# ---- dmem_arbiter ----
Fig. 1: dmem_arbiter, metal 3
Scale: 2 px per um. Cells faint in the background.
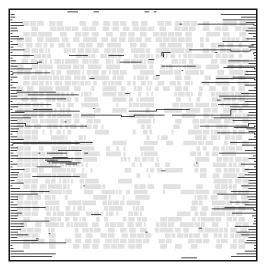

### src/rtl/dmem_arbiter.sv
// Round-robin two-port arbiter and access sequencer for the 64-word data memory.
// Define DMEM_ARB_FIXED_PRI_EN to make requester 0 win every tie.
module dmem_arbiter #(
   parameter int unsigned DEPTH = 64
) (
   input  logic        clk,
   input  logic        reset,
   input  logic        req0_valid,
   input  logic        req0_we,
   input  logic [1:0]  req0_size,
   input  logic [31:0] req0_addr,
   input  logic [31:0] req0_wdata,
   output logic        req0_grant,
   output logic        req0_done,
   output logic [31:0] req0_rdata,
   output logic        req0_err,
   input  logic        req1_valid,
   input  logic        req1_we,
   input  logic [1:0]  req1_size,
   input  logic [31:0] req1_addr,
   input  logic [31:0] req1_wdata,
   output logic        req1_grant,
   output logic        req1_done,
   output logic [31:0] req1_rdata,
   output logic        req1_err,
   output logic [31:0] mem_addr,
   output logic [31:0] mem_wdata,
   output logic [1:0]  mem_read,
   output logic [1:0]  mem_write,
   input  logic [31:0] mem_rdata,
   output logic        busy
);

   typedef enum logic [1:0] {StIdle, StAccess, StResp} state_e;

   state_e      state_q, state_d;
   logic        ptr_q, ptr_d;
   logic        id_q, id_d;
   logic        we_q, we_d;
   logic        err_q, err_d;
   logic [1:0]  size_q, size_d;
   logic [31:0] addr_q, addr_d;
   logic [31:0] wdata_q, wdata_d;
   logic [31:0] rdata_q, rdata_d;
   logic        winner;
   logic        illegal;

   assign illegal = (size_q == 2'd0) || (addr_q >= 32'(DEPTH));
   assign busy    = (state_q != StIdle);

   // ptr_q holds the last winner; on a tie the other requester goes next.
   always_comb begin
      winner = 1'b0;
      if (req0_valid && req1_valid) begin
`ifdef DMEM_ARB_FIXED_PRI_EN
         winner = 1'b0;
`else
         winner = ~ptr_q;
`endif
      end else if (req1_valid) begin
         winner = 1'b1;
      end
   end

   always_comb begin
      state_d    = state_q;
      ptr_d      = ptr_q;
      id_d       = id_q;
      we_d       = we_q;
      size_d     = size_q;
      addr_d     = addr_q;
      wdata_d    = wdata_q;
      rdata_d    = rdata_q;
      err_d      = err_q;
      mem_addr   = 32'h0;
      mem_wdata  = 32'h0;
      mem_read   = 2'd0;
      mem_write  = 2'd0;
      req0_grant = 1'b0;
      req1_grant = 1'b0;
      req0_done  = 1'b0;
      req1_done  = 1'b0;
      req0_rdata = 32'h0;
      req1_rdata = 32'h0;
      req0_err   = 1'b0;
      req1_err   = 1'b0;
      unique case (state_q)
         StIdle: begin
            if (req0_valid || req1_valid) begin
               state_d = StAccess;
               id_d    = winner;
               ptr_d   = winner;
               we_d    = winner ? req1_we    : req0_we;
               size_d  = winner ? req1_size  : req0_size;
               addr_d  = winner ? req1_addr  : req0_addr;
               wdata_d = winner ? req1_wdata : req0_wdata;
            end
         end
         StAccess: begin
            mem_addr   = addr_q;
            mem_wdata  = wdata_q;
            if (!illegal) begin
               if (we_q) mem_write = size_q;
               else      mem_read  = size_q;
            end
            rdata_d    = (!illegal && !we_q) ? mem_rdata : 32'h0;
            err_d      = illegal;
            req0_grant = ~id_q;
            req1_grant = id_q;
            state_d    = StResp;
         end
         StResp: begin
            req0_done  = ~id_q;
            req1_done  = id_q;
            req0_rdata = id_q ? 32'h0 : rdata_q;
            req1_rdata = id_q ? rdata_q : 32'h0;
            req0_err   = ~id_q & err_q;
            req1_err   = id_q & err_q;
            state_d    = StIdle;
         end
         default: state_d = StIdle;
      endcase
   end

   always_ff @(posedge clk) begin
      if (reset) begin
         state_q <= StIdle;
         ptr_q   <= 1'b1;
         id_q    <= 1'b0;
         we_q    <= 1'b0;
         size_q  <= 2'd0;
         addr_q  <= 32'h0;
         wdata_q <= 32'h0;
         rdata_q <= 32'h0;
         err_q   <= 1'b0;
      end else begin
         state_q <= state_d;
         ptr_q   <= ptr_d;
         id_q    <= id_d;
         we_q    <= we_d;
         size_q  <= size_d;
         addr_q  <= addr_d;
         wdata_q <= wdata_d;
         rdata_q <= rdata_d;
         err_q   <= err_d;
      end
   end

endmodule
### config.mk
export PLATFORM = sky130hd
export DESIGN_NAME = dmem_arbiter
export DESIGN_NICKNAME = d
export VERILOG_FILES = /design/src/rtl/dmem_arbiter.sv
export SDC_FILE = /design/constraint.sdc
export NUM_CORES = 1
export LEC_CHECK = 0
export ABC_CLOCK_PERIOD_IN_PS = 3760
export CAP_MARGIN = 10
export CORE_AREA = 3 3 120 122
export DETAILED_ROUTE_END_ITERATION = 16
export DIE_AREA = 0 0 123 125
export GPL_TIMING_DRIVEN = 0
export HOLD_SLACK_MARGIN = 0.1
export PLACE_DENSITY = 0.81
export RECOVER_POWER = 50
export SLEW_MARGIN = 20
export SYNTH_ARGS = -nofsm -noshare
export SYNTH_HDL_FRONTEND = slang
export SYNTH_SLANG_ARGS = --single-unit
### constraint.sdc
create_clock -name clk -period 3.76 [get_ports clk]
set_input_delay 0.564 -clock clk [delete_from_list [all_inputs] [get_ports clk]]
set_output_delay 0.564 -clock clk [all_outputs]
set_load 0.01 [all_outputs]
# ---- facto_job_sched ----
`config.mk`:
```
export PLATFORM = sky130hd
export DESIGN_NAME = facto_job_sched
export DESIGN_NICKNAME = d
export VERILOG_FILES = /design/src/rtl/facto_pkg.sv /design/src/rtl/rr_arbiter.sv /design/src/rtl/facto_job_sched.sv
export SDC_FILE = /design/constraint.sdc
export NUM_CORES = 1
export LEC_CHECK = 0
export CAP_MARGIN = 25
export CORE_ASPECT_RATIO = 1.5
export CORE_MARGIN = 2
export CORE_UTILIZATION = 42
export CTS_CLUSTER_DIAMETER = 50
export DETAILED_ROUTE_END_ITERATION = 8
export GPL_TIMING_DRIVEN = 1
export PLACE_DENSITY = 0.86
export RECOVER_POWER = 100
export SYNTH_ARGS = -nofsm -noshare
export SYNTH_HDL_FRONTEND = slang
export SYNTH_HIERARCHICAL = 1
export SYNTH_SLANG_ARGS = --single-unit
```
`constraint.sdc`:
```
create_clock -name clk -period 3.4 [get_ports clk]
set_input_delay 0.51 -clock clk [delete_from_list [all_inputs] [get_ports clk]]
set_output_delay 0.51 -clock clk [all_outputs]
set_load 0.02 [all_outputs]
```
`src/rtl/facto_pkg.sv`:
```
// facto_pkg: shared constants and types for the FactoCore job scheduler.
//   - FactoCore slave register map
//   - scheduler FSM state encoding (4-bit)
//   - bus request payload and the per-state bus decode helper
package facto_pkg;

  localparam int unsigned ADDR_W   = 16;
  localparam int unsigned DATA_W   = 64;
  localparam int unsigned RESULT_W = 128;

  localparam logic [ADDR_W-1:0] ADDR_OPSTART  = 16'h7000;
  localparam logic [ADDR_W-1:0] ADDR_OPCLEAR  = 16'h7008;
  localparam logic [ADDR_W-1:0] ADDR_OPDONE   = 16'h7010;
  localparam logic [ADDR_W-1:0] ADDR_INTREN   = 16'h7018;
  localparam logic [ADDR_W-1:0] ADDR_OPERAND  = 16'h7020;
  localparam logic [ADDR_W-1:0] ADDR_RESULT_H = 16'h7028;
  localparam logic [ADDR_W-1:0] ADDR_RESULT_L = 16'h7030;

  typedef enum logic [3:0] {
    IDLE     = 4'd0,
    WR_OPND  = 4'd1,
    WR_INTEN = 4'd2,
    WR_START = 4'd3,
    WAIT_INT = 4'd4,
    RD_HI    = 4'd5,
    RD_LO    = 4'd6,
    CAP_LO   = 4'd7,
    WR_CLEAR = 4'd8,
    RESP     = 4'd9
  } state_t;

  typedef struct packed {
    logic              sel;
    logic              wr;
    logic [ADDR_W-1:0] addr;
    logic [DATA_W-1:0] din;
  } bus_req_t;

  // Bus transaction driven while the FSM sits in state s; idle bus elsewhere.
  function automatic bus_req_t bus_for_state(input state_t s, input logic [DATA_W-1:0] operand);
    bus_req_t b;
    b = '0;
    case (s)
      WR_OPND: begin
        b.sel  = 1'b1;
        b.wr   = 1'b1;
        b.addr = ADDR_OPERAND;
        b.din  = operand;
      end
      WR_INTEN: begin
        b.sel  = 1'b1;
        b.wr   = 1'b1;
        b.addr = ADDR_INTREN;
        b.din  = DATA_W'(1);
      end
      WR_START: begin
        b.sel  = 1'b1;
        b.wr   = 1'b1;
        b.addr = ADDR_OPSTART;
        b.din  = DATA_W'(1);
      end
      RD_HI: begin
        b.sel  = 1'b1;
        b.addr = ADDR_RESULT_H;
      end
      RD_LO: begin
        b.sel  = 1'b1;
        b.addr = ADDR_RESULT_L;
      end
      WR_CLEAR: begin
        b.sel  = 1'b1;
        b.wr   = 1'b1;
        b.addr = ADDR_OPCLEAR;
        b.din  = DATA_W'(1);
      end
      default: b = '0;
    endcase
    return b;
  endfunction

endpackage

```
`src/rtl/rr_arbiter.sv`:
```
// rr_arbiter: combinational round-robin pick.
//   req   : request vector
//   ptr   : highest-priority requester index (owned by the caller)
//   grant : one-hot grant of the first requester at or after ptr, wrapping
//   idx   : binary index of the granted requester
//   any   : at least one request is set
module rr_arbiter #(
  parameter int unsigned N_REQ = 2,
  localparam int unsigned IDX_W = $clog2(N_REQ)
) (
  input  logic [N_REQ-1:0] req,
  input  logic [IDX_W-1:0] ptr,
  output logic [N_REQ-1:0] grant,
  output logic [IDX_W-1:0] idx,
  output logic             any
);

  logic        found;
  int unsigned pos;

  // Scan N_REQ positions starting at ptr; first hit wins.
  always_comb begin
    grant = '0;
    idx   = '0;
    any   = |req;
    found = 1'b0;
    pos   = 0;
    for (int unsigned k = 0; k < N_REQ; k++) begin
      pos = (32'(ptr) + k) % N_REQ;
      if (!found && req[pos]) begin
        found      = 1'b1;
        grant[pos] = 1'b1;
        idx        = IDX_W'(pos);
      end
    end
  end

endmodule

```
`src/rtl/facto_job_sched.sv`:
```
// facto_job_sched: round-robin job scheduler and bus master for one FactoCore.
//   clk, reset_n     : clock, synchronous active-low reset
//   req_valid/ready  : per-requester job handshake (ready is a one-cycle one-hot grant)
//   req_operand      : flattened 64-bit operands, requester i at [64i+63:64i]
//   resp_valid/ready : per-requester response handshake (valid is one-hot)
//   resp_result/err  : 128-bit factorial {hi,lo}; err marks range reject or timeout
//   m_sel/wr/addr/din/dout : master port onto the core slave bus
//   interrupt        : core completion interrupt (level)
module facto_job_sched
  import facto_pkg::*;
#(
  parameter int unsigned N_REQ          = 2,
  parameter int unsigned MAX_OPERAND    = 34,
  parameter int unsigned TIMEOUT_CYCLES = 16384
) (
  input  logic                  clk,
  input  logic                  reset_n,
  input  logic [N_REQ-1:0]      req_valid,
  output logic [N_REQ-1:0]      req_ready,
  input  logic [64*N_REQ-1:0]   req_operand,
  output logic [N_REQ-1:0]      resp_valid,
  input  logic [N_REQ-1:0]      resp_ready,
  output logic [RESULT_W-1:0]   resp_result,
  output logic                  resp_err,
  output logic                  m_sel,
  output logic                  m_wr,
  output logic [ADDR_W-1:0]     m_addr,
  output logic [DATA_W-1:0]     m_din,
  input  logic [DATA_W-1:0]     m_dout,
  input  logic                  interrupt
);

  localparam int unsigned IDX_W = $clog2(N_REQ);
  localparam int unsigned CNT_W = (TIMEOUT_CYCLES > 1) ? $clog2(TIMEOUT_CYCLES) : 1;

  state_t            state, next_state;
  logic [IDX_W-1:0]  rr_ptr, g_idx, arb_idx;
  logic [N_REQ-1:0]  arb_grant;
  logic              arb_any;
  logic [DATA_W-1:0] operand, hi, lo;
  logic              err;
  logic [CNT_W-1:0]  cnt;
  bus_req_t          bus_q, bus_nxt;
  logic [DATA_W-1:0] opnd_arr [N_REQ];
  logic              grant_take, opnd_bad, timeout_hit, reject, resp_enter, resp_exit;

  rr_arbiter #(.N_REQ(N_REQ)) u_arb (
    .req   (req_valid),
    .ptr   (rr_ptr),
    .grant (arb_grant),
    .idx   (arb_idx),
    .any   (arb_any)
  );

  // Unflatten operand bus so the granted one can be selected by index.
  always_comb begin
    for (int unsigned i = 0; i < N_REQ; i++) begin
      opnd_arr[i] = req_operand[i*64 +: 64];
    end
  end

  // State register.
  always_ff @(posedge clk) begin
    if (!reset_n) state <= IDLE;
    else          state <= next_state;
  end

  // Next-state and per-cycle control decode.
  // IDLE has two phases: arbitrate (req_ready low), then range-check the
  // latched operand while req_ready is being pulsed.
  always_comb begin
    next_state  = state;
    grant_take  = 1'b0;
    timeout_hit = 1'b0;
    opnd_bad    = operand > DATA_W'(MAX_OPERAND);
    case (state)
      IDLE: begin
        if (|req_ready)   next_state = opnd_bad ? RESP : WR_OPND;
        else if (arb_any) grant_take = 1'b1;
      end
      WR_OPND:  next_state = WR_INTEN;
      WR_INTEN: next_state = WR_START;
      WR_START: next_state = WAIT_INT;
      WAIT_INT: begin
        if (interrupt) begin
          next_state = RD_HI;
        end else if (cnt == CNT_W'(TIMEOUT_CYCLES - 1)) begin
          timeout_hit = 1'b1;
          next_state  = WR_CLEAR;
        end
      end
      RD_HI:    next_state = RD_LO;
      RD_LO:    next_state = CAP_LO;
      CAP_LO:   next_state = WR_CLEAR;
      WR_CLEAR: next_state = RESP;
      RESP:     if (resp_ready[g_idx]) next_state = IDLE;
      default:  next_state = IDLE;
    endcase
    reject     = (state == IDLE) && (|req_ready) && opnd_bad;
    resp_enter = (next_state == RESP) && (state != RESP);
    resp_exit  = (state == RESP) && (next_state != RESP);
    bus_nxt    = bus_for_state(next_state, operand);
  end

  // Job datapath and registered outputs.
  always_ff @(posedge clk) begin
    if (!reset_n) begin
      rr_ptr      <= '0;
      g_idx       <= '0;
      operand     <= '0;
      hi          <= '0;
      lo          <= '0;
      err         <= 1'b0;
      cnt         <= '0;
      bus_q       <= '0;
      req_ready   <= '0;
      resp_valid  <= '0;
      resp_result <= '0;
      resp_err    <= 1'b0;
    end else begin
      req_ready <= grant_take ? arb_grant : '0;
      bus_q     <= bus_nxt;
      cnt       <= (state == WAIT_INT) ? cnt + CNT_W'(1) : '0;

      if (grant_take) begin
        g_idx   <= arb_idx;
        operand <= opnd_arr[arb_idx];
        rr_ptr  <= (32'(arb_idx) == N_REQ - 1) ? '0 : arb_idx + IDX_W'(1);
        err     <= 1'b0;
      end else if (reject || timeout_hit) begin
        err <= 1'b1;
      end

      // m_dout is valid the cycle after each read is issued.
      if (state == RD_LO)  hi <= m_dout;
      if (state == CAP_LO) lo <= m_dout;

      if (resp_enter) begin
        resp_valid  <= N_REQ'(1) << g_idx;
        resp_err    <= reject | err;
        resp_result <= (reject | err) ? '0 : {hi, lo};
      end else if (resp_exit) begin
        resp_valid  <= '0;
        resp_err    <= 1'b0;
        resp_result <= '0;
      end
    end
  end

  assign m_sel  = bus_q.sel;
  assign m_wr   = bus_q.wr;
  assign m_addr = bus_q.addr;
  assign m_din  = bus_q.din;

endmodule

```
# ---- uart_tx_scheduler_flat ----
`config.mk`:
```
export PLATFORM = sky130hd
export DESIGN_NAME = uart_tx_scheduler_flat
export DESIGN_NICKNAME = d
export VERILOG_FILES = /design/src/rtl/uart_pkg.sv /design/src/rtl/uart_tx_scheduler_if.sv /design/src/rtl/baud_tick_gen.sv /design/src/rtl/uart_tx_scheduler.sv /design/src/flat_wrapper.sv
export SDC_FILE = /design/constraint.sdc
export NUM_CORES = 1
export LEC_CHECK = 0
export CAP_MARGIN = 20
export CORE_ASPECT_RATIO = 0.6
export CORE_MARGIN = 2
export CORE_UTILIZATION = 48
export DETAILED_ROUTE_END_ITERATION = 16
export PLACE_DENSITY = 0.75
export SYNTH_ARGS = -nofsm -noshare
export SYNTH_HDL_FRONTEND = slang
export SYNTH_HIERARCHICAL = 1
export SYNTH_SLANG_ARGS = --single-unit
```
`constraint.sdc`:
```
create_clock -name Clk -period 1.9 [get_ports Clk]
set_input_delay 0.19 -clock Clk [delete_from_list [all_inputs] [get_ports Clk]]
set_output_delay 0.19 -clock Clk [all_outputs]
set_load 0.01 [all_outputs]
```
`src/rtl/uart_pkg.sv`:
```
`default_nettype none
// -----------------------------------------------------------------------------
// Module   : uart_pkg
// Brief    : Shared types and constants for the UART transmit scheduler.
// Revision : 1.0
// -----------------------------------------------------------------------------
package uart_pkg;
    localparam int DATA_BITS     = 8;
    localparam int DIV_9600_100M = 10416;

    typedef enum logic [2:0] {
        IDLE  = 3'd0,
        START = 3'd1,
        DATA  = 3'd2,
        STOP  = 3'd3,
        GAP   = 3'd4
    } state_t;
endpackage
`default_nettype wire

```
`src/rtl/uart_tx_scheduler_if.sv`:
```
`default_nettype none
// -----------------------------------------------------------------------------
// Module   : uart_tx_scheduler_if
// Brief    : Requester handshake, status and serial line of the UART scheduler.
// Revision : 1.0
// -----------------------------------------------------------------------------
interface uart_tx_scheduler_if
    import uart_pkg::*;
#(
    parameter int NREQ = 2
);
    localparam int IDW = (NREQ > 1) ? $clog2(NREQ) : 1;

    logic [NREQ-1:0]           req_valid;
    logic [DATA_BITS*NREQ-1:0] req_data;
    logic [NREQ-1:0]           req_ready;
    logic [IDW-1:0]            grant_id;
    logic                      busy;
    logic                      frame_done;
    logic                      Tx;

    modport master (
        output req_valid, req_data,
        input  req_ready, grant_id, busy, frame_done, Tx
    );

    modport slave (
        input  req_valid, req_data,
        output req_ready, grant_id, busy, frame_done, Tx
    );
endinterface
`default_nettype wire

```
`src/rtl/baud_tick_gen.sv`:
```
`default_nettype none
// -----------------------------------------------------------------------------
// Module   : baud_tick_gen
// Brief    : Enable-gated bit-period counter; tick every DIV+1 enabled clocks.
// Revision : 1.0
// -----------------------------------------------------------------------------
module baud_tick_gen #(
    parameter int DIV = 10416
) (
    input  wire logic Clk,
    input  wire logic Reset,
    input  wire logic en,
    output logic      tick
);
    localparam int              c_CW   = (DIV > 0) ? $clog2(DIV + 1) : 1;
    localparam logic [c_CW-1:0] c_TERM = c_CW'(DIV);

    logic [c_CW-1:0] r_cnt;

    // Clearing while disabled aligns the first tick exactly one bit period after a frame starts
    always_ff @(posedge Clk) begin
        if (!Reset || !en) begin
            r_cnt <= '0;
        end else if (r_cnt == c_TERM) begin
            r_cnt <= '0;
        end else begin
            r_cnt <= r_cnt + c_CW'(1);
        end
    end

    assign tick = en && (r_cnt == c_TERM);
endmodule
`default_nettype wire

```
`src/rtl/uart_tx_scheduler.sv`:
```
`default_nettype none
// -----------------------------------------------------------------------------
// Module   : uart_tx_scheduler
// Brief    : Round-robin arbitration of byte sources onto one 8N1 UART line.
// Revision : 1.0
// -----------------------------------------------------------------------------
module uart_tx_scheduler
    import uart_pkg::*;
#(
    parameter int DIV      = DIV_9600_100M,
    parameter int NREQ     = 2,
    parameter int GAP_BITS = 1
) (
    input wire logic           Clk,
    input wire logic           Reset,
    uart_tx_scheduler_if.slave bus
);
    localparam int c_IDW = (NREQ > 1) ? $clog2(NREQ) : 1;
    localparam int c_GW  = (GAP_BITS > 1) ? $clog2(GAP_BITS) : 1;

    state_t               r_state;
    state_t               w_state_next;
    logic                 w_tick;
    logic                 w_baud_en;
    logic                 w_found;
    logic                 w_accept;
    logic                 w_tx_next;
    logic                 w_done_next;
    logic [c_IDW-1:0]     w_winner;
    logic [NREQ-1:0]      w_ready;
    logic [DATA_BITS-1:0] w_sel_byte;
    logic [c_IDW-1:0]     r_ptr;
    logic [c_IDW-1:0]     r_grant;
    logic [DATA_BITS-1:0] r_shift;
    logic [2:0]           r_bit_idx;
    logic [c_GW-1:0]      r_gap_cnt;
    logic                 r_tx;
    logic                 r_done;

    assign w_baud_en = (r_state != IDLE);

    baud_tick_gen #(.DIV(DIV)) u_baud (
        .Clk   (Clk),
        .Reset (Reset),
        .en    (w_baud_en),
        .tick  (w_tick)
    );

    // Search starts just after the last winner so every source gets a turn
    always_comb begin
        logic [c_IDW-1:0] w_idx;
        w_idx    = '0;
        w_found  = 1'b0;
        w_winner = '0;
        for (int k = 1; k <= NREQ; k++) begin
            w_idx = c_IDW'((int'(r_ptr) + k) % NREQ);
            if (!w_found && bus.req_valid[w_idx]) begin
                w_found  = 1'b1;
                w_winner = w_idx;
            end
        end
    end

    always_comb begin
        w_sel_byte = '0;
        w_ready    = '0;
        for (int i = 0; i < NREQ; i++) begin
            if (w_winner == c_IDW'(i)) begin
                w_sel_byte = bus.req_data[i*DATA_BITS +: DATA_BITS];
                w_ready[i] = (r_state == IDLE) && w_found;
            end
        end
    end

    assign w_accept = (r_state == IDLE) && w_found;

    always_ff @(posedge Clk) begin
        if (!Reset) begin
            r_state <= IDLE;
        end else begin
            r_state <= w_state_next;
        end
    end

    // Tx is registered, so it is driven with the level of the state being entered
    always_comb begin
        w_state_next = r_state;
        w_tx_next    = r_tx;
        w_done_next  = 1'b0;
        unique case (r_state)
            IDLE: begin
                w_tx_next = 1'b1;
                if (w_accept) begin
                    w_state_next = START;
                    w_tx_next    = 1'b0;
                end
            end
            START: begin
                if (w_tick) begin
                    w_state_next = DATA;
                    w_tx_next    = r_shift[0];
                end
            end
            DATA: begin
                if (w_tick) begin
                    if (r_bit_idx == 3'(DATA_BITS - 1)) begin
                        w_state_next = STOP;
                        w_tx_next    = 1'b1;
                    end else begin
                        w_tx_next    = r_shift[1];
                    end
                end
            end
            STOP: begin
                if (w_tick) begin
                    w_tx_next = 1'b1;
                    if (GAP_BITS == 0) begin
                        w_state_next = IDLE;
                        w_done_next  = 1'b1;
                    end else begin
                        w_state_next = GAP;
                    end
                end
            end
            GAP: begin
                if (w_tick && (int'(r_gap_cnt) == GAP_BITS - 1)) begin
                    w_state_next = IDLE;
                    w_done_next  = 1'b1;
                end
            end
            default: begin
                w_state_next = IDLE;
                w_tx_next    = 1'b1;
            end
        endcase
    end

    always_ff @(posedge Clk) begin
        if (!Reset) begin
            r_tx      <= 1'b1;
            r_done    <= 1'b0;
            r_ptr     <= c_IDW'(NREQ - 1);
            r_grant   <= '0;
            r_shift   <= '0;
            r_bit_idx <= '0;
            r_gap_cnt <= '0;
        end else begin
            r_tx   <= w_tx_next;
            r_done <= w_done_next;
            if (w_accept) begin
                r_ptr   <= w_winner;
                r_grant <= w_winner;
                r_shift <= w_sel_byte;
            end
            if (r_state == DATA && w_tick) begin
                r_shift   <= r_shift >> 1;
                r_bit_idx <= r_bit_idx + 3'd1;
            end
            if (r_state == STOP) begin
                r_gap_cnt <= '0;
            end else if (r_state == GAP && w_tick) begin
                r_gap_cnt <= r_gap_cnt + c_GW'(1);
            end
        end
    end

    assign bus.req_ready  = w_ready;
    assign bus.grant_id   = r_grant;
    assign bus.busy       = (r_state != IDLE);
    assign bus.frame_done = r_done;
    assign bus.Tx         = r_tx;
endmodule
`default_nettype wire

```
`src/flat_wrapper.sv`:
```
// flat-port wrapper written by rule: the top's interface ports become plain ports
module uart_tx_scheduler_flat import uart_pkg::*;
#(
    parameter int DIV      = DIV_9600_100M,
    parameter int NREQ     = 2,
    parameter int GAP_BITS = 1
)
  (Clk, Reset, bus_req_valid, bus_req_data, bus_req_ready, bus_grant_id, bus_busy, bus_frame_done, bus_Tx);
  uart_tx_scheduler_if #(.NREQ(NREQ)) bus_i ();
  input wire logic Clk;
  input wire logic Reset;
  input wire logic [$bits(bus_i.req_valid)-1:0] bus_req_valid;
  input wire logic [$bits(bus_i.req_data)-1:0] bus_req_data;
  output wire logic [$bits(bus_i.req_ready)-1:0] bus_req_ready;
  output wire logic [$bits(bus_i.grant_id)-1:0] bus_grant_id;
  output wire logic [$bits(bus_i.busy)-1:0] bus_busy;
  output wire logic [$bits(bus_i.frame_done)-1:0] bus_frame_done;
  output wire logic [$bits(bus_i.Tx)-1:0] bus_Tx;
  assign bus_i.req_valid = bus_req_valid;
  assign bus_i.req_data = bus_req_data;
  assign bus_req_ready = bus_i.req_ready;
  assign bus_grant_id = bus_i.grant_id;
  assign bus_busy = bus_i.busy;
  assign bus_frame_done = bus_i.frame_done;
  assign bus_Tx = bus_i.Tx;
  uart_tx_scheduler #(.DIV(DIV), .NREQ(NREQ), .GAP_BITS(GAP_BITS)) u_core (.Clk(Clk), .Reset(Reset), .bus(bus_i));
endmodule
```
# ---- seg_frame_shifter ----
$ cat src/rtl/seg_frame_shifter.sv
// Parallel-to-serial frame shifter for the seven-segment / LED shift-register chain.
// A rising edge on start snapshots data, streams it MSB-first on sout/s_clk, then pulses pen.
module seg_frame_shifter #(
  parameter int DATA_BITS       = 64,
  parameter int DATA_COUNT_BITS = 6
) (
  input  logic                 clk,
  input  logic                 clrn,
  input  logic                 start,
  input  logic [DATA_BITS-1:0] data,
  output logic                 s_clk,
  output logic                 s_clrn,
  output logic                 sout,
  output logic                 pen,
  output logic                 busy
);

  // state    | meaning
  // IDLE     | waiting for a rising edge on start
  // SHIFT_LO | s_clk low, current bit presented on sout
  // SHIFT_HI | s_clk high, external chain samples sout
  // LATCH    | one-cycle pen strobe, frame complete
  typedef enum logic [1:0] {
    IDLE     = 2'd0,
    SHIFT_LO = 2'd1,
    SHIFT_HI = 2'd2,
    LATCH    = 2'd3
  } state_t;

  localparam logic [DATA_COUNT_BITS-1:0] CNT_LAST = DATA_COUNT_BITS'(DATA_BITS - 1);

  state_t                     state;
  state_t                     state_nxt;
  logic                       start_d;
  logic                       start_edge;
  logic [DATA_BITS-1:0]       shreg;
  logic [DATA_BITS-1:0]       shreg_nxt;
  logic [DATA_COUNT_BITS-1:0] cnt;
  logic [DATA_COUNT_BITS-1:0] cnt_nxt;

  assign start_edge = start & ~start_d;

  always_ff @(posedge clk or negedge clrn) begin
    if (!clrn) begin
      state   <= IDLE;
      start_d <= 1'b0;
      shreg   <= '0;
      cnt     <= '0;
      s_clrn  <= 1'b0;
    end else begin
      state   <= state_nxt;
      start_d <= start;
      shreg   <= shreg_nxt;
      cnt     <= cnt_nxt;
      s_clrn  <= 1'b1;
    end
  end

  // Edges seen outside IDLE are dropped; start_d still follows start so a held level never retriggers.
  always_comb begin
    state_nxt = state;
    shreg_nxt = shreg;
    cnt_nxt   = cnt;
    unique case (state)
      IDLE: begin
        if (start_edge) begin
          shreg_nxt = data;
          cnt_nxt   = '0;
          state_nxt = SHIFT_LO;
        end
      end
      SHIFT_LO: state_nxt = SHIFT_HI;
      SHIFT_HI: begin
        if (cnt == CNT_LAST) begin
          state_nxt = LATCH;
        end else begin
          shreg_nxt = {shreg[DATA_BITS-2:0], 1'b0};
          cnt_nxt   = cnt + DATA_COUNT_BITS'(1);
          state_nxt = SHIFT_LO;
        end
      end
      LATCH:   state_nxt = IDLE;
      default: state_nxt = IDLE;
    endcase
  end

  assign s_clk = (state == SHIFT_HI);
  assign sout  = ((state == SHIFT_LO) || (state == SHIFT_HI)) && shreg[DATA_BITS-1];
  assign pen   = (state == LATCH);
  assign busy  = (state != IDLE);

endmodule

$ cat config.mk
export PLATFORM = sky130hd
export DESIGN_NAME = seg_frame_shifter
export DESIGN_NICKNAME = d
export VERILOG_FILES = /design/src/rtl/seg_frame_shifter.sv
export SDC_FILE = /design/constraint.sdc
export NUM_CORES = 1
export LEC_CHECK = 0
export ABC_AREA = 1
export CAP_MARGIN = 20
export CORE_MARGIN = 2
export CORE_UTILIZATION = 47
export DETAILED_ROUTE_END_ITERATION = 10
export PLACE_DENSITY = 0.76
export SYNTH_ARGS = -nofsm -noshare
export SYNTH_HDL_FRONTEND = slang
export SYNTH_SLANG_ARGS = --single-unit
$ cat constraint.sdc
create_clock -name clk -period 1.8 [get_ports clk]
set_clock_uncertainty 0.1 [all_clocks]
set_input_delay 0.36 -clock clk [delete_from_list [all_inputs] [get_ports clk]]
set_output_delay 0.36 -clock clk [all_outputs]
set_load 0.05 [all_outputs]

==> screenshots <==
Clock network drawn from the DEF.
shot_01.png
Scale: 1.5 px per um.
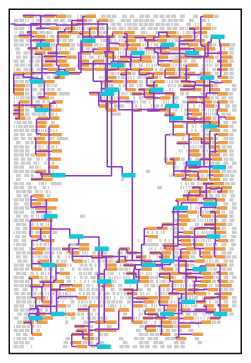
shot_02.png
Scale: 4 px per um.
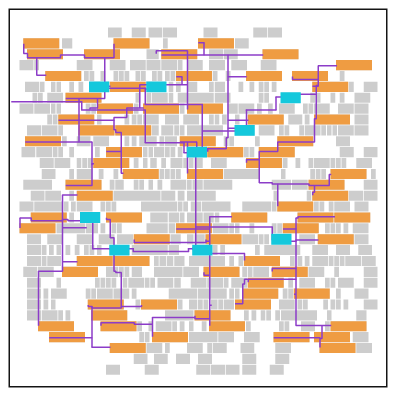
shot_03.png
Scale: 3 px per um.
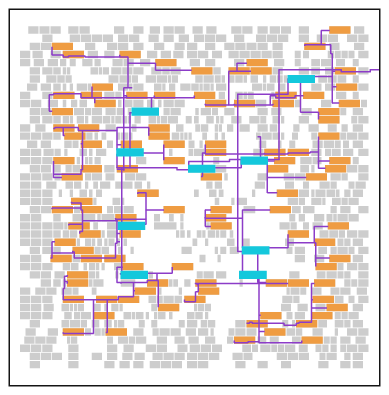
shot_04.png
Scale: 6 px per um.
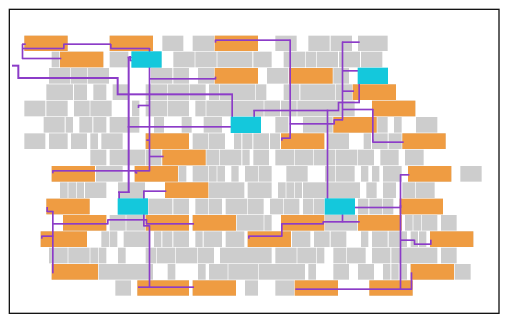
shot_03.png: dmem_arbiter
shot_04.png: uart_tx_scheduler_flat
shot_01.png: facto_job_sched
shot_02.png: seg_frame_shifter
The one with the smallest die is shot_04.png.
The one with the largest die is shot_01.png.

Key to shot_04.png:
[clock wires] purple | length: 455 um
[clock-net drivers] cyan | count: 5
[flip-flops] orange | count: 33
flops lie: widely spread

Fig. 2: facto_job_sched, routed metal, one color a layer
Scale: 1 px per um.
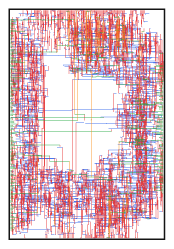
[M3] green | wire length: 2,530 um
[M4] orange | wire length: 1,580 um
[M2] red | wire length: 20.6 mm
[M1] blue | wire length: 13,800 um

==> notes.md, facto_job_sched <==
impl run done, here's what came out: Flops after synth 415, critical hold path startpoint lo[15], area leader, netlist dfxtp_1, Sequential Power Share 0.460, status complete, but fails checks, NonClk Buf Share 0.221, Power Dens Cells 621 nW/um^2, Worst-Margin Slew 1960 ps, max_cap viols 2, yosys adder share 0.00177, clock root cell clkbuf_16, Biggest Area Class registers, worst path cell trace nor4_1 -> nand4_1 -> or4_4 -> a21oi_1 -> nor3_1 -> ha_1 -> nand3b_1 -> a211oi_4 -> buf_12 -> buf_12 -> a22o_1, crit-path max FO 27, logic area 5380 um^2, violations in the final reports capacitance limit, slew limit, Slew Limit Fails 204
==> facto_job_sched: per-stage QoR <==
stage           util  instance area [um^2]  hold slack (ps)  setup slack, ps
6_report       0.596                 19800              453              143
5_1_grt        0.596                 19800              467            0.949
4_1_cts        0.597                 19900              455             88.9
3_5_place_dp   0.561                 18600              446             -244
3_3_place_gp   0.561                 18600              442             -178
2_1_floorplan      -                 14400              430              212
==> facto_job_sched: state kept, by name (all words and copies together), names as in the netlist, 2 cells and up <==
signal	flops
resp_result	128
hi	64
lo	64
m_din	64
operand	64
cnt	14
m_addr	4
state	4
req_ready	2
resp_valid	2
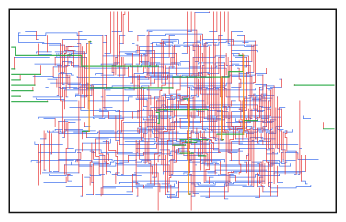
Fig. 3. Routed metal, one color a layer (uart_tx_scheduler_flat).
Scale: 4 px per um.
[M3] green | wire length: 174 um
[M2] red | wire length: 2,170 um
[M1] blue | wire length: 2,200 um
[M4] orange | wire length: 81.6 um

==> notes.md, uart_tx_scheduler_flat <==
impl run done, here's what came out: status complete, no violations, clock root cell clkbuf_8, Leakage 0.899 nW, hpwl dp 3.27 mm, I/O Buffers 25, stage-log warning count 28, flip-flops 33, initial antenna violation count 0, Die ar. 4100 um^2, main area contributors after synthesis dfxtp_1 38%, mux2i_1 5.2%, nor2_1 5.2%, vias in the first global route 1,568, ao+oa area frac 0.128, combinational share of power 0.197, Flop+latch power 0.759 mW, Top cells excl fill/tap 30 x dfxtp_1, 23 x clkdlybuf4s50_1, 23 x nor2_1, via/cell ratio 5.74, Power Combinational 0.319 mW, Post-DRT Antenna Nets 0, Worst-Margin Slew 905 ps, logic area 1110 um^2, NetSw 0.442 mW, Yosys Chip Area 1720 um^2, top area contributor share 0.383, Biggest Area Class logic gates, CTS tree yes, Late-Pin Clk Latency 290 ps, fin worst setup slack 71.8 ps, crit-path max FO 4, # Post-CTS Setup Buffers 3, Inst Count DP 266, largest net degree at the start of global routing 15, final worst-path cycle share 0.962, number of flip-flops in the largest register 14, RePlAce Congestion 0.887, Hold EP u_core/bus.grant_id, I/O pin total 26, Final min period 1830 ps, Pre-Repair DR Iteration Count 4, type of the most critical hold path reg -> reg, Slew Limit Headroom 0.393, P_clk 0.540 mW, Placement Cell Area 2120 um^2, comb area leader simple AND/OR/NAND/NOR gates, max_cap viols 0, worst reg-to-reg setup slack 70 ps, depth of the worst register-to-register path 6, number of non-clock inverters 9, Gate Count Post-Synth 187, register name with the most flops u_core/u_baud/r_cnt, Slew Limit Fails 0, Simple-Gate Area Share 0.288, clk_skew 6.03 ps
==> uart_tx_scheduler_flat: cells in the mapped netlist, types with 2 or more instances <==
cell,n
o311ai_1,7
buf_2,4
or2_2,2
inv_1,8
and3_1,2
nor4_1,2
clkbuf_1,3
dfxtp_1,33
nor2_1,24
o211ai_1,7
ha_1,4
nand4_1,4
nor3_1,3
xnor2_1,8
nand4b_1,2
xor2_1,6
mux2i_1,9
nor2_2,2
nand3_1,10
nand2b_1,2
nand2_1,7
nor2b_1,3
nor3b_1,3
a21oi_1,5
Fig. 4: seg_frame_shifter, congestion heat map
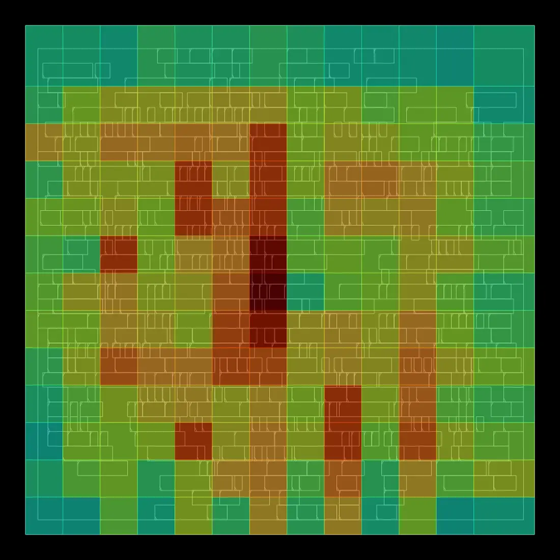
GRT Overall Usage: 0.195
wire per inst: 14.7 um
GR Util met1: 0.251

==> notes.md, seg_frame_shifter <==
impl run done, here's what came out: chip height 94.0 um, max_cap viols 0, final WL 9.11 mm, ys flop type dfrtp_1, fill cell count 641, Flop+latch power 2.83 mW, multi-input gates 311, Worst Setup EP s_clk, Clk pin slew, worst setup/hold paths 90 ps, final hold vios 0, reg2reg start state[1], violations in the final reports setup timing, fin worst setup slack -31.6 ps, crit-path max FO 3, Final min period 1830 ps, yosys cell count 418, final worst-path cycle share 1.02, hold_buf cts 1, I/O pin total 72, CP Data Required Time 1340 ps, DR DRC count 0, status complete, but fails checks, hpwl dp 5.18 mm, Tot Pwr 9.02 mW, depth of the worst register-to-register path 10, Inst Count DP 581, hold_ws 371 ps, P_clk 1.20 mW, Clock Power Share 0.133, utilization after layout 0.670, area leader, netlist dfrtp_1, clock buf count 11, syn nets 490, Power Dens Cells 1720 nW/um^2, final setup violation count 15
[seg_frame_shifter: kinds of logic (layout without fill, tap and decap cells)]
| group | Yosys count | count (layout) | synth area share |
|---|---|---|---|
| AND/OR/NAND/NOR | 233 | 234 | 0.240 |
| flip-flops | 74 | 74 | 0.486 |
| AND-OR/OR-AND | 5 | 5 | 0.00657 |
| buffers and inverters | 34 | 132 | 0.0568 |
| other | 1 | 1 | 0.000985 |
| multiplexers | 63 | 63 | 0.186 |
| XOR/XNOR | 3 | 3 | 0.00690 |
| adder cells (fa/ha/maj) | 5 | 5 | 0.0164 |
Fig. 5: dmem_arbiter, routed metal, one color a layer
Scale: 2 px per um.
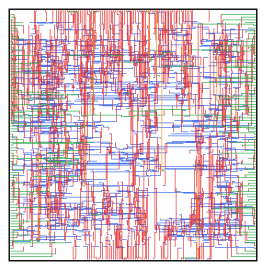
[M4] orange | wire length: 434 um
[M3] green | wire length: 1,840 um
[M1] blue | wire length: 6,950 um
[M2] red | wire length: 9,790 um

Notes on Fig. 1 above:
wire length on this layer: 1,840 um
main direction: horizontal
nets with wire on the layer: 211

==> notes.md, dmem_arbiter <==
impl run done, here's what came out: status complete, no violations, stage-log warning count 26, uppermost layer routed met4, RePlAce Congestion 0.814, fmax 299 MHz, Yosys Chip Area 5120 um^2, Final Non-Filler Cells 1,057, Gate Count Post-Synth 557, met1 wire length 6.95 mm, initial antenna violation count 0, DR WL met2 9.79 mm, clock root cell clkbuf_16, final worst-path cycle share 0.889, Critical Path Start Type primary input, FP Core Util 0.385
[dmem_arbiter: registers in the layout, summed over array words and instances, names as in the netlist]
signal	cells
ptr_q	1
state_q	2
addr_q	32
err_q	1
size_q	2
wdata_q	32
rdata_q	32
id_q	1
we_q	1
[dmem_arbiter: cell type report]
type	count	area (um^2)
fillers	1108	4630
repair buffers	308	3080
multi-input cells	402	2780
flip-flops and latches	104	2080
clock buffers	13	250
plain buffers	50	229
well taps	176	220
clock inverters	3	17.5
inverters	1	3.75

# ---- branch_predictor ----
Fig. 6: branch_predictor, clock network drawn from the DEF
Scale: 2 px per um.
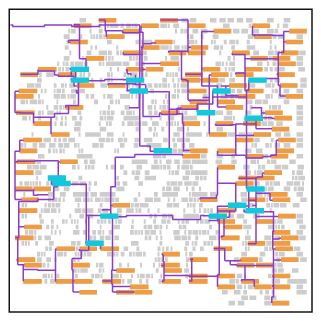

`src/rtl/branch_predictor.sv`:
```
// Bimodal branch predictor: a table of 2-bit saturating counters indexed by PC,
// with a sequential table clear on flush and update/mispredict statistics.
module branch_predictor #(
    parameter int ENTRIES = 32
) (
    input  logic        clk,
    input  logic        rst,
    input  logic [31:0] decode_pc,
    input  logic [31:0] decode_inst,
    input  logic        decode_valid,
    output logic        predict,
    input  logic        pred_en,
    input  logic        result,
    input  logic        flush,
    output logic        busy,
    output logic [31:0] branch_count,
    output logic [31:0] mispredict_count
);

    localparam int              IDX       = $clog2(ENTRIES);
    localparam logic [4:0]      OP_BRANCH = 5'b11000;
    localparam logic [1:0]      CNT_INIT  = 2'b01;
    localparam logic [IDX-1:0]  LAST_PTR  = IDX'(ENTRIES - 1);

    typedef enum logic {
        IDLE  = 1'b0,
        CLEAR = 1'b1
    } state_t;

    function automatic logic [1:0] sat_step(input logic [1:0] cnt, input logic taken);
        logic [1:0] nxt;
        if (taken) begin
            nxt = (cnt == 2'b11) ? 2'b11 : cnt + 2'b01;
        end else begin
            nxt = (cnt == 2'b00) ? 2'b00 : cnt - 2'b01;
        end
        return nxt;
    endfunction

    state_t            state_q;
    logic [IDX-1:0]    ptr_q;
    logic [1:0]        table_q [ENTRIES];
    logic [1:0]        table_d [ENTRIES];
    logic [IDX-1:0]    execute_idx_q;
    logic              execute_pred_q;
    logic [31:0]       branch_count_q;
    logic [31:0]       branch_count_d;
    logic [31:0]       mispredict_count_q;
    logic [31:0]       mispredict_count_d;

    logic [IDX-1:0]    lookup_idx_s;
    logic              is_branch_s;
    logic              predict_s;
    logic              accept_s;
    logic              unused_s;

    assign lookup_idx_s = decode_pc[IDX+1:2];
    assign is_branch_s  = (decode_inst[6:2] == OP_BRANCH);
    assign busy         = (state_q == CLEAR);
    assign accept_s     = pred_en & ~busy;

    // Lookup reads the registered table, so a same-cycle update is seen one cycle later.
    assign predict_s = rst & decode_valid & is_branch_s & table_q[lookup_idx_s][1] & ~busy;
    assign predict   = predict_s;

    assign branch_count     = branch_count_q;
    assign mispredict_count = mispredict_count_q;

    assign unused_s = ^{decode_pc[31:IDX+2], decode_pc[1:0], decode_inst[31:7], decode_inst[1:0]};

    // Next table and statistics: counter training when idle, sequential re-init while clearing.
    always_comb begin
        table_d            = table_q;
        branch_count_d     = branch_count_q;
        mispredict_count_d = mispredict_count_q;
        if (accept_s) begin
            table_d[execute_idx_q] = sat_step(table_q[execute_idx_q], result);
            branch_count_d         = branch_count_q + 32'd1;
            if (result != execute_pred_q) begin
                mispredict_count_d = mispredict_count_q + 32'd1;
            end else begin
                mispredict_count_d = mispredict_count_q;
            end
        end else begin
            branch_count_d     = branch_count_q;
            mispredict_count_d = mispredict_count_q;
        end
        if (state_q == CLEAR) begin
            table_d[ptr_q] = CNT_INIT;
        end else begin
            table_d[ptr_q] = table_d[ptr_q];
        end
    end

    // Clear sequencer: flush starts a walk over every entry; further flushes are ignored.
    always_ff @(posedge clk or negedge rst) begin
        if (!rst) begin
            state_q <= IDLE;
            ptr_q   <= '0;
        end else begin
            case (state_q)
                IDLE: begin
                    if (flush) begin
                        state_q <= CLEAR;
                        ptr_q   <= '0;
                    end
                end
                CLEAR: begin
                    ptr_q <= ptr_q + IDX'(1);
                    if (ptr_q == LAST_PTR) begin
                        state_q <= IDLE;
                    end
                end
                default: begin
                    state_q <= IDLE;
                    ptr_q   <= '0;
                end
            endcase
        end
    end

    // Table, execute-stage pipeline registers and statistics counters.
    always_ff @(posedge clk or negedge rst) begin
        if (!rst) begin
            for (int i = 0; i < ENTRIES; i++) begin
                table_q[i] <= CNT_INIT;
            end
            execute_idx_q      <= '0;
            execute_pred_q     <= 1'b0;
            branch_count_q     <= 32'd0;
            mispredict_count_q <= 32'd0;
        end else begin
            table_q            <= table_d;
            execute_idx_q      <= lookup_idx_s;
            execute_pred_q     <= predict_s;
            branch_count_q     <= branch_count_d;
            mispredict_count_q <= mispredict_count_d;
        end
    end

endmodule

```
`config.mk`:
```
export PLATFORM = sky130hd
export DESIGN_NAME = branch_predictor
export DESIGN_NICKNAME = d
export VERILOG_FILES = /design/src/rtl/branch_predictor.sv
export SDC_FILE = /design/constraint.sdc
export NUM_CORES = 1
export LEC_CHECK = 0
export CAP_MARGIN = 20
export CORE_MARGIN = 2
export CORE_UTILIZATION = 40
export CTS_BUF_LIST = sky130_fd_sc_hd__clkbuf_16
export DETAILED_ROUTE_END_ITERATION = 7
export GPL_TIMING_DRIVEN = 0
export PLACE_DENSITY_LB_ADDON = 0.08
export SETUP_SLACK_MARGIN = 0.4
export SLEW_MARGIN = 20
export SYNTH_ARGS = -nofsm -noshare
export SYNTH_HDL_FRONTEND = slang
export SYNTH_SLANG_ARGS = --single-unit
```
`constraint.sdc`:
```
create_clock -name clk -period 8.7 [get_ports clk]
set_input_delay 1.305 -clock clk [delete_from_list [all_inputs] [get_ports clk]]
set_output_delay 1.305 -clock clk [all_outputs]
set_load 0.1 [all_outputs]
```
# ---- dsp_seq_mac ----
### src/rtl/dsp_seq_mac.sv
// dsp_seq_mac: iterative multi-precision MAC, out = aa*bb + addend, one SLICE^2 multiplier.
// Build option DSP_ACC_SAT_EN: saturate the accumulator on carry out instead of wrapping.
module dsp_seq_mac #(
    parameter int unsigned WIDTH      = 32,
    parameter int unsigned SLICE      = 16,
    parameter int unsigned GUARD      = 0,
    parameter int unsigned SHIFT_BITS = 2,
    localparam int unsigned ACC_W     = 2 * WIDTH + GUARD
) (
    input  logic                  clk,
    input  logic                  rst_n,
    input  logic                  in_valid,
    output logic                  in_ready,
    input  logic [1:0]            mode,
    input  logic                  mac,
    input  logic [SHIFT_BITS-1:0] shift_amount,
    input  logic                  shift_dir,
    input  logic [WIDTH-1:0]      aa,
    input  logic [WIDTH-1:0]      bb,
    input  logic [ACC_W-1:0]      cc,
    output logic                  out_valid,
    input  logic                  out_ready,
    output logic [ACC_W-1:0]      out,
    output logic                  ovf
);

    localparam int unsigned N  = WIDTH / SLICE;
    localparam int unsigned IW = (N > 1) ? $clog2(N) : 1;
    localparam int unsigned PW = 2 * SLICE;
    localparam logic [IW-1:0] LAST = IW'(N - 1);

    typedef enum logic [1:0] {
        S_IDLE,
        S_MUL,
        S_DONE
    } state_t;

    state_t           state;
    logic             run;
    logic [WIDTH-1:0] a_r;
    logic [WIDTH-1:0] b_r;
    logic [1:0]       mode_r;
    logic [IW-1:0]    i_idx;
    logic [IW-1:0]    j_idx;
    logic [ACC_W-1:0] acc;
    logic [ACC_W-1:0] prev;
    logic             acc_ovf;

    logic             accept;
    logic [ACC_W-1:0] base;
    logic [ACC_W-1:0] init;
    logic [SLICE-1:0] a_sl;
    logic [SLICE-1:0] b_sl;
    logic [PW-1:0]    prod;
    logic [ACC_W-1:0] pp;
    logic [ACC_W:0]   sum;
    logic             carry;
    logic [ACC_W-1:0] acc_nxt;
    logic             last;

    assign in_ready = run & ((state == S_IDLE) |
                             ((state == S_DONE) & out_ready));
    assign accept   = in_valid & in_ready;

    // A request taken on the delivery edge chains off the result in flight.
    assign base = (state == S_DONE) ? out : prev;
    assign init = mac ? (shift_dir ? (base >> shift_amount)
                                   : (base << shift_amount))
                      : cc;

    always_comb begin
        a_sl  = a_r[int'(i_idx) * SLICE +: SLICE];
        b_sl  = b_r[int'(j_idx) * SLICE +: SLICE];
        prod  = PW'(a_sl) * PW'(b_sl);
        pp    = ACC_W'(prod) << ((int'(i_idx) + int'(j_idx)) * SLICE);
        if (mode_r == 2'd3) begin
            pp = '0;
        end
        sum   = {1'b0, acc} + {1'b0, pp};
        carry = sum[ACC_W];
`ifdef DSP_ACC_SAT_EN
        acc_nxt = carry ? {ACC_W{1'b1}} : sum[ACC_W-1:0];
`else
        acc_nxt = sum[ACC_W-1:0];
`endif
    end

    always_comb begin
        last = 1'b1;
        unique case (mode_r)
            2'd1:    last = (i_idx == LAST);
            2'd2:    last = (i_idx == LAST) && (j_idx == LAST);
            default: last = 1'b1;
        endcase
    end

    always_ff @(posedge clk or negedge rst_n) begin
        if (!rst_n) begin
            state     <= S_IDLE;
            run       <= 1'b0;
            a_r       <= '0;
            b_r       <= '0;
            mode_r    <= '0;
            i_idx     <= '0;
            j_idx     <= '0;
            acc       <= '0;
            prev      <= '0;
            acc_ovf   <= 1'b0;
            out_valid <= 1'b0;
            out       <= '0;
            ovf       <= 1'b0;
        end else begin
            run <= 1'b1;
            unique case (state)
                S_IDLE: begin
                end
                S_MUL: begin
                    acc     <= acc_nxt;
                    acc_ovf <= acc_ovf | carry;
                    if (last) begin
                        state     <= S_DONE;
                        out_valid <= 1'b1;
                        out       <= acc_nxt;
                        ovf       <= acc_ovf | carry;
                    end else if (mode_r == 2'd2 && j_idx != LAST) begin
                        j_idx <= j_idx + 1'b1;
                    end else begin
                        j_idx <= '0;
                        i_idx <= i_idx + 1'b1;
                    end
                end
                S_DONE: begin
                    if (out_ready) begin
                        prev      <= out;
                        out_valid <= 1'b0;
                        state     <= S_IDLE;
                    end
                end
                default: state <= S_IDLE;
            endcase
            // Mode 3 still spends one MUL cycle (adding zero) to keep latency >= 1.
            if (accept) begin
                state   <= S_MUL;
                a_r     <= aa;
                b_r     <= bb;
                mode_r  <= mode;
                i_idx   <= '0;
                j_idx   <= '0;
                acc     <= init;
                acc_ovf <= 1'b0;
                ovf     <= 1'b0;
            end
        end
    end

endmodule

### config.mk
export PLATFORM = sky130hd
export DESIGN_NAME = dsp_seq_mac
export DESIGN_NICKNAME = d
export VERILOG_FILES = /design/src/rtl/dsp_seq_mac.sv
export SDC_FILE = /design/constraint.sdc
export NUM_CORES = 2
export LEC_CHECK = 0
export ABC_AREA = 1
export ABC_CLOCK_PERIOD_IN_PS = 11150
export CAP_MARGIN = 10
export CORE_ASPECT_RATIO = 1.1
export CORE_MARGIN = 2
export CORE_UTILIZATION = 55
export DETAILED_ROUTE_END_ITERATION = 7
export PLACE_DENSITY = 0.82
export REMOVE_ABC_BUFFERS = 1
export SLEW_MARGIN = 10
export SYNTH_ARGS = -nofsm -noshare
export SYNTH_HDL_FRONTEND = slang
export SYNTH_SLANG_ARGS = --single-unit
### constraint.sdc
create_clock -name clk -period 11.15 [get_ports clk]
set_input_delay 2.23 -clock clk [delete_from_list [all_inputs] [get_ports clk]]
set_output_delay 2.23 -clock clk [all_outputs]
set_load 0.005 [all_outputs]
# ---- mem_arbiter_flat ----
### config.mk
export PLATFORM = sky130hd
export DESIGN_NAME = mem_arbiter_flat
export DESIGN_NICKNAME = d
export VERILOG_FILES = /design/src/rtl/mem_arbiter_if.sv /design/src/rtl/mem_arbiter.sv /design/src/flat_wrapper.sv
export SDC_FILE = /design/constraint.sdc
export NUM_CORES = 1
export LEC_CHECK = 0
export ABC_AREA = 1
export CORE_AREA = 2 2 109 111
export DETAILED_ROUTE_END_ITERATION = 8
export DIE_AREA = 0 0 111 113
export GPL_ROUTABILITY_DRIVEN = 0
export PLACE_DENSITY = 0.73
export SYNTH_ARGS = -nofsm -noshare
export SYNTH_HDL_FRONTEND = slang
export SYNTH_SLANG_ARGS = --single-unit
### constraint.sdc
create_clock -name clk -period 3.91 [get_ports clk]
set_input_delay 0.5865 -clock clk [delete_from_list [all_inputs] [get_ports clk]]
set_output_delay 0.5865 -clock clk [all_outputs]
set_load 0.02 [all_outputs]
### src/rtl/mem_arbiter_if.sv
// Requester-side bundle of mem_arbiter: instruction-fetch port and data port.
// master = requesters, slave = arbiter.
interface mem_arbiter_if;
  logic        i_req;
  logic [31:0] i_addr;
  logic        i_gnt;
  logic        i_rvalid;
  logic [31:0] i_rdata;
  logic        i_err;

  logic        d_req;
  logic        d_we;
  logic [31:0] d_addr;
  logic [31:0] d_wdata;
  logic [3:0]  d_be;
  logic        d_lock;
  logic        d_gnt;
  logic        d_rvalid;
  logic [31:0] d_rdata;
  logic        d_err;

  modport master (
    output i_req, i_addr, d_req, d_we, d_addr, d_wdata, d_be, d_lock,
    input  i_gnt, i_rvalid, i_rdata, i_err, d_gnt, d_rvalid, d_rdata, d_err
  );

  modport slave (
    input  i_req, i_addr, d_req, d_we, d_addr, d_wdata, d_be, d_lock,
    output i_gnt, i_rvalid, i_rdata, i_err, d_gnt, d_rvalid, d_rdata, d_err
  );
endinterface

### src/rtl/mem_arbiter.sv
// Two-port (fetch/data) arbiter onto one single-port memory: round-robin on ties,
// data-port lock for atomic sequences, registered one-cycle responses.
module mem_arbiter #(
  parameter int unsigned WORDS = 128
) (
  input  logic         clk,
  input  logic         nrst,
  mem_arbiter_if.slave bus,
  output logic [31:0]  mem_address,
  output logic [31:0]  mem_write_data,
  output logic [3:0]   mem_byte_enable,
  output logic         mem_write_enable,
  output logic         mem_nrst,
  input  logic [31:0]  mem_read_data
);

  localparam logic [32:0] LIMIT = 33'(WORDS) << 2;

  typedef enum logic [0:0] {StArb, StLock} state_e;

  state_e state_q, state_d;
  logic   last_d_q, last_d_d;  // 1: most recent grant went to the data port
  logic   i_bad, d_bad;

  function automatic logic addr_bad(input logic [31:0] a);
    return (a[1:0] != 2'b00) || ({1'b0, a} >= LIMIT);
  endfunction

  assign i_bad    = addr_bad(bus.i_addr);
  assign d_bad    = addr_bad(bus.d_addr);
  assign mem_nrst = nrst;

  always_comb begin
    bus.i_gnt = 1'b0;
    bus.d_gnt = 1'b0;
    state_d   = state_q;
    last_d_d  = last_d_q;

    unique case (state_q)
      StArb: begin
        if (bus.i_req && bus.d_req) begin
          bus.i_gnt = last_d_q;
          bus.d_gnt = !last_d_q;
        end else begin
          bus.i_gnt = bus.i_req;
          bus.d_gnt = bus.d_req;
        end
      end
      StLock:  bus.d_gnt = bus.d_req;
      default: ;
    endcase

    if (!nrst) begin
      bus.i_gnt = 1'b0;
      bus.d_gnt = 1'b0;
    end

    if (bus.i_gnt) last_d_d = 1'b0;
    if (bus.d_gnt) last_d_d = 1'b1;

    unique case (state_q)
      StArb:   if (bus.d_gnt && bus.d_lock) state_d = StLock;
      // A final unlocked grant completes normally; an idle unlocked cycle also releases.
      StLock:  if (!bus.d_lock && (bus.d_gnt || !bus.d_req)) state_d = StArb;
      default: ;
    endcase
  end

  always_comb begin
    mem_address      = '0;
    mem_byte_enable  = '0;
    mem_write_enable = 1'b0;
    mem_write_data   = bus.d_wdata;
    if (bus.d_gnt) begin
      mem_address      = bus.d_addr;
      mem_byte_enable  = bus.d_be;
      mem_write_enable = bus.d_we && !d_bad;
    end else if (bus.i_gnt) begin
      mem_address = bus.i_addr;
    end
  end

  always_ff @(posedge clk) begin
    if (!nrst) begin
      state_q  <= StArb;
      last_d_q <= 1'b1;
    end else begin
      state_q  <= state_d;
      last_d_q <= last_d_d;
    end
  end

  // rdata captures the pre-write word; a grant in a reset cycle never happens.
  always_ff @(posedge clk) begin
    if (!nrst) begin
      bus.i_rvalid <= 1'b0;
      bus.i_err    <= 1'b0;
      bus.i_rdata  <= '0;
      bus.d_rvalid <= 1'b0;
      bus.d_err    <= 1'b0;
      bus.d_rdata  <= '0;
    end else begin
      bus.i_rvalid <= bus.i_gnt;
      bus.i_err    <= bus.i_gnt && i_bad;
      if (bus.i_gnt) bus.i_rdata <= i_bad ? '0 : mem_read_data;
      bus.d_rvalid <= bus.d_gnt;
      bus.d_err    <= bus.d_gnt && d_bad;
      if (bus.d_gnt) bus.d_rdata <= d_bad ? '0 : mem_read_data;
    end
  end

endmodule

### src/flat_wrapper.sv
// flat-port wrapper written by rule: the top's interface ports become plain ports
module mem_arbiter_flat 
#(
  parameter int unsigned WORDS = 128
)
  (clk, nrst, mem_address, mem_write_data, mem_byte_enable, mem_write_enable, mem_nrst, mem_read_data, bus_i_req, bus_i_addr, bus_d_req, bus_d_we, bus_d_addr, bus_d_wdata, bus_d_be, bus_d_lock, bus_i_gnt, bus_i_rvalid, bus_i_rdata, bus_i_err, bus_d_gnt, bus_d_rvalid, bus_d_rdata, bus_d_err);
  mem_arbiter_if bus_i ();
  input  logic clk;
  input  logic nrst;
  output logic [31:0] mem_address;
  output logic [31:0] mem_write_data;
  output logic [3:0] mem_byte_enable;
  output logic mem_write_enable;
  output logic mem_nrst;
  input  logic [31:0] mem_read_data;
  input wire logic [$bits(bus_i.i_req)-1:0] bus_i_req;
  input wire logic [$bits(bus_i.i_addr)-1:0] bus_i_addr;
  input wire logic [$bits(bus_i.d_req)-1:0] bus_d_req;
  input wire logic [$bits(bus_i.d_we)-1:0] bus_d_we;
  input wire logic [$bits(bus_i.d_addr)-1:0] bus_d_addr;
  input wire logic [$bits(bus_i.d_wdata)-1:0] bus_d_wdata;
  input wire logic [$bits(bus_i.d_be)-1:0] bus_d_be;
  input wire logic [$bits(bus_i.d_lock)-1:0] bus_d_lock;
  output wire logic [$bits(bus_i.i_gnt)-1:0] bus_i_gnt;
  output wire logic [$bits(bus_i.i_rvalid)-1:0] bus_i_rvalid;
  output wire logic [$bits(bus_i.i_rdata)-1:0] bus_i_rdata;
  output wire logic [$bits(bus_i.i_err)-1:0] bus_i_err;
  output wire logic [$bits(bus_i.d_gnt)-1:0] bus_d_gnt;
  output wire logic [$bits(bus_i.d_rvalid)-1:0] bus_d_rvalid;
  output wire logic [$bits(bus_i.d_rdata)-1:0] bus_d_rdata;
  output wire logic [$bits(bus_i.d_err)-1:0] bus_d_err;
  assign bus_i.i_req = bus_i_req;
  assign bus_i.i_addr = bus_i_addr;
  assign bus_i.d_req = bus_d_req;
  assign bus_i.d_we = bus_d_we;
  assign bus_i.d_addr = bus_d_addr;
  assign bus_i.d_wdata = bus_d_wdata;
  assign bus_i.d_be = bus_d_be;
  assign bus_i.d_lock = bus_d_lock;
  assign bus_i_gnt = bus_i.i_gnt;
  assign bus_i_rvalid = bus_i.i_rvalid;
  assign bus_i_rdata = bus_i.i_rdata;
  assign bus_i_err = bus_i.i_err;
  assign bus_d_gnt = bus_i.d_gnt;
  assign bus_d_rvalid = bus_i.d_rvalid;
  assign bus_d_rdata = bus_i.d_rdata;
  assign bus_d_err = bus_i.d_err;
  mem_arbiter #(.WORDS(WORDS)) u_core (.clk(clk), .nrst(nrst), .bus(bus_i), .mem_address(mem_address), .mem_write_data(mem_write_data), .mem_byte_enable(mem_byte_enable), .mem_write_enable(mem_write_enable), .mem_nrst(mem_nrst), .mem_read_data(mem_read_data));
endmodule
# ---- mainfsm_ws ----
`src/rtl/mainfsm_ws.sv`:
```
// Multicycle RISC-V main control FSM with memory wait states, a wait timeout,
// external stall and an absorbing trap state.
module mainfsm_ws #(
  parameter int unsigned TO_W   = 4,
  parameter int unsigned TO_MAX = 15,
  parameter bit          EN_LUI = 1'b1
) (
  input  logic       clk,
  input  logic       rst_n,
  input  logic [6:0] op,
  input  logic       mem_ready,
  input  logic       stall,
  output logic [1:0] ALUSrcA,
  output logic [1:0] ALUSrcB,
  output logic [1:0] ResultSrc,
  output logic       AdrSrc,
  output logic       IRWrite,
  output logic       PCUpdate,
  output logic       RegWrite,
  output logic       MemWrite,
  output logic       Branch,
  output logic [1:0] ALUOp,
  output logic       mem_req,
  output logic       mem_rd,
  output logic       trap,
  output logic [1:0] trap_cause,
  output logic [3:0] state_o
);

  typedef enum logic [3:0] {
    StFetch    = 4'd0,
    StDecode   = 4'd1,
    StMemAdr   = 4'd2,
    StMemRead  = 4'd3,
    StMemWrite = 4'd4,
    StMemWb    = 4'd5,
    StExecR    = 4'd6,
    StExecI    = 4'd7,
    StAluWb    = 4'd8,
    StBranch   = 4'd9,
    StJal      = 4'd10,
    StAuipc    = 4'd11,
    StLui      = 4'd12,
    StTrap     = 4'd13
  } state_e;

  localparam logic [6:0] OpLoad   = 7'b0000011;
  localparam logic [6:0] OpStore  = 7'b0100011;
  localparam logic [6:0] OpRtype  = 7'b0110011;
  localparam logic [6:0] OpItype  = 7'b0010011;
  localparam logic [6:0] OpBranch = 7'b1100011;
  localparam logic [6:0] OpJal    = 7'b1101111;
  localparam logic [6:0] OpJalr   = 7'b1100111;
  localparam logic [6:0] OpAuipc  = 7'b0010111;
  localparam logic [6:0] OpLui    = 7'b0110111;

  localparam logic [1:0] CauseIllegal = 2'b01;
  localparam logic [1:0] CauseTimeout = 2'b10;

  localparam logic [TO_W-1:0] ToLimit = TO_W'(TO_MAX);

  state_e          state_q, state_d;
  logic [TO_W-1:0] cnt_q, cnt_d;
  logic [1:0]      cause_q, cause_d;
  logic            is_wait;
  logic            hold;

  assign is_wait = (state_q == StFetch) || (state_q == StMemRead) || (state_q == StMemWrite);
  assign hold    = stall && !is_wait && (state_q != StTrap);

  always_comb begin
    state_d = state_q;
    cause_d = cause_q;
    case (state_q)
      StFetch: begin
        if (mem_ready) begin
          state_d = StDecode;
        end else if (cnt_q == ToLimit) begin
          state_d = StTrap;
          cause_d = CauseTimeout;
        end
      end
      StDecode: begin
        case (op)
          OpLoad, OpStore, OpJalr: state_d = StMemAdr;
          OpRtype:                 state_d = StExecR;
          OpItype:                 state_d = StExecI;
          OpBranch:                state_d = StBranch;
          OpJal:                   state_d = StJal;
          OpAuipc:                 state_d = StAuipc;
          OpLui: begin
            if (EN_LUI) begin
              state_d = StLui;
            end else begin
              state_d = StTrap;
              cause_d = CauseIllegal;
            end
          end
          default: begin
            state_d = StTrap;
            cause_d = CauseIllegal;
          end
        endcase
      end
      StMemAdr: begin
        if (op == OpJalr)  state_d = StJal;
        else if (op[5])    state_d = StMemWrite;
        else               state_d = StMemRead;
      end
      StMemRead: begin
        if (mem_ready) begin
          state_d = StMemWb;
        end else if (cnt_q == ToLimit) begin
          state_d = StTrap;
          cause_d = CauseTimeout;
        end
      end
      StMemWrite: begin
        if (mem_ready) begin
          state_d = StFetch;
        end else if (cnt_q == ToLimit) begin
          state_d = StTrap;
          cause_d = CauseTimeout;
        end
      end
      StExecR, StExecI, StAuipc, StLui, StJal: state_d = StAluWb;
      StMemWb, StAluWb, StBranch:              state_d = StFetch;
      StTrap:                                  state_d = StTrap;
      default:                                 state_d = StFetch;
    endcase
    if (hold) begin
      state_d = state_q;
      cause_d = cause_q;
    end
  end

  // Counter runs only while a wait state holds; any state change clears it.
  always_comb begin
    cnt_d = '0;
    if (is_wait && (state_d == state_q)) cnt_d = cnt_q + 1'b1;
  end

  always_ff @(posedge clk or negedge rst_n) begin
    if (!rst_n) begin
      state_q <= StFetch;
      cnt_q   <= '0;
      cause_q <= 2'b00;
    end else begin
      state_q <= state_d;
      cnt_q   <= cnt_d;
      cause_q <= cause_d;
    end
  end

  always_comb begin
    ALUSrcA   = 2'b00;
    ALUSrcB   = 2'b00;
    ResultSrc = 2'b00;
    AdrSrc    = 1'b0;
    IRWrite   = 1'b0;
    PCUpdate  = 1'b0;
    RegWrite  = 1'b0;
    MemWrite  = 1'b0;
    Branch    = 1'b0;
    ALUOp     = 2'b00;
    mem_req   = 1'b0;
    mem_rd    = 1'b0;
    trap      = 1'b0;
    case (state_q)
      StFetch: begin
        ALUSrcB   = 2'b10;
        ResultSrc = 2'b10;
        mem_req   = 1'b1;
        mem_rd    = 1'b1;
        IRWrite   = mem_ready;
        PCUpdate  = mem_ready;
      end
      StDecode: begin
        ALUSrcA = 2'b01;
        ALUSrcB = 2'b01;
      end
      StMemAdr: begin
        ALUSrcA = 2'b10;
        ALUSrcB = 2'b01;
      end
      StMemRead: begin
        AdrSrc  = 1'b1;
        mem_req = 1'b1;
        mem_rd  = 1'b1;
      end
      StMemWrite: begin
        AdrSrc   = 1'b1;
        mem_req  = 1'b1;
        MemWrite = mem_ready;
      end
      StMemWb: begin
        ResultSrc = 2'b01;
        RegWrite  = 1'b1;
      end
      StExecR: begin
        ALUSrcA = 2'b10;
        ALUOp   = 2'b10;
      end
      StExecI: begin
        ALUSrcA = 2'b10;
        ALUSrcB = 2'b01;
        ALUOp   = 2'b10;
      end
      StAluWb: RegWrite = 1'b1;
      StBranch: begin
        ALUSrcA = 2'b10;
        ALUOp   = 2'b01;
        Branch  = 1'b1;
      end
      StJal: begin
        ALUSrcA  = 2'b01;
        ALUSrcB  = 2'b10;
        PCUpdate = 1'b1;
      end
      StAuipc: begin
        ALUSrcA = 2'b01;
        ALUSrcB = 2'b01;
      end
      StLui: begin
        ALUSrcA = 2'b11;
        ALUSrcB = 2'b01;
      end
      StTrap:  trap = 1'b1;
      default: trap = 1'b0;
    endcase
    if (hold) begin
      RegWrite = 1'b0;
      PCUpdate = 1'b0;
      MemWrite = 1'b0;
      IRWrite  = 1'b0;
    end
  end

  assign trap_cause = cause_q;
  assign state_o    = state_q;

endmodule

```
`config.mk`:
```
export PLATFORM = sky130hd
export DESIGN_NAME = mainfsm_ws
export DESIGN_NICKNAME = d
export VERILOG_FILES = /design/src/rtl/mainfsm_ws.sv
export SDC_FILE = /design/constraint.sdc
export NUM_CORES = 1
export LEC_CHECK = 0
export CAP_MARGIN = 5
export CORE_MARGIN = 5
export CORE_UTILIZATION = 40
export CTS_CLUSTER_DIAMETER = 50
export CTS_CLUSTER_SIZE = 10
export DETAILED_ROUTE_END_ITERATION = 7
export HOLD_SLACK_MARGIN = 0.08
export PLACE_DENSITY = 0.72
export RECOVER_POWER = 100
export SETUP_SLACK_MARGIN = 0.1
export SLEW_MARGIN = 0
export SYNTH_ARGS = -nofsm -noshare
export SYNTH_HDL_FRONTEND = slang
export SYNTH_SLANG_ARGS = --single-unit
```
`constraint.sdc`:
```
create_clock -name clk -period 1.7 [get_ports clk]
set_clock_uncertainty 0.15 [all_clocks]
set_input_delay 0.34 -clock clk [delete_from_list [all_inputs] [get_ports clk]]
set_output_delay 0.34 -clock clk [all_outputs]
set_load 0.01 [all_outputs]
```
Fig. 7: branch_predictor, sequential cells grouped by signal name
Scale: 2 px per um. Other sequential cells in the stronger gray, the rest of the logic in the fainter gray.
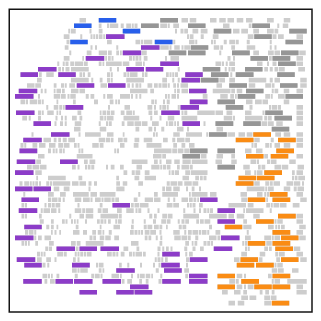
[branch_count] orange | sequential cells: 32
[ptr_q] blue | sequential cells: 5
[table_q] purple | sequential cells: 64
not colored: 39

Fig. 8: branch_predictor, metal 3
Scale: 2 px per um. Cells faint in the background.
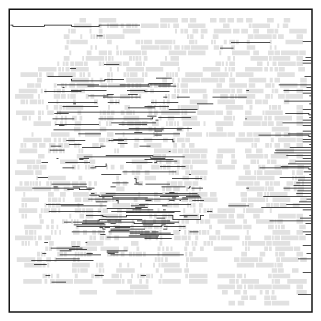
nets with wire on the layer: 170
share of all routed wire: 9.4%
longest straight run: 69.0 um

## Picture notes: Fig. 6
[clock-net drivers] cyan | count: 17
[flip-flops] orange | count: 140
[clock wires] purple | length: 2,110 um
flops lie: widely spread

==> notes.md, branch_predictor <==
impl run done, here's what came out: Clk pin slew, worst setup/hold paths 70 ps, fill cell count 2,017, status complete, no violations, Pre-Repair DR Iteration Count 6, antenna fix cells 0, ys flop type dfrtp_1, fin worst setup slack 2480 ps, GRT busiest layer met2, arrival time at the worst endpoint 4920 ps, Gate Count Post-Synth 937, Die W 151 um, crit-path max FO 8, chip height 151 um, final worst-path cycle share 0.715, area leader, netlist dfrtp_1, I/O pin total 136, Async SR Flop Fraction 1.00, cts repair resizes 0, most common cell in the netlist nand2_1, crit path from decode_pc[2], met1 wire length 12.9 mm, clock buffer depth 2, # Post-CTS Setup Buffers 0, Die ar. 22,700 um^2, Slew Limit Headroom 0.269, Final Non-Filler Cells 1,326, Worst-Margin Slew 1090 ps, top area contributor share 0.314, fmax 161 MHz, Hold EP branch_count[31], yosys warns 0, crit path capture type output pin, sequential fraction of the synthesis area 0.412, row cnt 53, mux frac, synth 0.0910, uppermost layer routed met4, Inst Count DP 1,294, DR vias 7,850, Yosys Chip Area 8600 um^2, Top cells excl fill/tap 158 x nand2_1, 108 x dfrtp_1, 80 x clkdlybuf4s50_1, comb area leader simple AND/OR/NAND/NOR gates, top post-synthesis cells by count 158 x nand2_1, 108 x dfrtp_1, 66 x nor2_1, 53 x o21ai_0, 48 x xnor2_1, main area contributors after synthesis dfrtp_1 31%, dfstp_2 9.8%, nand2_1 6.9%, Levels on crit path 7
## branch_predictor: flip-flops by register name, summed over array words and instances, names as in the netlist
register          flops
table_q              64
execute_idx_q         5
branch_count         32
execute_pred_q        1
busy                  1
mispredict_count     32
ptr_q                 5
## branch_predictor: cell type report
cell class | count | area, um^2 | area share
buffer | 53 | 284 | 0.0275
clock buffer | 17 | 425 | 0.0411
clock inverter | 15 | 129 | 0.0125
inverter | 9 | 33.8 | 0.00327
multi-input combinational | 735 | 4740 | 0.458
sequential | 140 | 3540 | 0.343
tap | 275 | 344 | 0.0333
timing repair buffer | 82 | 843 | 0.0815
Fig. 9: mainfsm_ws, routed metal, one color a layer
Scale: 4 px per um.
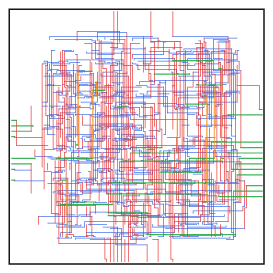
[M3] green | wire length: 346 um
[M4] orange | wire length: 131 um
[M1] blue | wire length: 2,230 um
[M2] red | wire length: 2,820 um

==> notes.md, mainfsm_ws <==
impl run done, here's what came out: post-synth cell types 54, Pre-Repair DR Iteration Count 4, violations in the final reports setup timing, Yosys Chip Area 1140 um^2, uppermost layer routed met4, worst path cell trace buf_6 -> buf_6 -> nand3b_4 -> buf_4 -> nand2b_1 -> a21oi_1 -> nand2_1 -> nor3_1, fin worst setup slack -478 ps, Setup CP Type reg -> reg, nonclk buf count 110, logic area 1030 um^2, Critical Path Start Type flip-flop, FP Core Util 0.416, Simple-Gate Area Share 0.368, pre-CTS setup slack -646 ps, Nets 266, final setup violation count 27, met3 WL 345 um, top post-synthesis cells by count 16 x nor2_1, 15 x nand2_1, 10 x a21oi_1, 10 x dfrtp_1, 9 x nor3_1, crit-path max FO 8, # clock sinks 10, grt ovf 0, CP delay by family, top simple AND/OR/NAND/NOR gates, RePlAce Congestion 0.909, syn nets 163, status complete, but fails checks, antenna fix cells 0, Placement Cell Area 1940 um^2, number of non-clock inverters 5, Gate Count Post-Synth 151, slowest CP cell dfrtp_4, final-layout clock-cell area share 0.00971, DR WL met2 2.82 mm, reg2reg end cnt_q[1], initial DRC count 140, CTS H-tree depth 1, flip-flops 10, Slew Limit Headroom 0.706, Num CTS Buffers 3, crit path capture type flip-flop, final WL 5.53 mm, multi-input gates 124, met1 wire length 2.23 mm, Worst-Margin Slew 439 ps, GRT busiest layer met2
[mainfsm_ws: sequential cells by signal, summed over array words and instances, names as in the netlist]
register / cells
cnt_q: 4
state_o: 4
trap_cause: 2
[mainfsm_ws: stage by stage]
stage | cells | util
2_1_floorplan | 151 | -
3_3_place_gp | 252 | 0.711
3_5_place_dp | 252 | 0.711
4_1_cts | 272 | 0.781
5_1_grt | 283 | 0.849
6_report | 283 | 0.849
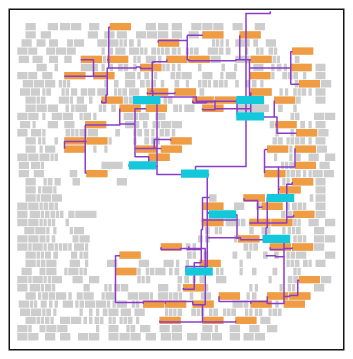
Fig. 10. Clock network drawn from the DEF (mem_arbiter_flat).
Scale: 3 px per um.
[clock wires] purple | length: 937 um
[clock-net drivers] cyan | count: 9
[flip-flops] orange | count: 70
routed clock nets: 10

==> notes.md, mem_arbiter_flat <==
impl run done, here's what came out: fin worst setup slack 584 ps, ao+oa area frac 0.111, initial antenna violation count 0, crit-path max FO 20, Late-Pin Clk Latency 330 ps, yosys warns 0, Flops after synth 70, mux frac, synth 0, final WL 13.0 mm, wire per inst 15.3 um, type of the most critical hold path reg -> reg, antenna fix cells 0, Final Cell Area 5860 um^2, pre-CTS setup slack 582 ps, status complete, no violations, comb area leader simple AND/OR/NAND/NOR gates, Biggest Area Class non-clock buffers, DR vias 4,077, # Post-CTS Setup Buffers 0, Slew Limit Headroom 0.428, Placement Cell Area 5570 um^2, via/cell ratio 4.78, nonclk buf count 221, logic area 1490 um^2, critical hold path startpoint u_core.bus.d_rdata[26], flip-flops 70, Mapped Area 3550 um^2, Post-DRT Antenna Nets 0, CP Data Required Time 3320 ps, Final Non-Filler Cells 853
==> mem_arbiter_flat: layer usage <==
layer  vias up  share of wire  track usage
li1       1984              -            -
met1      1821           0.36        0.201
met2       233           0.52        0.381
met3        39          0.076       0.0578
met4         0          0.042       0.0967
met5         -              0            0
==> mem_arbiter_flat: sequential cells by signal (all words and copies together), names as in the netlist <==
name,flops
u_core.bus.d_rdata,32
u_core.bus.i_rdata,32
u_core.bus.d_err,1
u_core.bus.d_rvalid,1
u_core.bus.i_err,1
u_core.bus.i_rvalid,1
u_core.last_d_q,1
u_core.state_q,1
Fig. 11: dsp_seq_mac, routed metal, one color a layer
Scale: 1 px per um.
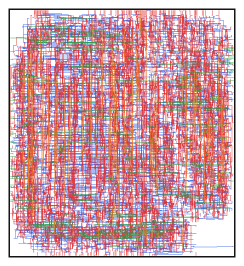
[M1] blue | wire length: 39.1 mm
[M5] purple | wire length: 12.9 um
[M4] orange | wire length: 7,100 um
[M3] green | wire length: 6,850 um
[M2] red | wire length: 47.7 mm

==> notes.md, dsp_seq_mac <==
impl run done, here's what came out: status complete, no violations, fmax 101 MHz, largest net degree at the start of global routing 93, row cnt 88, final hold vios 0, Post-Syn Area per Cell 6.58 um^2, Simple-Gate Area Share 0.319, I/O pin total 205, Yosys Chip Area 29,300 um^2, sequential fraction of the synthesis area 0.227, Post-DRT Antenna Nets 0, Slew Limit Fails 0, hold_buf cts 0, reg2reg end out[57], # Post-CTS Setup Buffers 0, GR Util met1 0.451, Worst-Margin Slew 1210 ps, I/O Buffers 204, Slew Limit Headroom 0.192, Seq/total area 0.203, Die W 224 um, routing usage on met3 0.0427, Mapped Area 29,300 um^2, antenna fix cells 0, initial DRC count 2,460, GRT busiest layer met2, hpwl dp 80.7 mm, RSZ-0062 raised after global routing false, clock buf count 35, CP delay by family, top adder cells, critical hold path startpoint b_r[8], mux frac, synth 0, pre-CTS setup slack 1490 ps, nonclk buf count 241, Core ar. 52,500 um^2, met2 usage 0.622, type of the most critical hold path reg -> reg, worst reg-to-reg setup slack 1240 ps, post-synth cell types 48, crit path capture type flip-flop, clock root cell clkbuf_16, hold_ws 477 ps, final-layout clock-cell area share 0.0308, GRT Overall Usage 0.367, cts repair resizes 0, top area contributor share 0.227, stage-log warning count 27, Buf/Inv on CP 5, final setup violation count 0, fill cell count 4,879, Biggest Area Class logic gates, Inst Count DP 5,200, comb area leader simple AND/OR/NAND/NOR gates, ao+oa area frac 0.123, Worst Setup EP out[57], crit-path max FO 19, FP Core Util 0.558, DR DRC count 0, Placement Cell Area 31,700 um^2, Crit path largest cell delay 780 ps
==> dsp_seq_mac: state kept, by name (all words and copies together) (netlist names) <==
name       cells
run            1
i_idx          1
out_valid      1
acc_ovf        1
prev          64
b_r           32
state          2
mode_r         2
j_idx          1
out           64
ovf            1
acc           64
a_r           32
==> dsp_seq_mac: metal layers <==
| layer | part of all wire | up-vias | wire [um] |
|---|---|---|---|
| li1 | - | 14100 | - |
| met1 | 0.39 | 13800 | 39100 |
| met2 | 0.47 | 1322 | 47700 |
| met3 | 0.068 | 344 | 6850 |
| met4 | 0.070 | 2 | 7100 |
| met5 | 0.00012 | - | 12 |

# ---- ps2_host_tx ----
## src/rtl/ps2_pkg.sv

```systemverilog
// Shared PS/2 definitions: keyboard command/response bytes and the host
// transmitter state encoding.
package ps2_pkg;

  localparam logic [7:0] CMD_SET_LEDS = 8'hED;
  localparam logic [7:0] CMD_ENABLE   = 8'hF4;
  localparam logic [7:0] CMD_RESET    = 8'hFF;
  localparam logic [7:0] RSP_ACK      = 8'hFA;
  localparam logic [7:0] RSP_RESEND   = 8'hFE;

  typedef enum logic [2:0] {
    ST_IDLE     = 3'd0,
    ST_INHIBIT  = 3'd1,
    ST_REQUEST  = 3'd2,
    ST_XMIT     = 3'd3,
    ST_ACK      = 3'd4,
    ST_WAITIDLE = 3'd5
  } tx_state_t;

  // Odd parity: the parity bit makes the total count of ones odd.
  function automatic logic odd_parity(input logic [7:0] b);
    return ~^b;
  endfunction

endpackage

```

## src/rtl/ps2_line_filter.sv

```systemverilog
// PS/2 pad conditioner: 2-flop synchronizer, stable-sample filter and a
// one-cycle pulse on each accepted 1->0 transition.
module ps2_line_filter #(
  parameter int unsigned FILTER_LEN = 8
) (
  input  logic clk,
  input  logic rst,
  input  logic pad,
  output logic level,
  output logic fall
);

  localparam int unsigned CW = (FILTER_LEN > 1) ? $clog2(FILTER_LEN) : 1;
  localparam logic [CW-1:0] CNT_LAST = CW'(FILTER_LEN - 1);

  logic [1:0]    sync;
  logic [CW-1:0] cnt;

  // A new level is accepted only after FILTER_LEN consecutive differing samples.
  always_ff @(posedge clk) begin
    if (rst) begin
      sync  <= '1;
      level <= 1'b1;
      cnt   <= '0;
      fall  <= 1'b0;
    end else begin
      sync <= {sync[0], pad};
      fall <= 1'b0;
      if (sync[1] == level) begin
        cnt <= '0;
      end else if (cnt == CNT_LAST) begin
        level <= sync[1];
        fall  <= level;
        cnt   <= '0;
      end else begin
        cnt <= cnt + 1'b1;
      end
    end
  end

endmodule

```

## src/rtl/ps2_host_tx.sv

```systemverilog
// PS/2 host-to-device transmitter: inhibits the bus, sends one command byte
// with odd parity on device clock falls, and reports the device ACK bit.
module ps2_host_tx
  import ps2_pkg::*;
#(
  parameter int unsigned INHIBIT_CYCLES = 3500,
  parameter int unsigned SETUP_CYCLES   = 28,
  parameter int unsigned TIMEOUT_CYCLES = 560000,
  parameter int unsigned FILTER_LEN     = 8
) (
  input  logic       clk,
  input  logic       rst,
  input  logic       send,
  input  logic [7:0] din,
  input  logic       ps2clk_in,
  input  logic       ps2dat_in,
  output logic       ps2clk_oe,
  output logic       ps2dat_oe,
  output logic       busy,
  output logic       done,
  output logic       error
);

  localparam int unsigned MAX_IS  = (INHIBIT_CYCLES > SETUP_CYCLES) ? INHIBIT_CYCLES : SETUP_CYCLES;
  localparam int unsigned MAX_ALL = (MAX_IS > TIMEOUT_CYCLES) ? MAX_IS : TIMEOUT_CYCLES;
  localparam int unsigned CNT_W   = (MAX_ALL > 1) ? $clog2(MAX_ALL) : 1;

  localparam logic [CNT_W-1:0] INH_LAST = CNT_W'(INHIBIT_CYCLES - 1);
  localparam logic [CNT_W-1:0] SET_LAST = CNT_W'(SETUP_CYCLES - 1);
  localparam logic [CNT_W-1:0] TO_LAST  = CNT_W'(TIMEOUT_CYCLES - 1);
  localparam logic [3:0]       BIT_STOP = 4'd9;

  tx_state_t        state;
  logic [CNT_W-1:0] cnt;
  logic [3:0]       bitcnt;
  logic [8:0]       sh;
  logic             ack_bit;

  logic clk_lvl, fall_clk;
  logic dat_lvl, dat_fall_unused;
  logic timeout;

  ps2_line_filter #(.FILTER_LEN(FILTER_LEN)) u_clk_filt (
    .clk   (clk),
    .rst   (rst),
    .pad   (ps2clk_in),
    .level (clk_lvl),
    .fall  (fall_clk)
  );

  ps2_line_filter #(.FILTER_LEN(FILTER_LEN)) u_dat_filt (
    .clk   (clk),
    .rst   (rst),
    .pad   (ps2dat_in),
    .level (dat_lvl),
    .fall  (dat_fall_unused)
  );

  // The counter holds at its last value so a timeout masked by a line event
  // still fires in the following state.
  assign timeout = (cnt == TO_LAST);
  assign busy    = (state != ST_IDLE);

  always_ff @(posedge clk) begin
    if (rst) begin
      state     <= ST_IDLE;
      cnt       <= '0;
      bitcnt    <= '0;
      sh        <= '0;
      ack_bit   <= 1'b0;
      ps2clk_oe <= 1'b0;
      ps2dat_oe <= 1'b0;
      done      <= 1'b0;
      error     <= 1'b0;
    end else begin
      done  <= 1'b0;
      error <= 1'b0;
      case (state)
        ST_IDLE: begin
          ps2clk_oe <= 1'b0;
          ps2dat_oe <= 1'b0;
          if (send) begin
            sh        <= {odd_parity(din), din};
            cnt       <= '0;
            ps2clk_oe <= 1'b1;
            state     <= ST_INHIBIT;
          end
        end

        ST_INHIBIT: begin
          if (cnt == INH_LAST) begin
            cnt       <= '0;
            ps2dat_oe <= 1'b1;
            state     <= ST_REQUEST;
          end else begin
            cnt <= cnt + 1'b1;
          end
        end

        ST_REQUEST: begin
          if (cnt == SET_LAST) begin
            cnt       <= '0;
            bitcnt    <= '0;
            ps2clk_oe <= 1'b0;
            state     <= ST_XMIT;
          end else begin
            cnt <= cnt + 1'b1;
          end
        end

        ST_XMIT: begin
          cnt <= timeout ? cnt : cnt + 1'b1;
          if (fall_clk) begin
            if (bitcnt == BIT_STOP) begin
              ps2dat_oe <= 1'b0;
              state     <= ST_ACK;
            end else begin
              ps2dat_oe <= ~sh[bitcnt];
              bitcnt    <= bitcnt + 1'b1;
            end
          end else if (timeout) begin
            ps2dat_oe <= 1'b0;
            error     <= 1'b1;
            state     <= ST_IDLE;
          end
        end

        ST_ACK: begin
          cnt <= timeout ? cnt : cnt + 1'b1;
          if (fall_clk) begin
            ack_bit <= dat_lvl;
            state   <= ST_WAITIDLE;
          end else if (timeout) begin
            ps2dat_oe <= 1'b0;
            error     <= 1'b1;
            state     <= ST_IDLE;
          end
        end

        ST_WAITIDLE: begin
          cnt <= timeout ? cnt : cnt + 1'b1;
          if (clk_lvl && dat_lvl) begin
            done  <= ~ack_bit;
            error <= ack_bit;
            state <= ST_IDLE;
          end else if (timeout) begin
            ps2dat_oe <= 1'b0;
            error     <= 1'b1;
            state     <= ST_IDLE;
          end
        end

        default: begin
          ps2clk_oe <= 1'b0;
          ps2dat_oe <= 1'b0;
          state     <= ST_IDLE;
        end
      endcase
    end
  end

endmodule

```

## config.mk

```make
export PLATFORM = sky130hd
export DESIGN_NAME = ps2_host_tx
export DESIGN_NICKNAME = d
export VERILOG_FILES = /design/src/rtl/ps2_pkg.sv /design/src/rtl/ps2_line_filter.sv /design/src/rtl/ps2_host_tx.sv
export SDC_FILE = /design/constraint.sdc
export NUM_CORES = 1
export LEC_CHECK = 0
export ABC_AREA = 1
export CAP_MARGIN = 20
export CORE_MARGIN = 1
export CORE_UTILIZATION = 35
export CTS_CLUSTER_SIZE = 14
export DETAILED_ROUTE_END_ITERATION = 10
export SYNTH_ARGS = -nofsm -noshare
export SYNTH_HDL_FRONTEND = slang
export SYNTH_SLANG_ARGS = --single-unit
```

## constraint.sdc

```tcl
create_clock -name clk -period 1.8 [get_ports clk]
set_input_delay 0.54 -clock clk [delete_from_list [all_inputs] [get_ports clk]]
set_output_delay 0.54 -clock clk [all_outputs]
set_load 0.02 [all_outputs]
```

# ---- moo_iv_ctx_flat ----
[src/rtl/moo_iv_ctx_if.sv]
// Command, core-feedback and read bus of the multi-context IV store.
// slave: the store itself; master: the command decoder / cipher core side.
interface moo_iv_ctx_if #(
  parameter int unsigned NCTX = 4,
  parameter int unsigned DW   = 128
);
  localparam int unsigned CXW = $clog2(NCTX);

  logic            clr_core;
  logic            ld_en;
  logic [CXW-1:0]  ld_ctx;
  logic [2:0]      ld_mode;
  logic [DW-1:0]   ld_iv;
  logic            upd_en;
  logic [CXW-1:0]  upd_ctx;
  logic [DW-1:0]   upd_fb;
  logic            inv_en;
  logic [CXW-1:0]  inv_ctx;
  logic            rd_en;
  logic [CXW-1:0]  rd_ctx;
  logic            rd_vld;
  logic [DW-1:0]   rd_iv;
  logic [2:0]      rd_mode;
  logic [NCTX-1:0] ctx_vld;
  logic [NCTX-1:0] cnt_wrap;
  logic            err;

  modport slave (
    input  clr_core, ld_en, ld_ctx, ld_mode, ld_iv,
    input  upd_en, upd_ctx, upd_fb, inv_en, inv_ctx, rd_en, rd_ctx,
    output rd_vld, rd_iv, rd_mode, ctx_vld, cnt_wrap, err
  );

  modport master (
    output clr_core, ld_en, ld_ctx, ld_mode, ld_iv,
    output upd_en, upd_ctx, upd_fb, inv_en, inv_ctx, rd_en, rd_ctx,
    input  rd_vld, rd_iv, rd_mode, ctx_vld, cnt_wrap, err
  );
endinterface

[src/rtl/moo_iv_ctx.sv]
// Multi-context IV/counter store: per-slot mode tag, feedback capture or counter advance.
// Optional MOO_IV_CTR_SAT_EN: counters saturate at all-ones (flagging err) instead of wrapping.
module moo_iv_ctx #(
  parameter int unsigned NCTX = 4,
  parameter int unsigned DW   = 128,
  parameter int unsigned CW   = 32
) (
  input logic         clk,
  input logic         rst_n,
  moo_iv_ctx_if.slave bus
);
  localparam int unsigned CXW = $clog2(NCTX);

  localparam logic [2:0] ModeCbc = 3'b010;
  localparam logic [2:0] ModeOfb = 3'b011;
  localparam logic [2:0] ModeCfb = 3'b100;
  localparam logic [2:0] ModeCtr = 3'b101;
  localparam logic [2:0] ModeCcm = 3'b110;
  localparam logic [2:0] ModeGcm = 3'b111;

  logic [DW-1:0]   r_slot [NCTX];
  logic [2:0]      r_mode [NCTX];
  logic [NCTX-1:0] r_vld;
  logic [NCTX-1:0] r_wrap;
  logic [DW-1:0]   r_rd_iv;
  logic [2:0]      r_rd_mode;
  logic            r_rd_vld;
  logic            r_err;

  logic [DW-1:0]   w_slot_d [NCTX];
  logic [2:0]      w_mode_d [NCTX];
  logic [NCTX-1:0] w_vld_d;
  logic [NCTX-1:0] w_wrap_d;
  logic [DW-1:0]   w_rd_iv_d;
  logic [2:0]      w_rd_mode_d;
  logic            w_rd_vld_d;
  logic            w_err_d;

  logic [NCTX-1:0] w_ld_hit;
  logic [NCTX-1:0] w_inv_hit;
  logic [NCTX-1:0] w_upd_hit;
  logic [CW-1:0]   w_cnt_inc [NCTX];
  logic [NCTX-1:0] w_cnt_max;

  logic w_ld_ok;
  logic w_upd_ok;
  logic w_inv_ok;
  logic w_rd_ok;

  // With a power-of-two context count every index is legal.
  if (NCTX == (1 << CXW)) begin : g_pow2
    assign w_ld_ok  = 1'b1;
    assign w_upd_ok = 1'b1;
    assign w_inv_ok = 1'b1;
    assign w_rd_ok  = 1'b1;
  end else begin : g_npow2
    assign w_ld_ok  = (32'(bus.ld_ctx)  < NCTX);
    assign w_upd_ok = (32'(bus.upd_ctx) < NCTX);
    assign w_inv_ok = (32'(bus.inv_ctx) < NCTX);
    assign w_rd_ok  = (32'(bus.rd_ctx)  < NCTX);
  end

  always_comb begin
    for (int unsigned c = 0; c < NCTX; c++) begin
      w_ld_hit[c]  = bus.ld_en  && (bus.ld_ctx  == CXW'(c));
      w_inv_hit[c] = bus.inv_en && (bus.inv_ctx == CXW'(c));
      w_upd_hit[c] = bus.upd_en && (bus.upd_ctx == CXW'(c));
      w_cnt_inc[c] = r_slot[c][CW-1:0] + CW'(1);
      w_cnt_max[c] = &r_slot[c][CW-1:0];
    end
  end

  always_comb begin
    w_vld_d  = r_vld;
    w_wrap_d = r_wrap;
    w_err_d  = 1'b0;
    for (int unsigned c = 0; c < NCTX; c++) begin
      w_slot_d[c] = r_slot[c];
      w_mode_d[c] = r_mode[c];
    end

    if ((bus.ld_en && !w_ld_ok) || (bus.upd_en && !w_upd_ok) ||
        (bus.inv_en && !w_inv_ok) || (bus.rd_en && !w_rd_ok)) begin
      w_err_d = 1'b1;
    end

    // Per slot: load beats invalidate beats update; a losing op flags err.
    for (int unsigned c = 0; c < NCTX; c++) begin
      if (w_ld_hit[c]) begin
        w_slot_d[c] = bus.ld_iv;
        w_mode_d[c] = bus.ld_mode;
        w_vld_d[c]  = 1'b1;
        w_wrap_d[c] = 1'b0;
        if (w_inv_hit[c] || w_upd_hit[c]) begin
          w_err_d = 1'b1;
        end
      end else if (w_inv_hit[c]) begin
        w_vld_d[c]  = 1'b0;
        w_wrap_d[c] = 1'b0;
        if (w_upd_hit[c]) begin
          w_err_d = 1'b1;
        end
      end else if (w_upd_hit[c]) begin
        if (!r_vld[c]) begin
          w_err_d = 1'b1;
        end else begin
          case (r_mode[c])
            ModeCbc, ModeOfb, ModeCfb: w_slot_d[c] = bus.upd_fb;
            ModeCtr, ModeCcm, ModeGcm: begin
              if (w_cnt_max[c]) begin
                w_wrap_d[c] = 1'b1;
`ifdef MOO_IV_CTR_SAT_EN
                w_err_d = 1'b1;
`else
                w_slot_d[c][CW-1:0] = '0;
`endif
              end else begin
                w_slot_d[c][CW-1:0] = w_cnt_inc[c];
              end
            end
            default: ;
          endcase
        end
      end
    end

    // Reads see the state before this cycle's writes.
    w_rd_vld_d  = 1'b0;
    w_rd_iv_d   = r_rd_iv;
    w_rd_mode_d = r_rd_mode;
    if (bus.rd_en && w_rd_ok) begin
      w_rd_vld_d = 1'b1;
      if (r_vld[bus.rd_ctx]) begin
        w_rd_iv_d   = r_slot[bus.rd_ctx];
        w_rd_mode_d = r_mode[bus.rd_ctx];
      end else begin
        w_rd_iv_d   = '0;
        w_rd_mode_d = '0;
        w_err_d     = 1'b1;
      end
    end
  end

  always_ff @(posedge clk or negedge rst_n) begin
    if (!rst_n) begin
      for (int unsigned c = 0; c < NCTX; c++) begin
        r_slot[c] <= '0;
        r_mode[c] <= '0;
      end
      r_vld     <= '0;
      r_wrap    <= '0;
      r_rd_iv   <= '0;
      r_rd_mode <= '0;
      r_rd_vld  <= 1'b0;
      r_err     <= 1'b0;
    end else if (bus.clr_core) begin
      for (int unsigned c = 0; c < NCTX; c++) begin
        r_slot[c] <= '0;
        r_mode[c] <= '0;
      end
      r_vld     <= '0;
      r_wrap    <= '0;
      r_rd_iv   <= '0;
      r_rd_mode <= '0;
      r_rd_vld  <= 1'b0;
      r_err     <= 1'b0;
    end else begin
      for (int unsigned c = 0; c < NCTX; c++) begin
        r_slot[c] <= w_slot_d[c];
        r_mode[c] <= w_mode_d[c];
      end
      r_vld     <= w_vld_d;
      r_wrap    <= w_wrap_d;
      r_rd_iv   <= w_rd_iv_d;
      r_rd_mode <= w_rd_mode_d;
      r_rd_vld  <= w_rd_vld_d;
      r_err     <= w_err_d;
    end
  end

  assign bus.rd_vld   = r_rd_vld;
  assign bus.rd_iv    = r_rd_iv;
  assign bus.rd_mode  = r_rd_mode;
  assign bus.ctx_vld  = r_vld;
  assign bus.cnt_wrap = r_wrap;
  assign bus.err      = r_err;
endmodule

[src/flat_wrapper.sv]
// flat-port wrapper written by rule: the top's interface ports become plain ports
module moo_iv_ctx_flat 
#(
  parameter int unsigned NCTX = 4,
  parameter int unsigned DW   = 128,
  parameter int unsigned CW   = 32
)
  (clk, rst_n, bus_clr_core, bus_ld_en, bus_ld_ctx, bus_ld_mode, bus_ld_iv, bus_upd_en, bus_upd_ctx, bus_upd_fb, bus_inv_en, bus_inv_ctx, bus_rd_en, bus_rd_ctx, bus_rd_vld, bus_rd_iv, bus_rd_mode, bus_ctx_vld, bus_cnt_wrap, bus_err);
  moo_iv_ctx_if #(.NCTX(NCTX), .DW(DW)) bus_i ();
  input logic clk;
  input logic rst_n;
  input wire logic [$bits(bus_i.clr_core)-1:0] bus_clr_core;
  input wire logic [$bits(bus_i.ld_en)-1:0] bus_ld_en;
  input wire logic [$bits(bus_i.ld_ctx)-1:0] bus_ld_ctx;
  input wire logic [$bits(bus_i.ld_mode)-1:0] bus_ld_mode;
  input wire logic [$bits(bus_i.ld_iv)-1:0] bus_ld_iv;
  input wire logic [$bits(bus_i.upd_en)-1:0] bus_upd_en;
  input wire logic [$bits(bus_i.upd_ctx)-1:0] bus_upd_ctx;
  input wire logic [$bits(bus_i.upd_fb)-1:0] bus_upd_fb;
  input wire logic [$bits(bus_i.inv_en)-1:0] bus_inv_en;
  input wire logic [$bits(bus_i.inv_ctx)-1:0] bus_inv_ctx;
  input wire logic [$bits(bus_i.rd_en)-1:0] bus_rd_en;
  input wire logic [$bits(bus_i.rd_ctx)-1:0] bus_rd_ctx;
  output wire logic [$bits(bus_i.rd_vld)-1:0] bus_rd_vld;
  output wire logic [$bits(bus_i.rd_iv)-1:0] bus_rd_iv;
  output wire logic [$bits(bus_i.rd_mode)-1:0] bus_rd_mode;
  output wire logic [$bits(bus_i.ctx_vld)-1:0] bus_ctx_vld;
  output wire logic [$bits(bus_i.cnt_wrap)-1:0] bus_cnt_wrap;
  output wire logic [$bits(bus_i.err)-1:0] bus_err;
  assign bus_i.clr_core = bus_clr_core;
  assign bus_i.ld_en = bus_ld_en;
  assign bus_i.ld_ctx = bus_ld_ctx;
  assign bus_i.ld_mode = bus_ld_mode;
  assign bus_i.ld_iv = bus_ld_iv;
  assign bus_i.upd_en = bus_upd_en;
  assign bus_i.upd_ctx = bus_upd_ctx;
  assign bus_i.upd_fb = bus_upd_fb;
  assign bus_i.inv_en = bus_inv_en;
  assign bus_i.inv_ctx = bus_inv_ctx;
  assign bus_i.rd_en = bus_rd_en;
  assign bus_i.rd_ctx = bus_rd_ctx;
  assign bus_rd_vld = bus_i.rd_vld;
  assign bus_rd_iv = bus_i.rd_iv;
  assign bus_rd_mode = bus_i.rd_mode;
  assign bus_ctx_vld = bus_i.ctx_vld;
  assign bus_cnt_wrap = bus_i.cnt_wrap;
  assign bus_err = bus_i.err;
  moo_iv_ctx #(.NCTX(NCTX), .DW(DW), .CW(CW)) u_core (.clk(clk), .rst_n(rst_n), .bus(bus_i));
endmodule
[config.mk]
export PLATFORM = sky130hd
export DESIGN_NAME = moo_iv_ctx_flat
export DESIGN_NICKNAME = d
export VERILOG_FILES = /design/src/rtl/moo_iv_ctx_if.sv /design/src/rtl/moo_iv_ctx.sv /design/src/flat_wrapper.sv
export SDC_FILE = /design/constraint.sdc
export NUM_CORES = 2
export LEC_CHECK = 0
export CAP_MARGIN = 5
export CORE_UTILIZATION = 52
export DETAILED_ROUTE_END_ITERATION = 10
export PLACE_DENSITY = 0.78
export SYNTH_ARGS = -nofsm -noshare
export SYNTH_HDL_FRONTEND = slang
export SYNTH_SLANG_ARGS = --single-unit
[constraint.sdc]
create_clock -name clk -period 2.41 [get_ports clk]
set_input_delay 0.723 -clock clk [delete_from_list [all_inputs] [get_ports clk]]
set_output_delay 0.723 -clock clk [all_outputs]
set_load 0.02 [all_outputs]
# ---- kbd_flat ----
<file path="src/rtl/kbd_pkg.sv">
// Shared definitions for the keyboard input device: bus widths and the
// default FIFO depth and intake gap.
package kbd_pkg;
   localparam int DATA_W    = 32;
   localparam int CHAR_W    = DATA_W / 4;
   localparam int KBD_DEPTH = 4;
   localparam int KBD_GAP   = 7;

   typedef logic [CHAR_W-1:0] char_t;
endpackage

</file>
<file path="src/rtl/kbd_if.sv">
// Key-source handshake and CPU polling bus of the keyboard device.
interface kbd_if import kbd_pkg::*; #(
   parameter int DEPTH = KBD_DEPTH
);
   char_t                  key_data;
   logic                   key_valid;
   logic                   key_ready;
   logic                   re;
   char_t                  dout;
   logic                   flag;
   logic [$clog2(DEPTH):0] level;

   modport master (
      output key_data, key_valid, re,
      input  key_ready, dout, flag, level
   );

   modport slave (
      input  key_data, key_valid, re,
      output key_ready, dout, flag, level
   );
endinterface

</file>
<file path="src/rtl/kbd_char_fifo.sv">
// First-word-fall-through FIFO for characters; push and pop are ignored
// when full or empty respectively, and both are suppressed during reset.
module char_fifo #(
   parameter int DEPTH = 4,
   parameter int W     = 8
) (
   input  logic                   clk,
   input  logic                   rst,
   input  logic                   push,
   input  logic                   pop,
   input  logic [W-1:0]           din,
   output logic [W-1:0]           dout,
   output logic                   full,
   output logic                   empty,
   output logic [$clog2(DEPTH):0] count
);
   localparam int AW = $clog2(DEPTH);
   localparam logic [AW:0] FULL_CNT = (AW+1)'(DEPTH);

   logic [W-1:0]  mem [DEPTH];
   logic [AW-1:0] wp, rp;
   logic          do_push, do_pop;

   assign do_push = push & ~full & ~rst;
   assign do_pop  = pop & ~empty & ~rst;
   assign full    = (count == FULL_CNT);
   assign empty   = (count == '0);
   assign dout    = mem[rp];

   always_ff @(posedge clk) begin
      if (rst) begin
         wp    <= '0;
         rp    <= '0;
         count <= '0;
      end else begin
         if (do_push) wp <= wp + 1'b1;
         if (do_pop)  rp <= rp + 1'b1;
         case ({do_push, do_pop})
            2'b10:   count <= count + 1'b1;
            2'b01:   count <= count - 1'b1;
            default: ;
         endcase
      end
   end

   // Storage is deliberately left out of reset.
   always_ff @(posedge clk) begin
      if (do_push) mem[wp] <= din;
   end
endmodule

</file>
<file path="src/rtl/kbd.sv">
// Keyboard input device: paces key intake with a fixed idle gap after each
// accepted character and buffers bytes for the CPU to poll and pop.
module kbd import kbd_pkg::*; #(
   parameter int DEPTH = KBD_DEPTH,
   parameter int GAP   = KBD_GAP
) (
   input  logic clk,
   input  logic rst,
   kbd_if.slave bus
);
   localparam int GW = (GAP > 0) ? $clog2(GAP + 1) : 1;

   logic [GW-1:0] gap_cnt;
   logic          full, empty, push, pop;

   // Ready comes from registers only, never from key_valid.
   assign bus.key_ready = ~full & (gap_cnt == '0);
   assign push          = bus.key_valid & bus.key_ready;
   assign pop           = bus.re & ~empty;
   assign bus.flag      = ~empty;

   always_ff @(posedge clk) begin
      if (rst)                  gap_cnt <= '0;
      else if (push)            gap_cnt <= GW'(GAP);
      else if (gap_cnt != '0)   gap_cnt <= gap_cnt - 1'b1;
   end

   char_fifo #(.DEPTH(DEPTH), .W(CHAR_W)) u_fifo (
      .clk   (clk),
      .rst   (rst),
      .push  (push),
      .pop   (pop),
      .din   (bus.key_data),
      .dout  (bus.dout),
      .full  (full),
      .empty (empty),
      .count (bus.level)
   );
endmodule

</file>
<file path="src/flat_wrapper.sv">
// flat-port wrapper written by rule: the top's interface ports become plain ports
module kbd_flat import kbd_pkg::*;
#(
   parameter int DEPTH = KBD_DEPTH,
   parameter int GAP   = KBD_GAP
)
  (clk, rst, bus_key_data, bus_key_valid, bus_re, bus_key_ready, bus_dout, bus_flag, bus_level);
  kbd_if #(.DEPTH(DEPTH)) bus_i ();
  input  logic clk;
  input  logic rst;
  input wire logic [$bits(bus_i.key_data)-1:0] bus_key_data;
  input wire logic [$bits(bus_i.key_valid)-1:0] bus_key_valid;
  input wire logic [$bits(bus_i.re)-1:0] bus_re;
  output wire logic [$bits(bus_i.key_ready)-1:0] bus_key_ready;
  output wire logic [$bits(bus_i.dout)-1:0] bus_dout;
  output wire logic [$bits(bus_i.flag)-1:0] bus_flag;
  output wire logic [$bits(bus_i.level)-1:0] bus_level;
  assign bus_i.key_data = bus_key_data;
  assign bus_i.key_valid = bus_key_valid;
  assign bus_i.re = bus_re;
  assign bus_key_ready = bus_i.key_ready;
  assign bus_dout = bus_i.dout;
  assign bus_flag = bus_i.flag;
  assign bus_level = bus_i.level;
  kbd #(.DEPTH(DEPTH), .GAP(GAP)) u_core (.clk(clk), .rst(rst), .bus(bus_i));
endmodule
</file>
<file path="config.mk">
export PLATFORM = sky130hd
export DESIGN_NAME = kbd_flat
export DESIGN_NICKNAME = d
export VERILOG_FILES = /design/src/rtl/kbd_pkg.sv /design/src/rtl/kbd_if.sv /design/src/rtl/kbd_char_fifo.sv /design/src/rtl/kbd.sv /design/src/flat_wrapper.sv
export SDC_FILE = /design/constraint.sdc
export NUM_CORES = 1
export LEC_CHECK = 0
export ABC_AREA = 1
export CORE_MARGIN = 3
export CORE_UTILIZATION = 48
export DETAILED_ROUTE_END_ITERATION = 12
export GPL_TIMING_DRIVEN = 0
export PLACE_DENSITY = 0.77
export SYNTH_ARGS = -nofsm -noshare
export SYNTH_HDL_FRONTEND = slang
export SYNTH_SLANG_ARGS = --single-unit
</file>
<file path="constraint.sdc">
create_clock -name clk -period 1.9 [get_ports clk]
set_input_delay 0.19 -clock clk [delete_from_list [all_inputs] [get_ports clk]]
set_output_delay 0.19 -clock clk [all_outputs]
set_load 0.03 [all_outputs]
</file>

## Gallery

Congestion heat map.
image #1
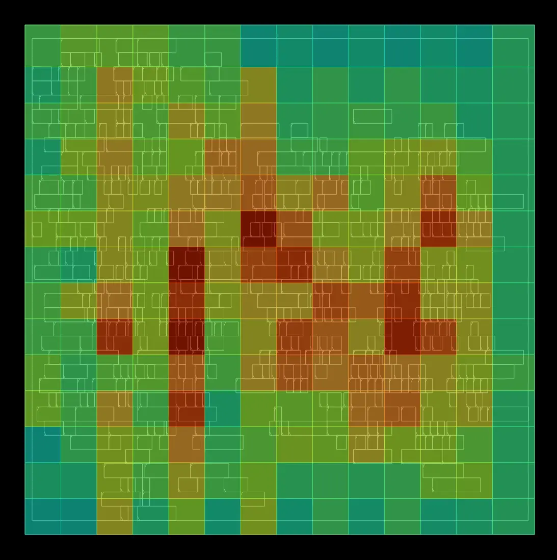
image #2
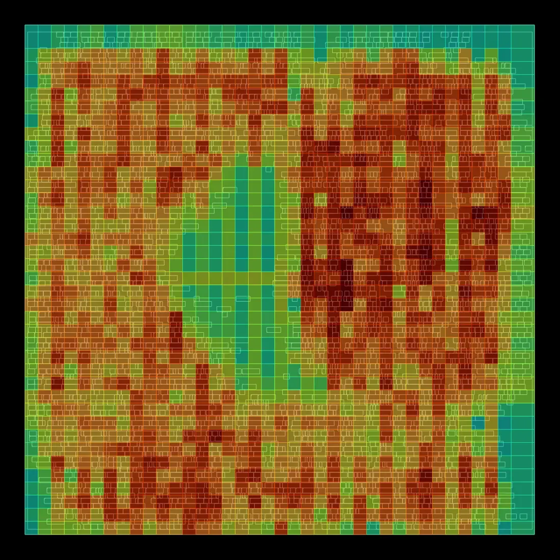
image #3
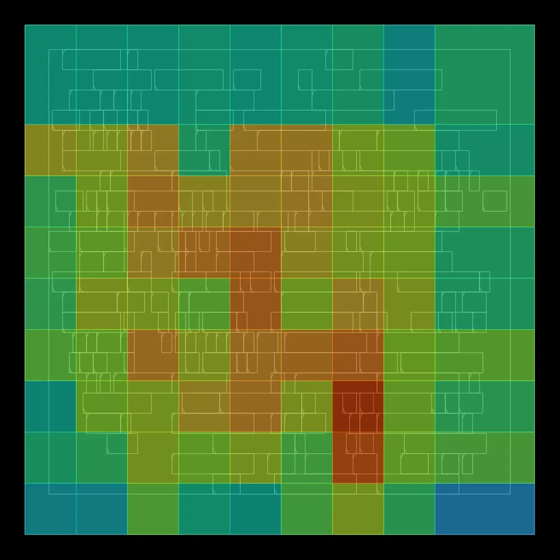
Image #2 comes from moo_iv_ctx_flat.
Image #1 comes from ps2_host_tx.
Image #3 comes from kbd_flat.
- most wire per cell: image #2
- least wire per cell: image #1

Fig. 12: moo_iv_ctx_flat, metal 3
Scale: 1 px per um. Cells faint in the background.
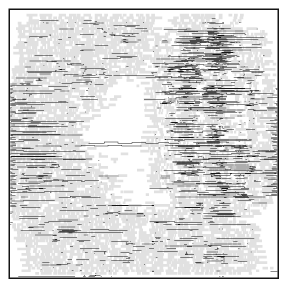
wire length on this layer: 12,300 um
main direction: horizontal
share of all routed wire: 9.6%
longest straight run: 89.7 um

==> notes.md, moo_iv_ctx_flat <==
impl run done, here's what came out: status complete, no violations, largest power group registers, initial DRC count 4,012, fill cell count 5,152, Leakage 20.4 nW, reg2reg end u_core.r_slot[411], top area contributor share 0.454, # clock sinks 665, Post-DRT Antenna Nets 0, Yosys Chip Area 36,700 um^2, sequential fraction of the synthesis area 0.454, NonClk Buf Share 0.167, routing usage on met3 0.0726, max_cap viols 0, hold-critical path depth 2, yosys adder share 0.00136, final worst-path cycle share 0.993, uppermost layer routed met5, CP Data Required Time 1690 ps, Clock Power Share 0.419, met3 WL 12.3 mm, internal power 20.9 mW, Worst-Margin Slew 852 ps, pre-CTS setup slack -712 ps, yosys warns 0, most common cell in the netlist dfrtp_1, largest net degree at the start of global routing 138, ao+oa area frac 0.199, area leader, netlist dfrtp_1
## moo_iv_ctx_flat: worst max-delay path by stage
stage	cells after the start	to
after detailed placement	9	u_core.r_slot[414]
final	1	bus_rd_mode[1]
after global routing	10	u_core.r_slot[259]
after floorplan	5	u_core.bus.rd_iv[32]
after CTS	1	bus_rd_iv[112]
after global placement	9	u_core.r_slot[411]
## moo_iv_ctx_flat: what timing repair did
item                                    4_1_cts  5_1_grt
cloned                                        0        0
resized                                      43       33
hold endpoints to repair                     15        0
setup buffers                                 1        8
pin swaps                                     1       12
endpoints found under the setup margin       61       78
hold buffers                                  1        0
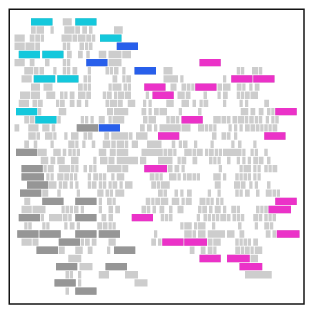
Fig. 13. Sequential cells grouped by signal name (ps2_host_tx).
Scale: 3 px per um. Other sequential cells in the stronger gray, the rest of the logic in the fainter gray.
[bitcnt] blue | sequential cells: 4
[sh] cyan | sequential cells: 9 | where: north-west
[cnt] magenta | sequential cells: 20

Fig. 14: ps2_host_tx, routed metal, one color a layer
Scale: 3 px per um.
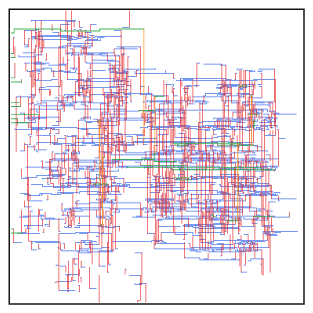
[M3] green | wire length: 281 um
[M4] orange | wire length: 139 um
[M1] blue | wire length: 3,870 um
[M2] red | wire length: 3,660 um

==> notes.md, ps2_host_tx <==
impl run done, here's what came out: GRT Overall Usage 0.177, I/O pin total 18, post-route setup TNS 0 ps, Nets 579, status complete, no violations, clock root cell clkbuf_8, Yosys Chip Area 3210 um^2, max_cap viols 0, cts repair resizes 6, DR vias 3,226, Placement Cell Area 3790 um^2, Biggest Area Class logic gates, met3 WL 280 um, GRT busiest layer met2, Hold EP u_clk_filt.sync[1], Async SR Flop Fraction 0, top area contributor share 0.337, # Post-CTS Setup Buffers 0, Num CTS Buffers 5, Critical Path Start Type flip-flop, fmax 602 MHz, CP Data Required Time 2010 ps, RSZ-0062 raised after global routing true, final WL 7.96 mm, uppermost layer routed met4, clock buffer depth 2
ps2_host_tx: where the power goes:
group / leakage, nW / switching [mW] / total, mW / internal (mW)
clock network: 0.0447 / 0.452 / 0.735 / 0.283
logic: 1.36 / 0.852 / 1.46 / 0.605
registers: 0.443 / 0.0679 / 1.39 / 1.32
ps2_host_tx: worst max-delay path, delay by kind of cell (launching register included):
family                 cells  cell delay (ps)
AOI/OAI and AO/OA          1              230
and+or+nand+nor            7              840
DFF                        1              400
buffers and inverters      1               70
Fig. 15: kbd_flat, metal 3
Scale: 4 px per um. Cells faint in the background.
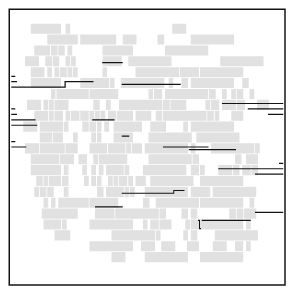
wire length on this layer: 185 um
nets with wire on the layer: 20
share of all routed wire: 5.2%
longest straight run: 16.0 um

==> notes.md, kbd_flat <==
impl run done, here's what came out: CP Data Required Time 2090 ps, initial DRC count 45, combinational share of power 0.338, Nets 222, number of non-clock inverters 23, hold-critical path depth 1, hold_ws 496 ps, Pre-Repair DR Iteration Count 4, NonClk Buf Share 0.113, post-route setup TNS 0 ps, # clock sinks 44, Slew Limit Headroom 0.523, Worst Setup EP u_core.u_fifo.count[2], type of the most critical hold path reg -> reg, antenna fix cells 0, Tot Pwr 2.65 mW, XORs/XNORs by Area 0.00931, vias in the first global route 1,209, hpwl dp 2.40 mm, Yosys Chip Area 1880 um^2, Simple-Gate Area Share 0.133, GRT Overall Usage 0.165, wire per inst 14.2 um, P_clk 0.544 mW, clock root cell clkbuf_8, comb area leader simple AND/OR/NAND/NOR gates, Power Dens Cells 1140 nW/um^2, clk_skew 5.83 ps, Setup CP Type in -> reg, Clock Power Share 0.206, cts repair resizes 16, final-layout clock-cell area share 0.0355, I/O pin total 25, final hold vios 0, slowest CP cell clkdlybuf4s50_1, DR vias 1,264, Crit path largest cell delay 620 ps, worst path cell trace clkdlybuf4s50_1 -> inv_2 -> nand3_4 -> ha_4 -> inv_2 -> fa_2 -> inv_1 -> nand2_1 -> nand3_1 -> nand2_1 -> nand2_1 -> nor2_1, FP Core Util 0.506, Post-DRT Antenna Nets 0, max_cap viols 0, largest power group registers, Worst-Margin Slew 713 ps, Gate Count Post-Synth 168, Biggest Area Class registers, multi-input gates 99, Top cells excl fill/tap 32 x edfxtp_1, 25 x nor2_1, 17 x o21ai_0, status complete, no violations, Late-Pin Clk Latency 290 ps, Tap Cells 48, Largest regs u_core.u_fifo.mem: 32 flops, u_core.gap_cnt: 3 flops, u_core.u_fifo.count: 3 flops, NetSw 0.923 mW, met2 usage 0.293, Hold EP u_core.u_fifo.count[0], crit path from rst
kbd_flat: cell usage after synthesis, drive strengths merged:
| master | n | area share |
|---|---|---|
| a21oi | 6 | 0.022 |
| buf | 2 | 0.012 |
| dfxtp | 12 | 0.13 |
| edfxtp | 32 | 0.51 |
| fa | 1 | 0.011 |
| ha | 7 | 0.047 |
| inv | 23 | 0.046 |
| nand2 | 18 | 0.040 |
| nand3 | 5 | 0.023 |
| nand4 | 1 | 0.0033 |
| nor2 | 31 | 0.067 |
| o21ai | 20 | 0.055 |
| o22ai | 8 | 0.027 |
| xor2 | 2 | 0.0093 |


## Gallery

Clock network drawn from the DEF.
(a)
Scale: 4 px per um.
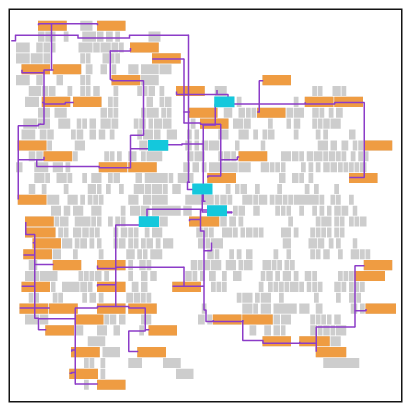
(b)
Scale: 1.5 px per um.
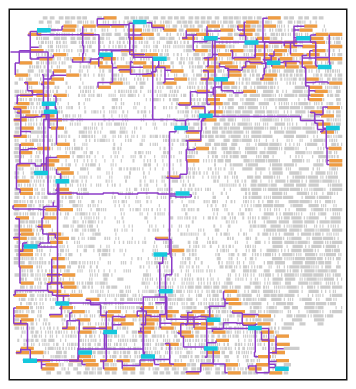
(c)
Scale: 1.5 px per um.
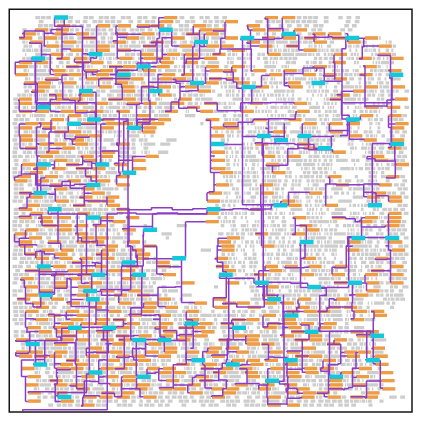
(d)
Scale: 6 px per um.
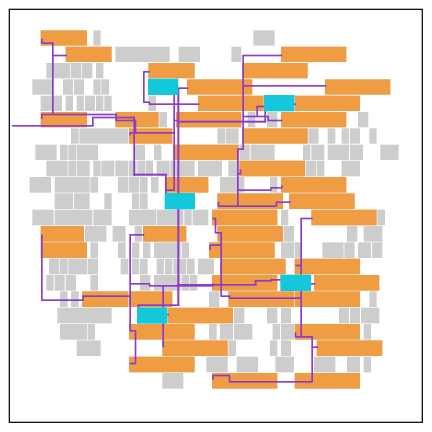
(e)
Scale: 6 px per um.
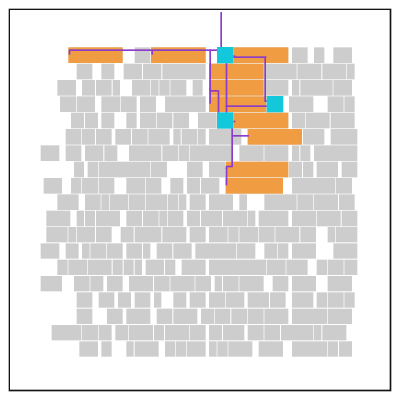
| picture | from |
|---|---|
| (d) | kbd_flat |
| (a) | ps2_host_tx |
| (e) | mainfsm_ws |
| (c) | moo_iv_ctx_flat |
| (b) | dsp_seq_mac |


==> gallery <==
Routed metal, one color a layer.
panel A
Scale: 3 px per um.
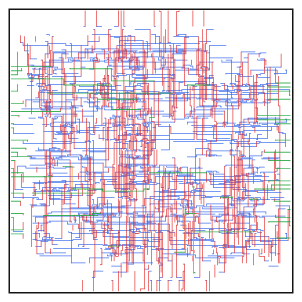
panel B
Scale: 4 px per um.
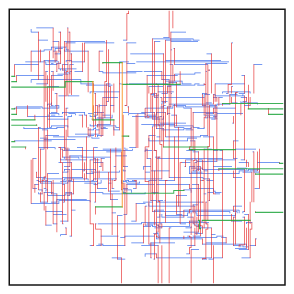
panel C
Scale: 1 px per um.
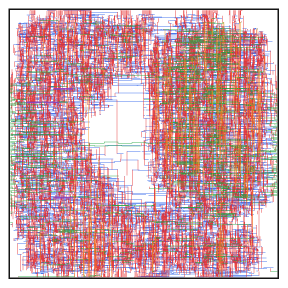
panel D
Scale: 2 px per um.
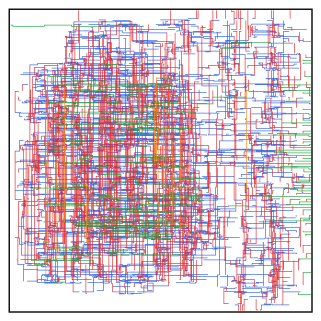
panel E
Scale: 2 px per um.
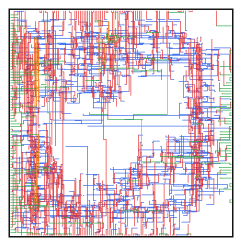
Panel B comes from kbd_flat.
Panel C comes from moo_iv_ctx_flat.
Panel A comes from seg_frame_shifter.
Panel E comes from mem_arbiter_flat.
Panel D comes from branch_predictor.

Key to panel D:
[M4] orange | wire length: 879 um
[M2] red | wire length: 13,200 um
[M3] green | wire length: 2,800 um
[M1] blue | wire length: 12,900 um

Power and IR drop assume default switching activity.
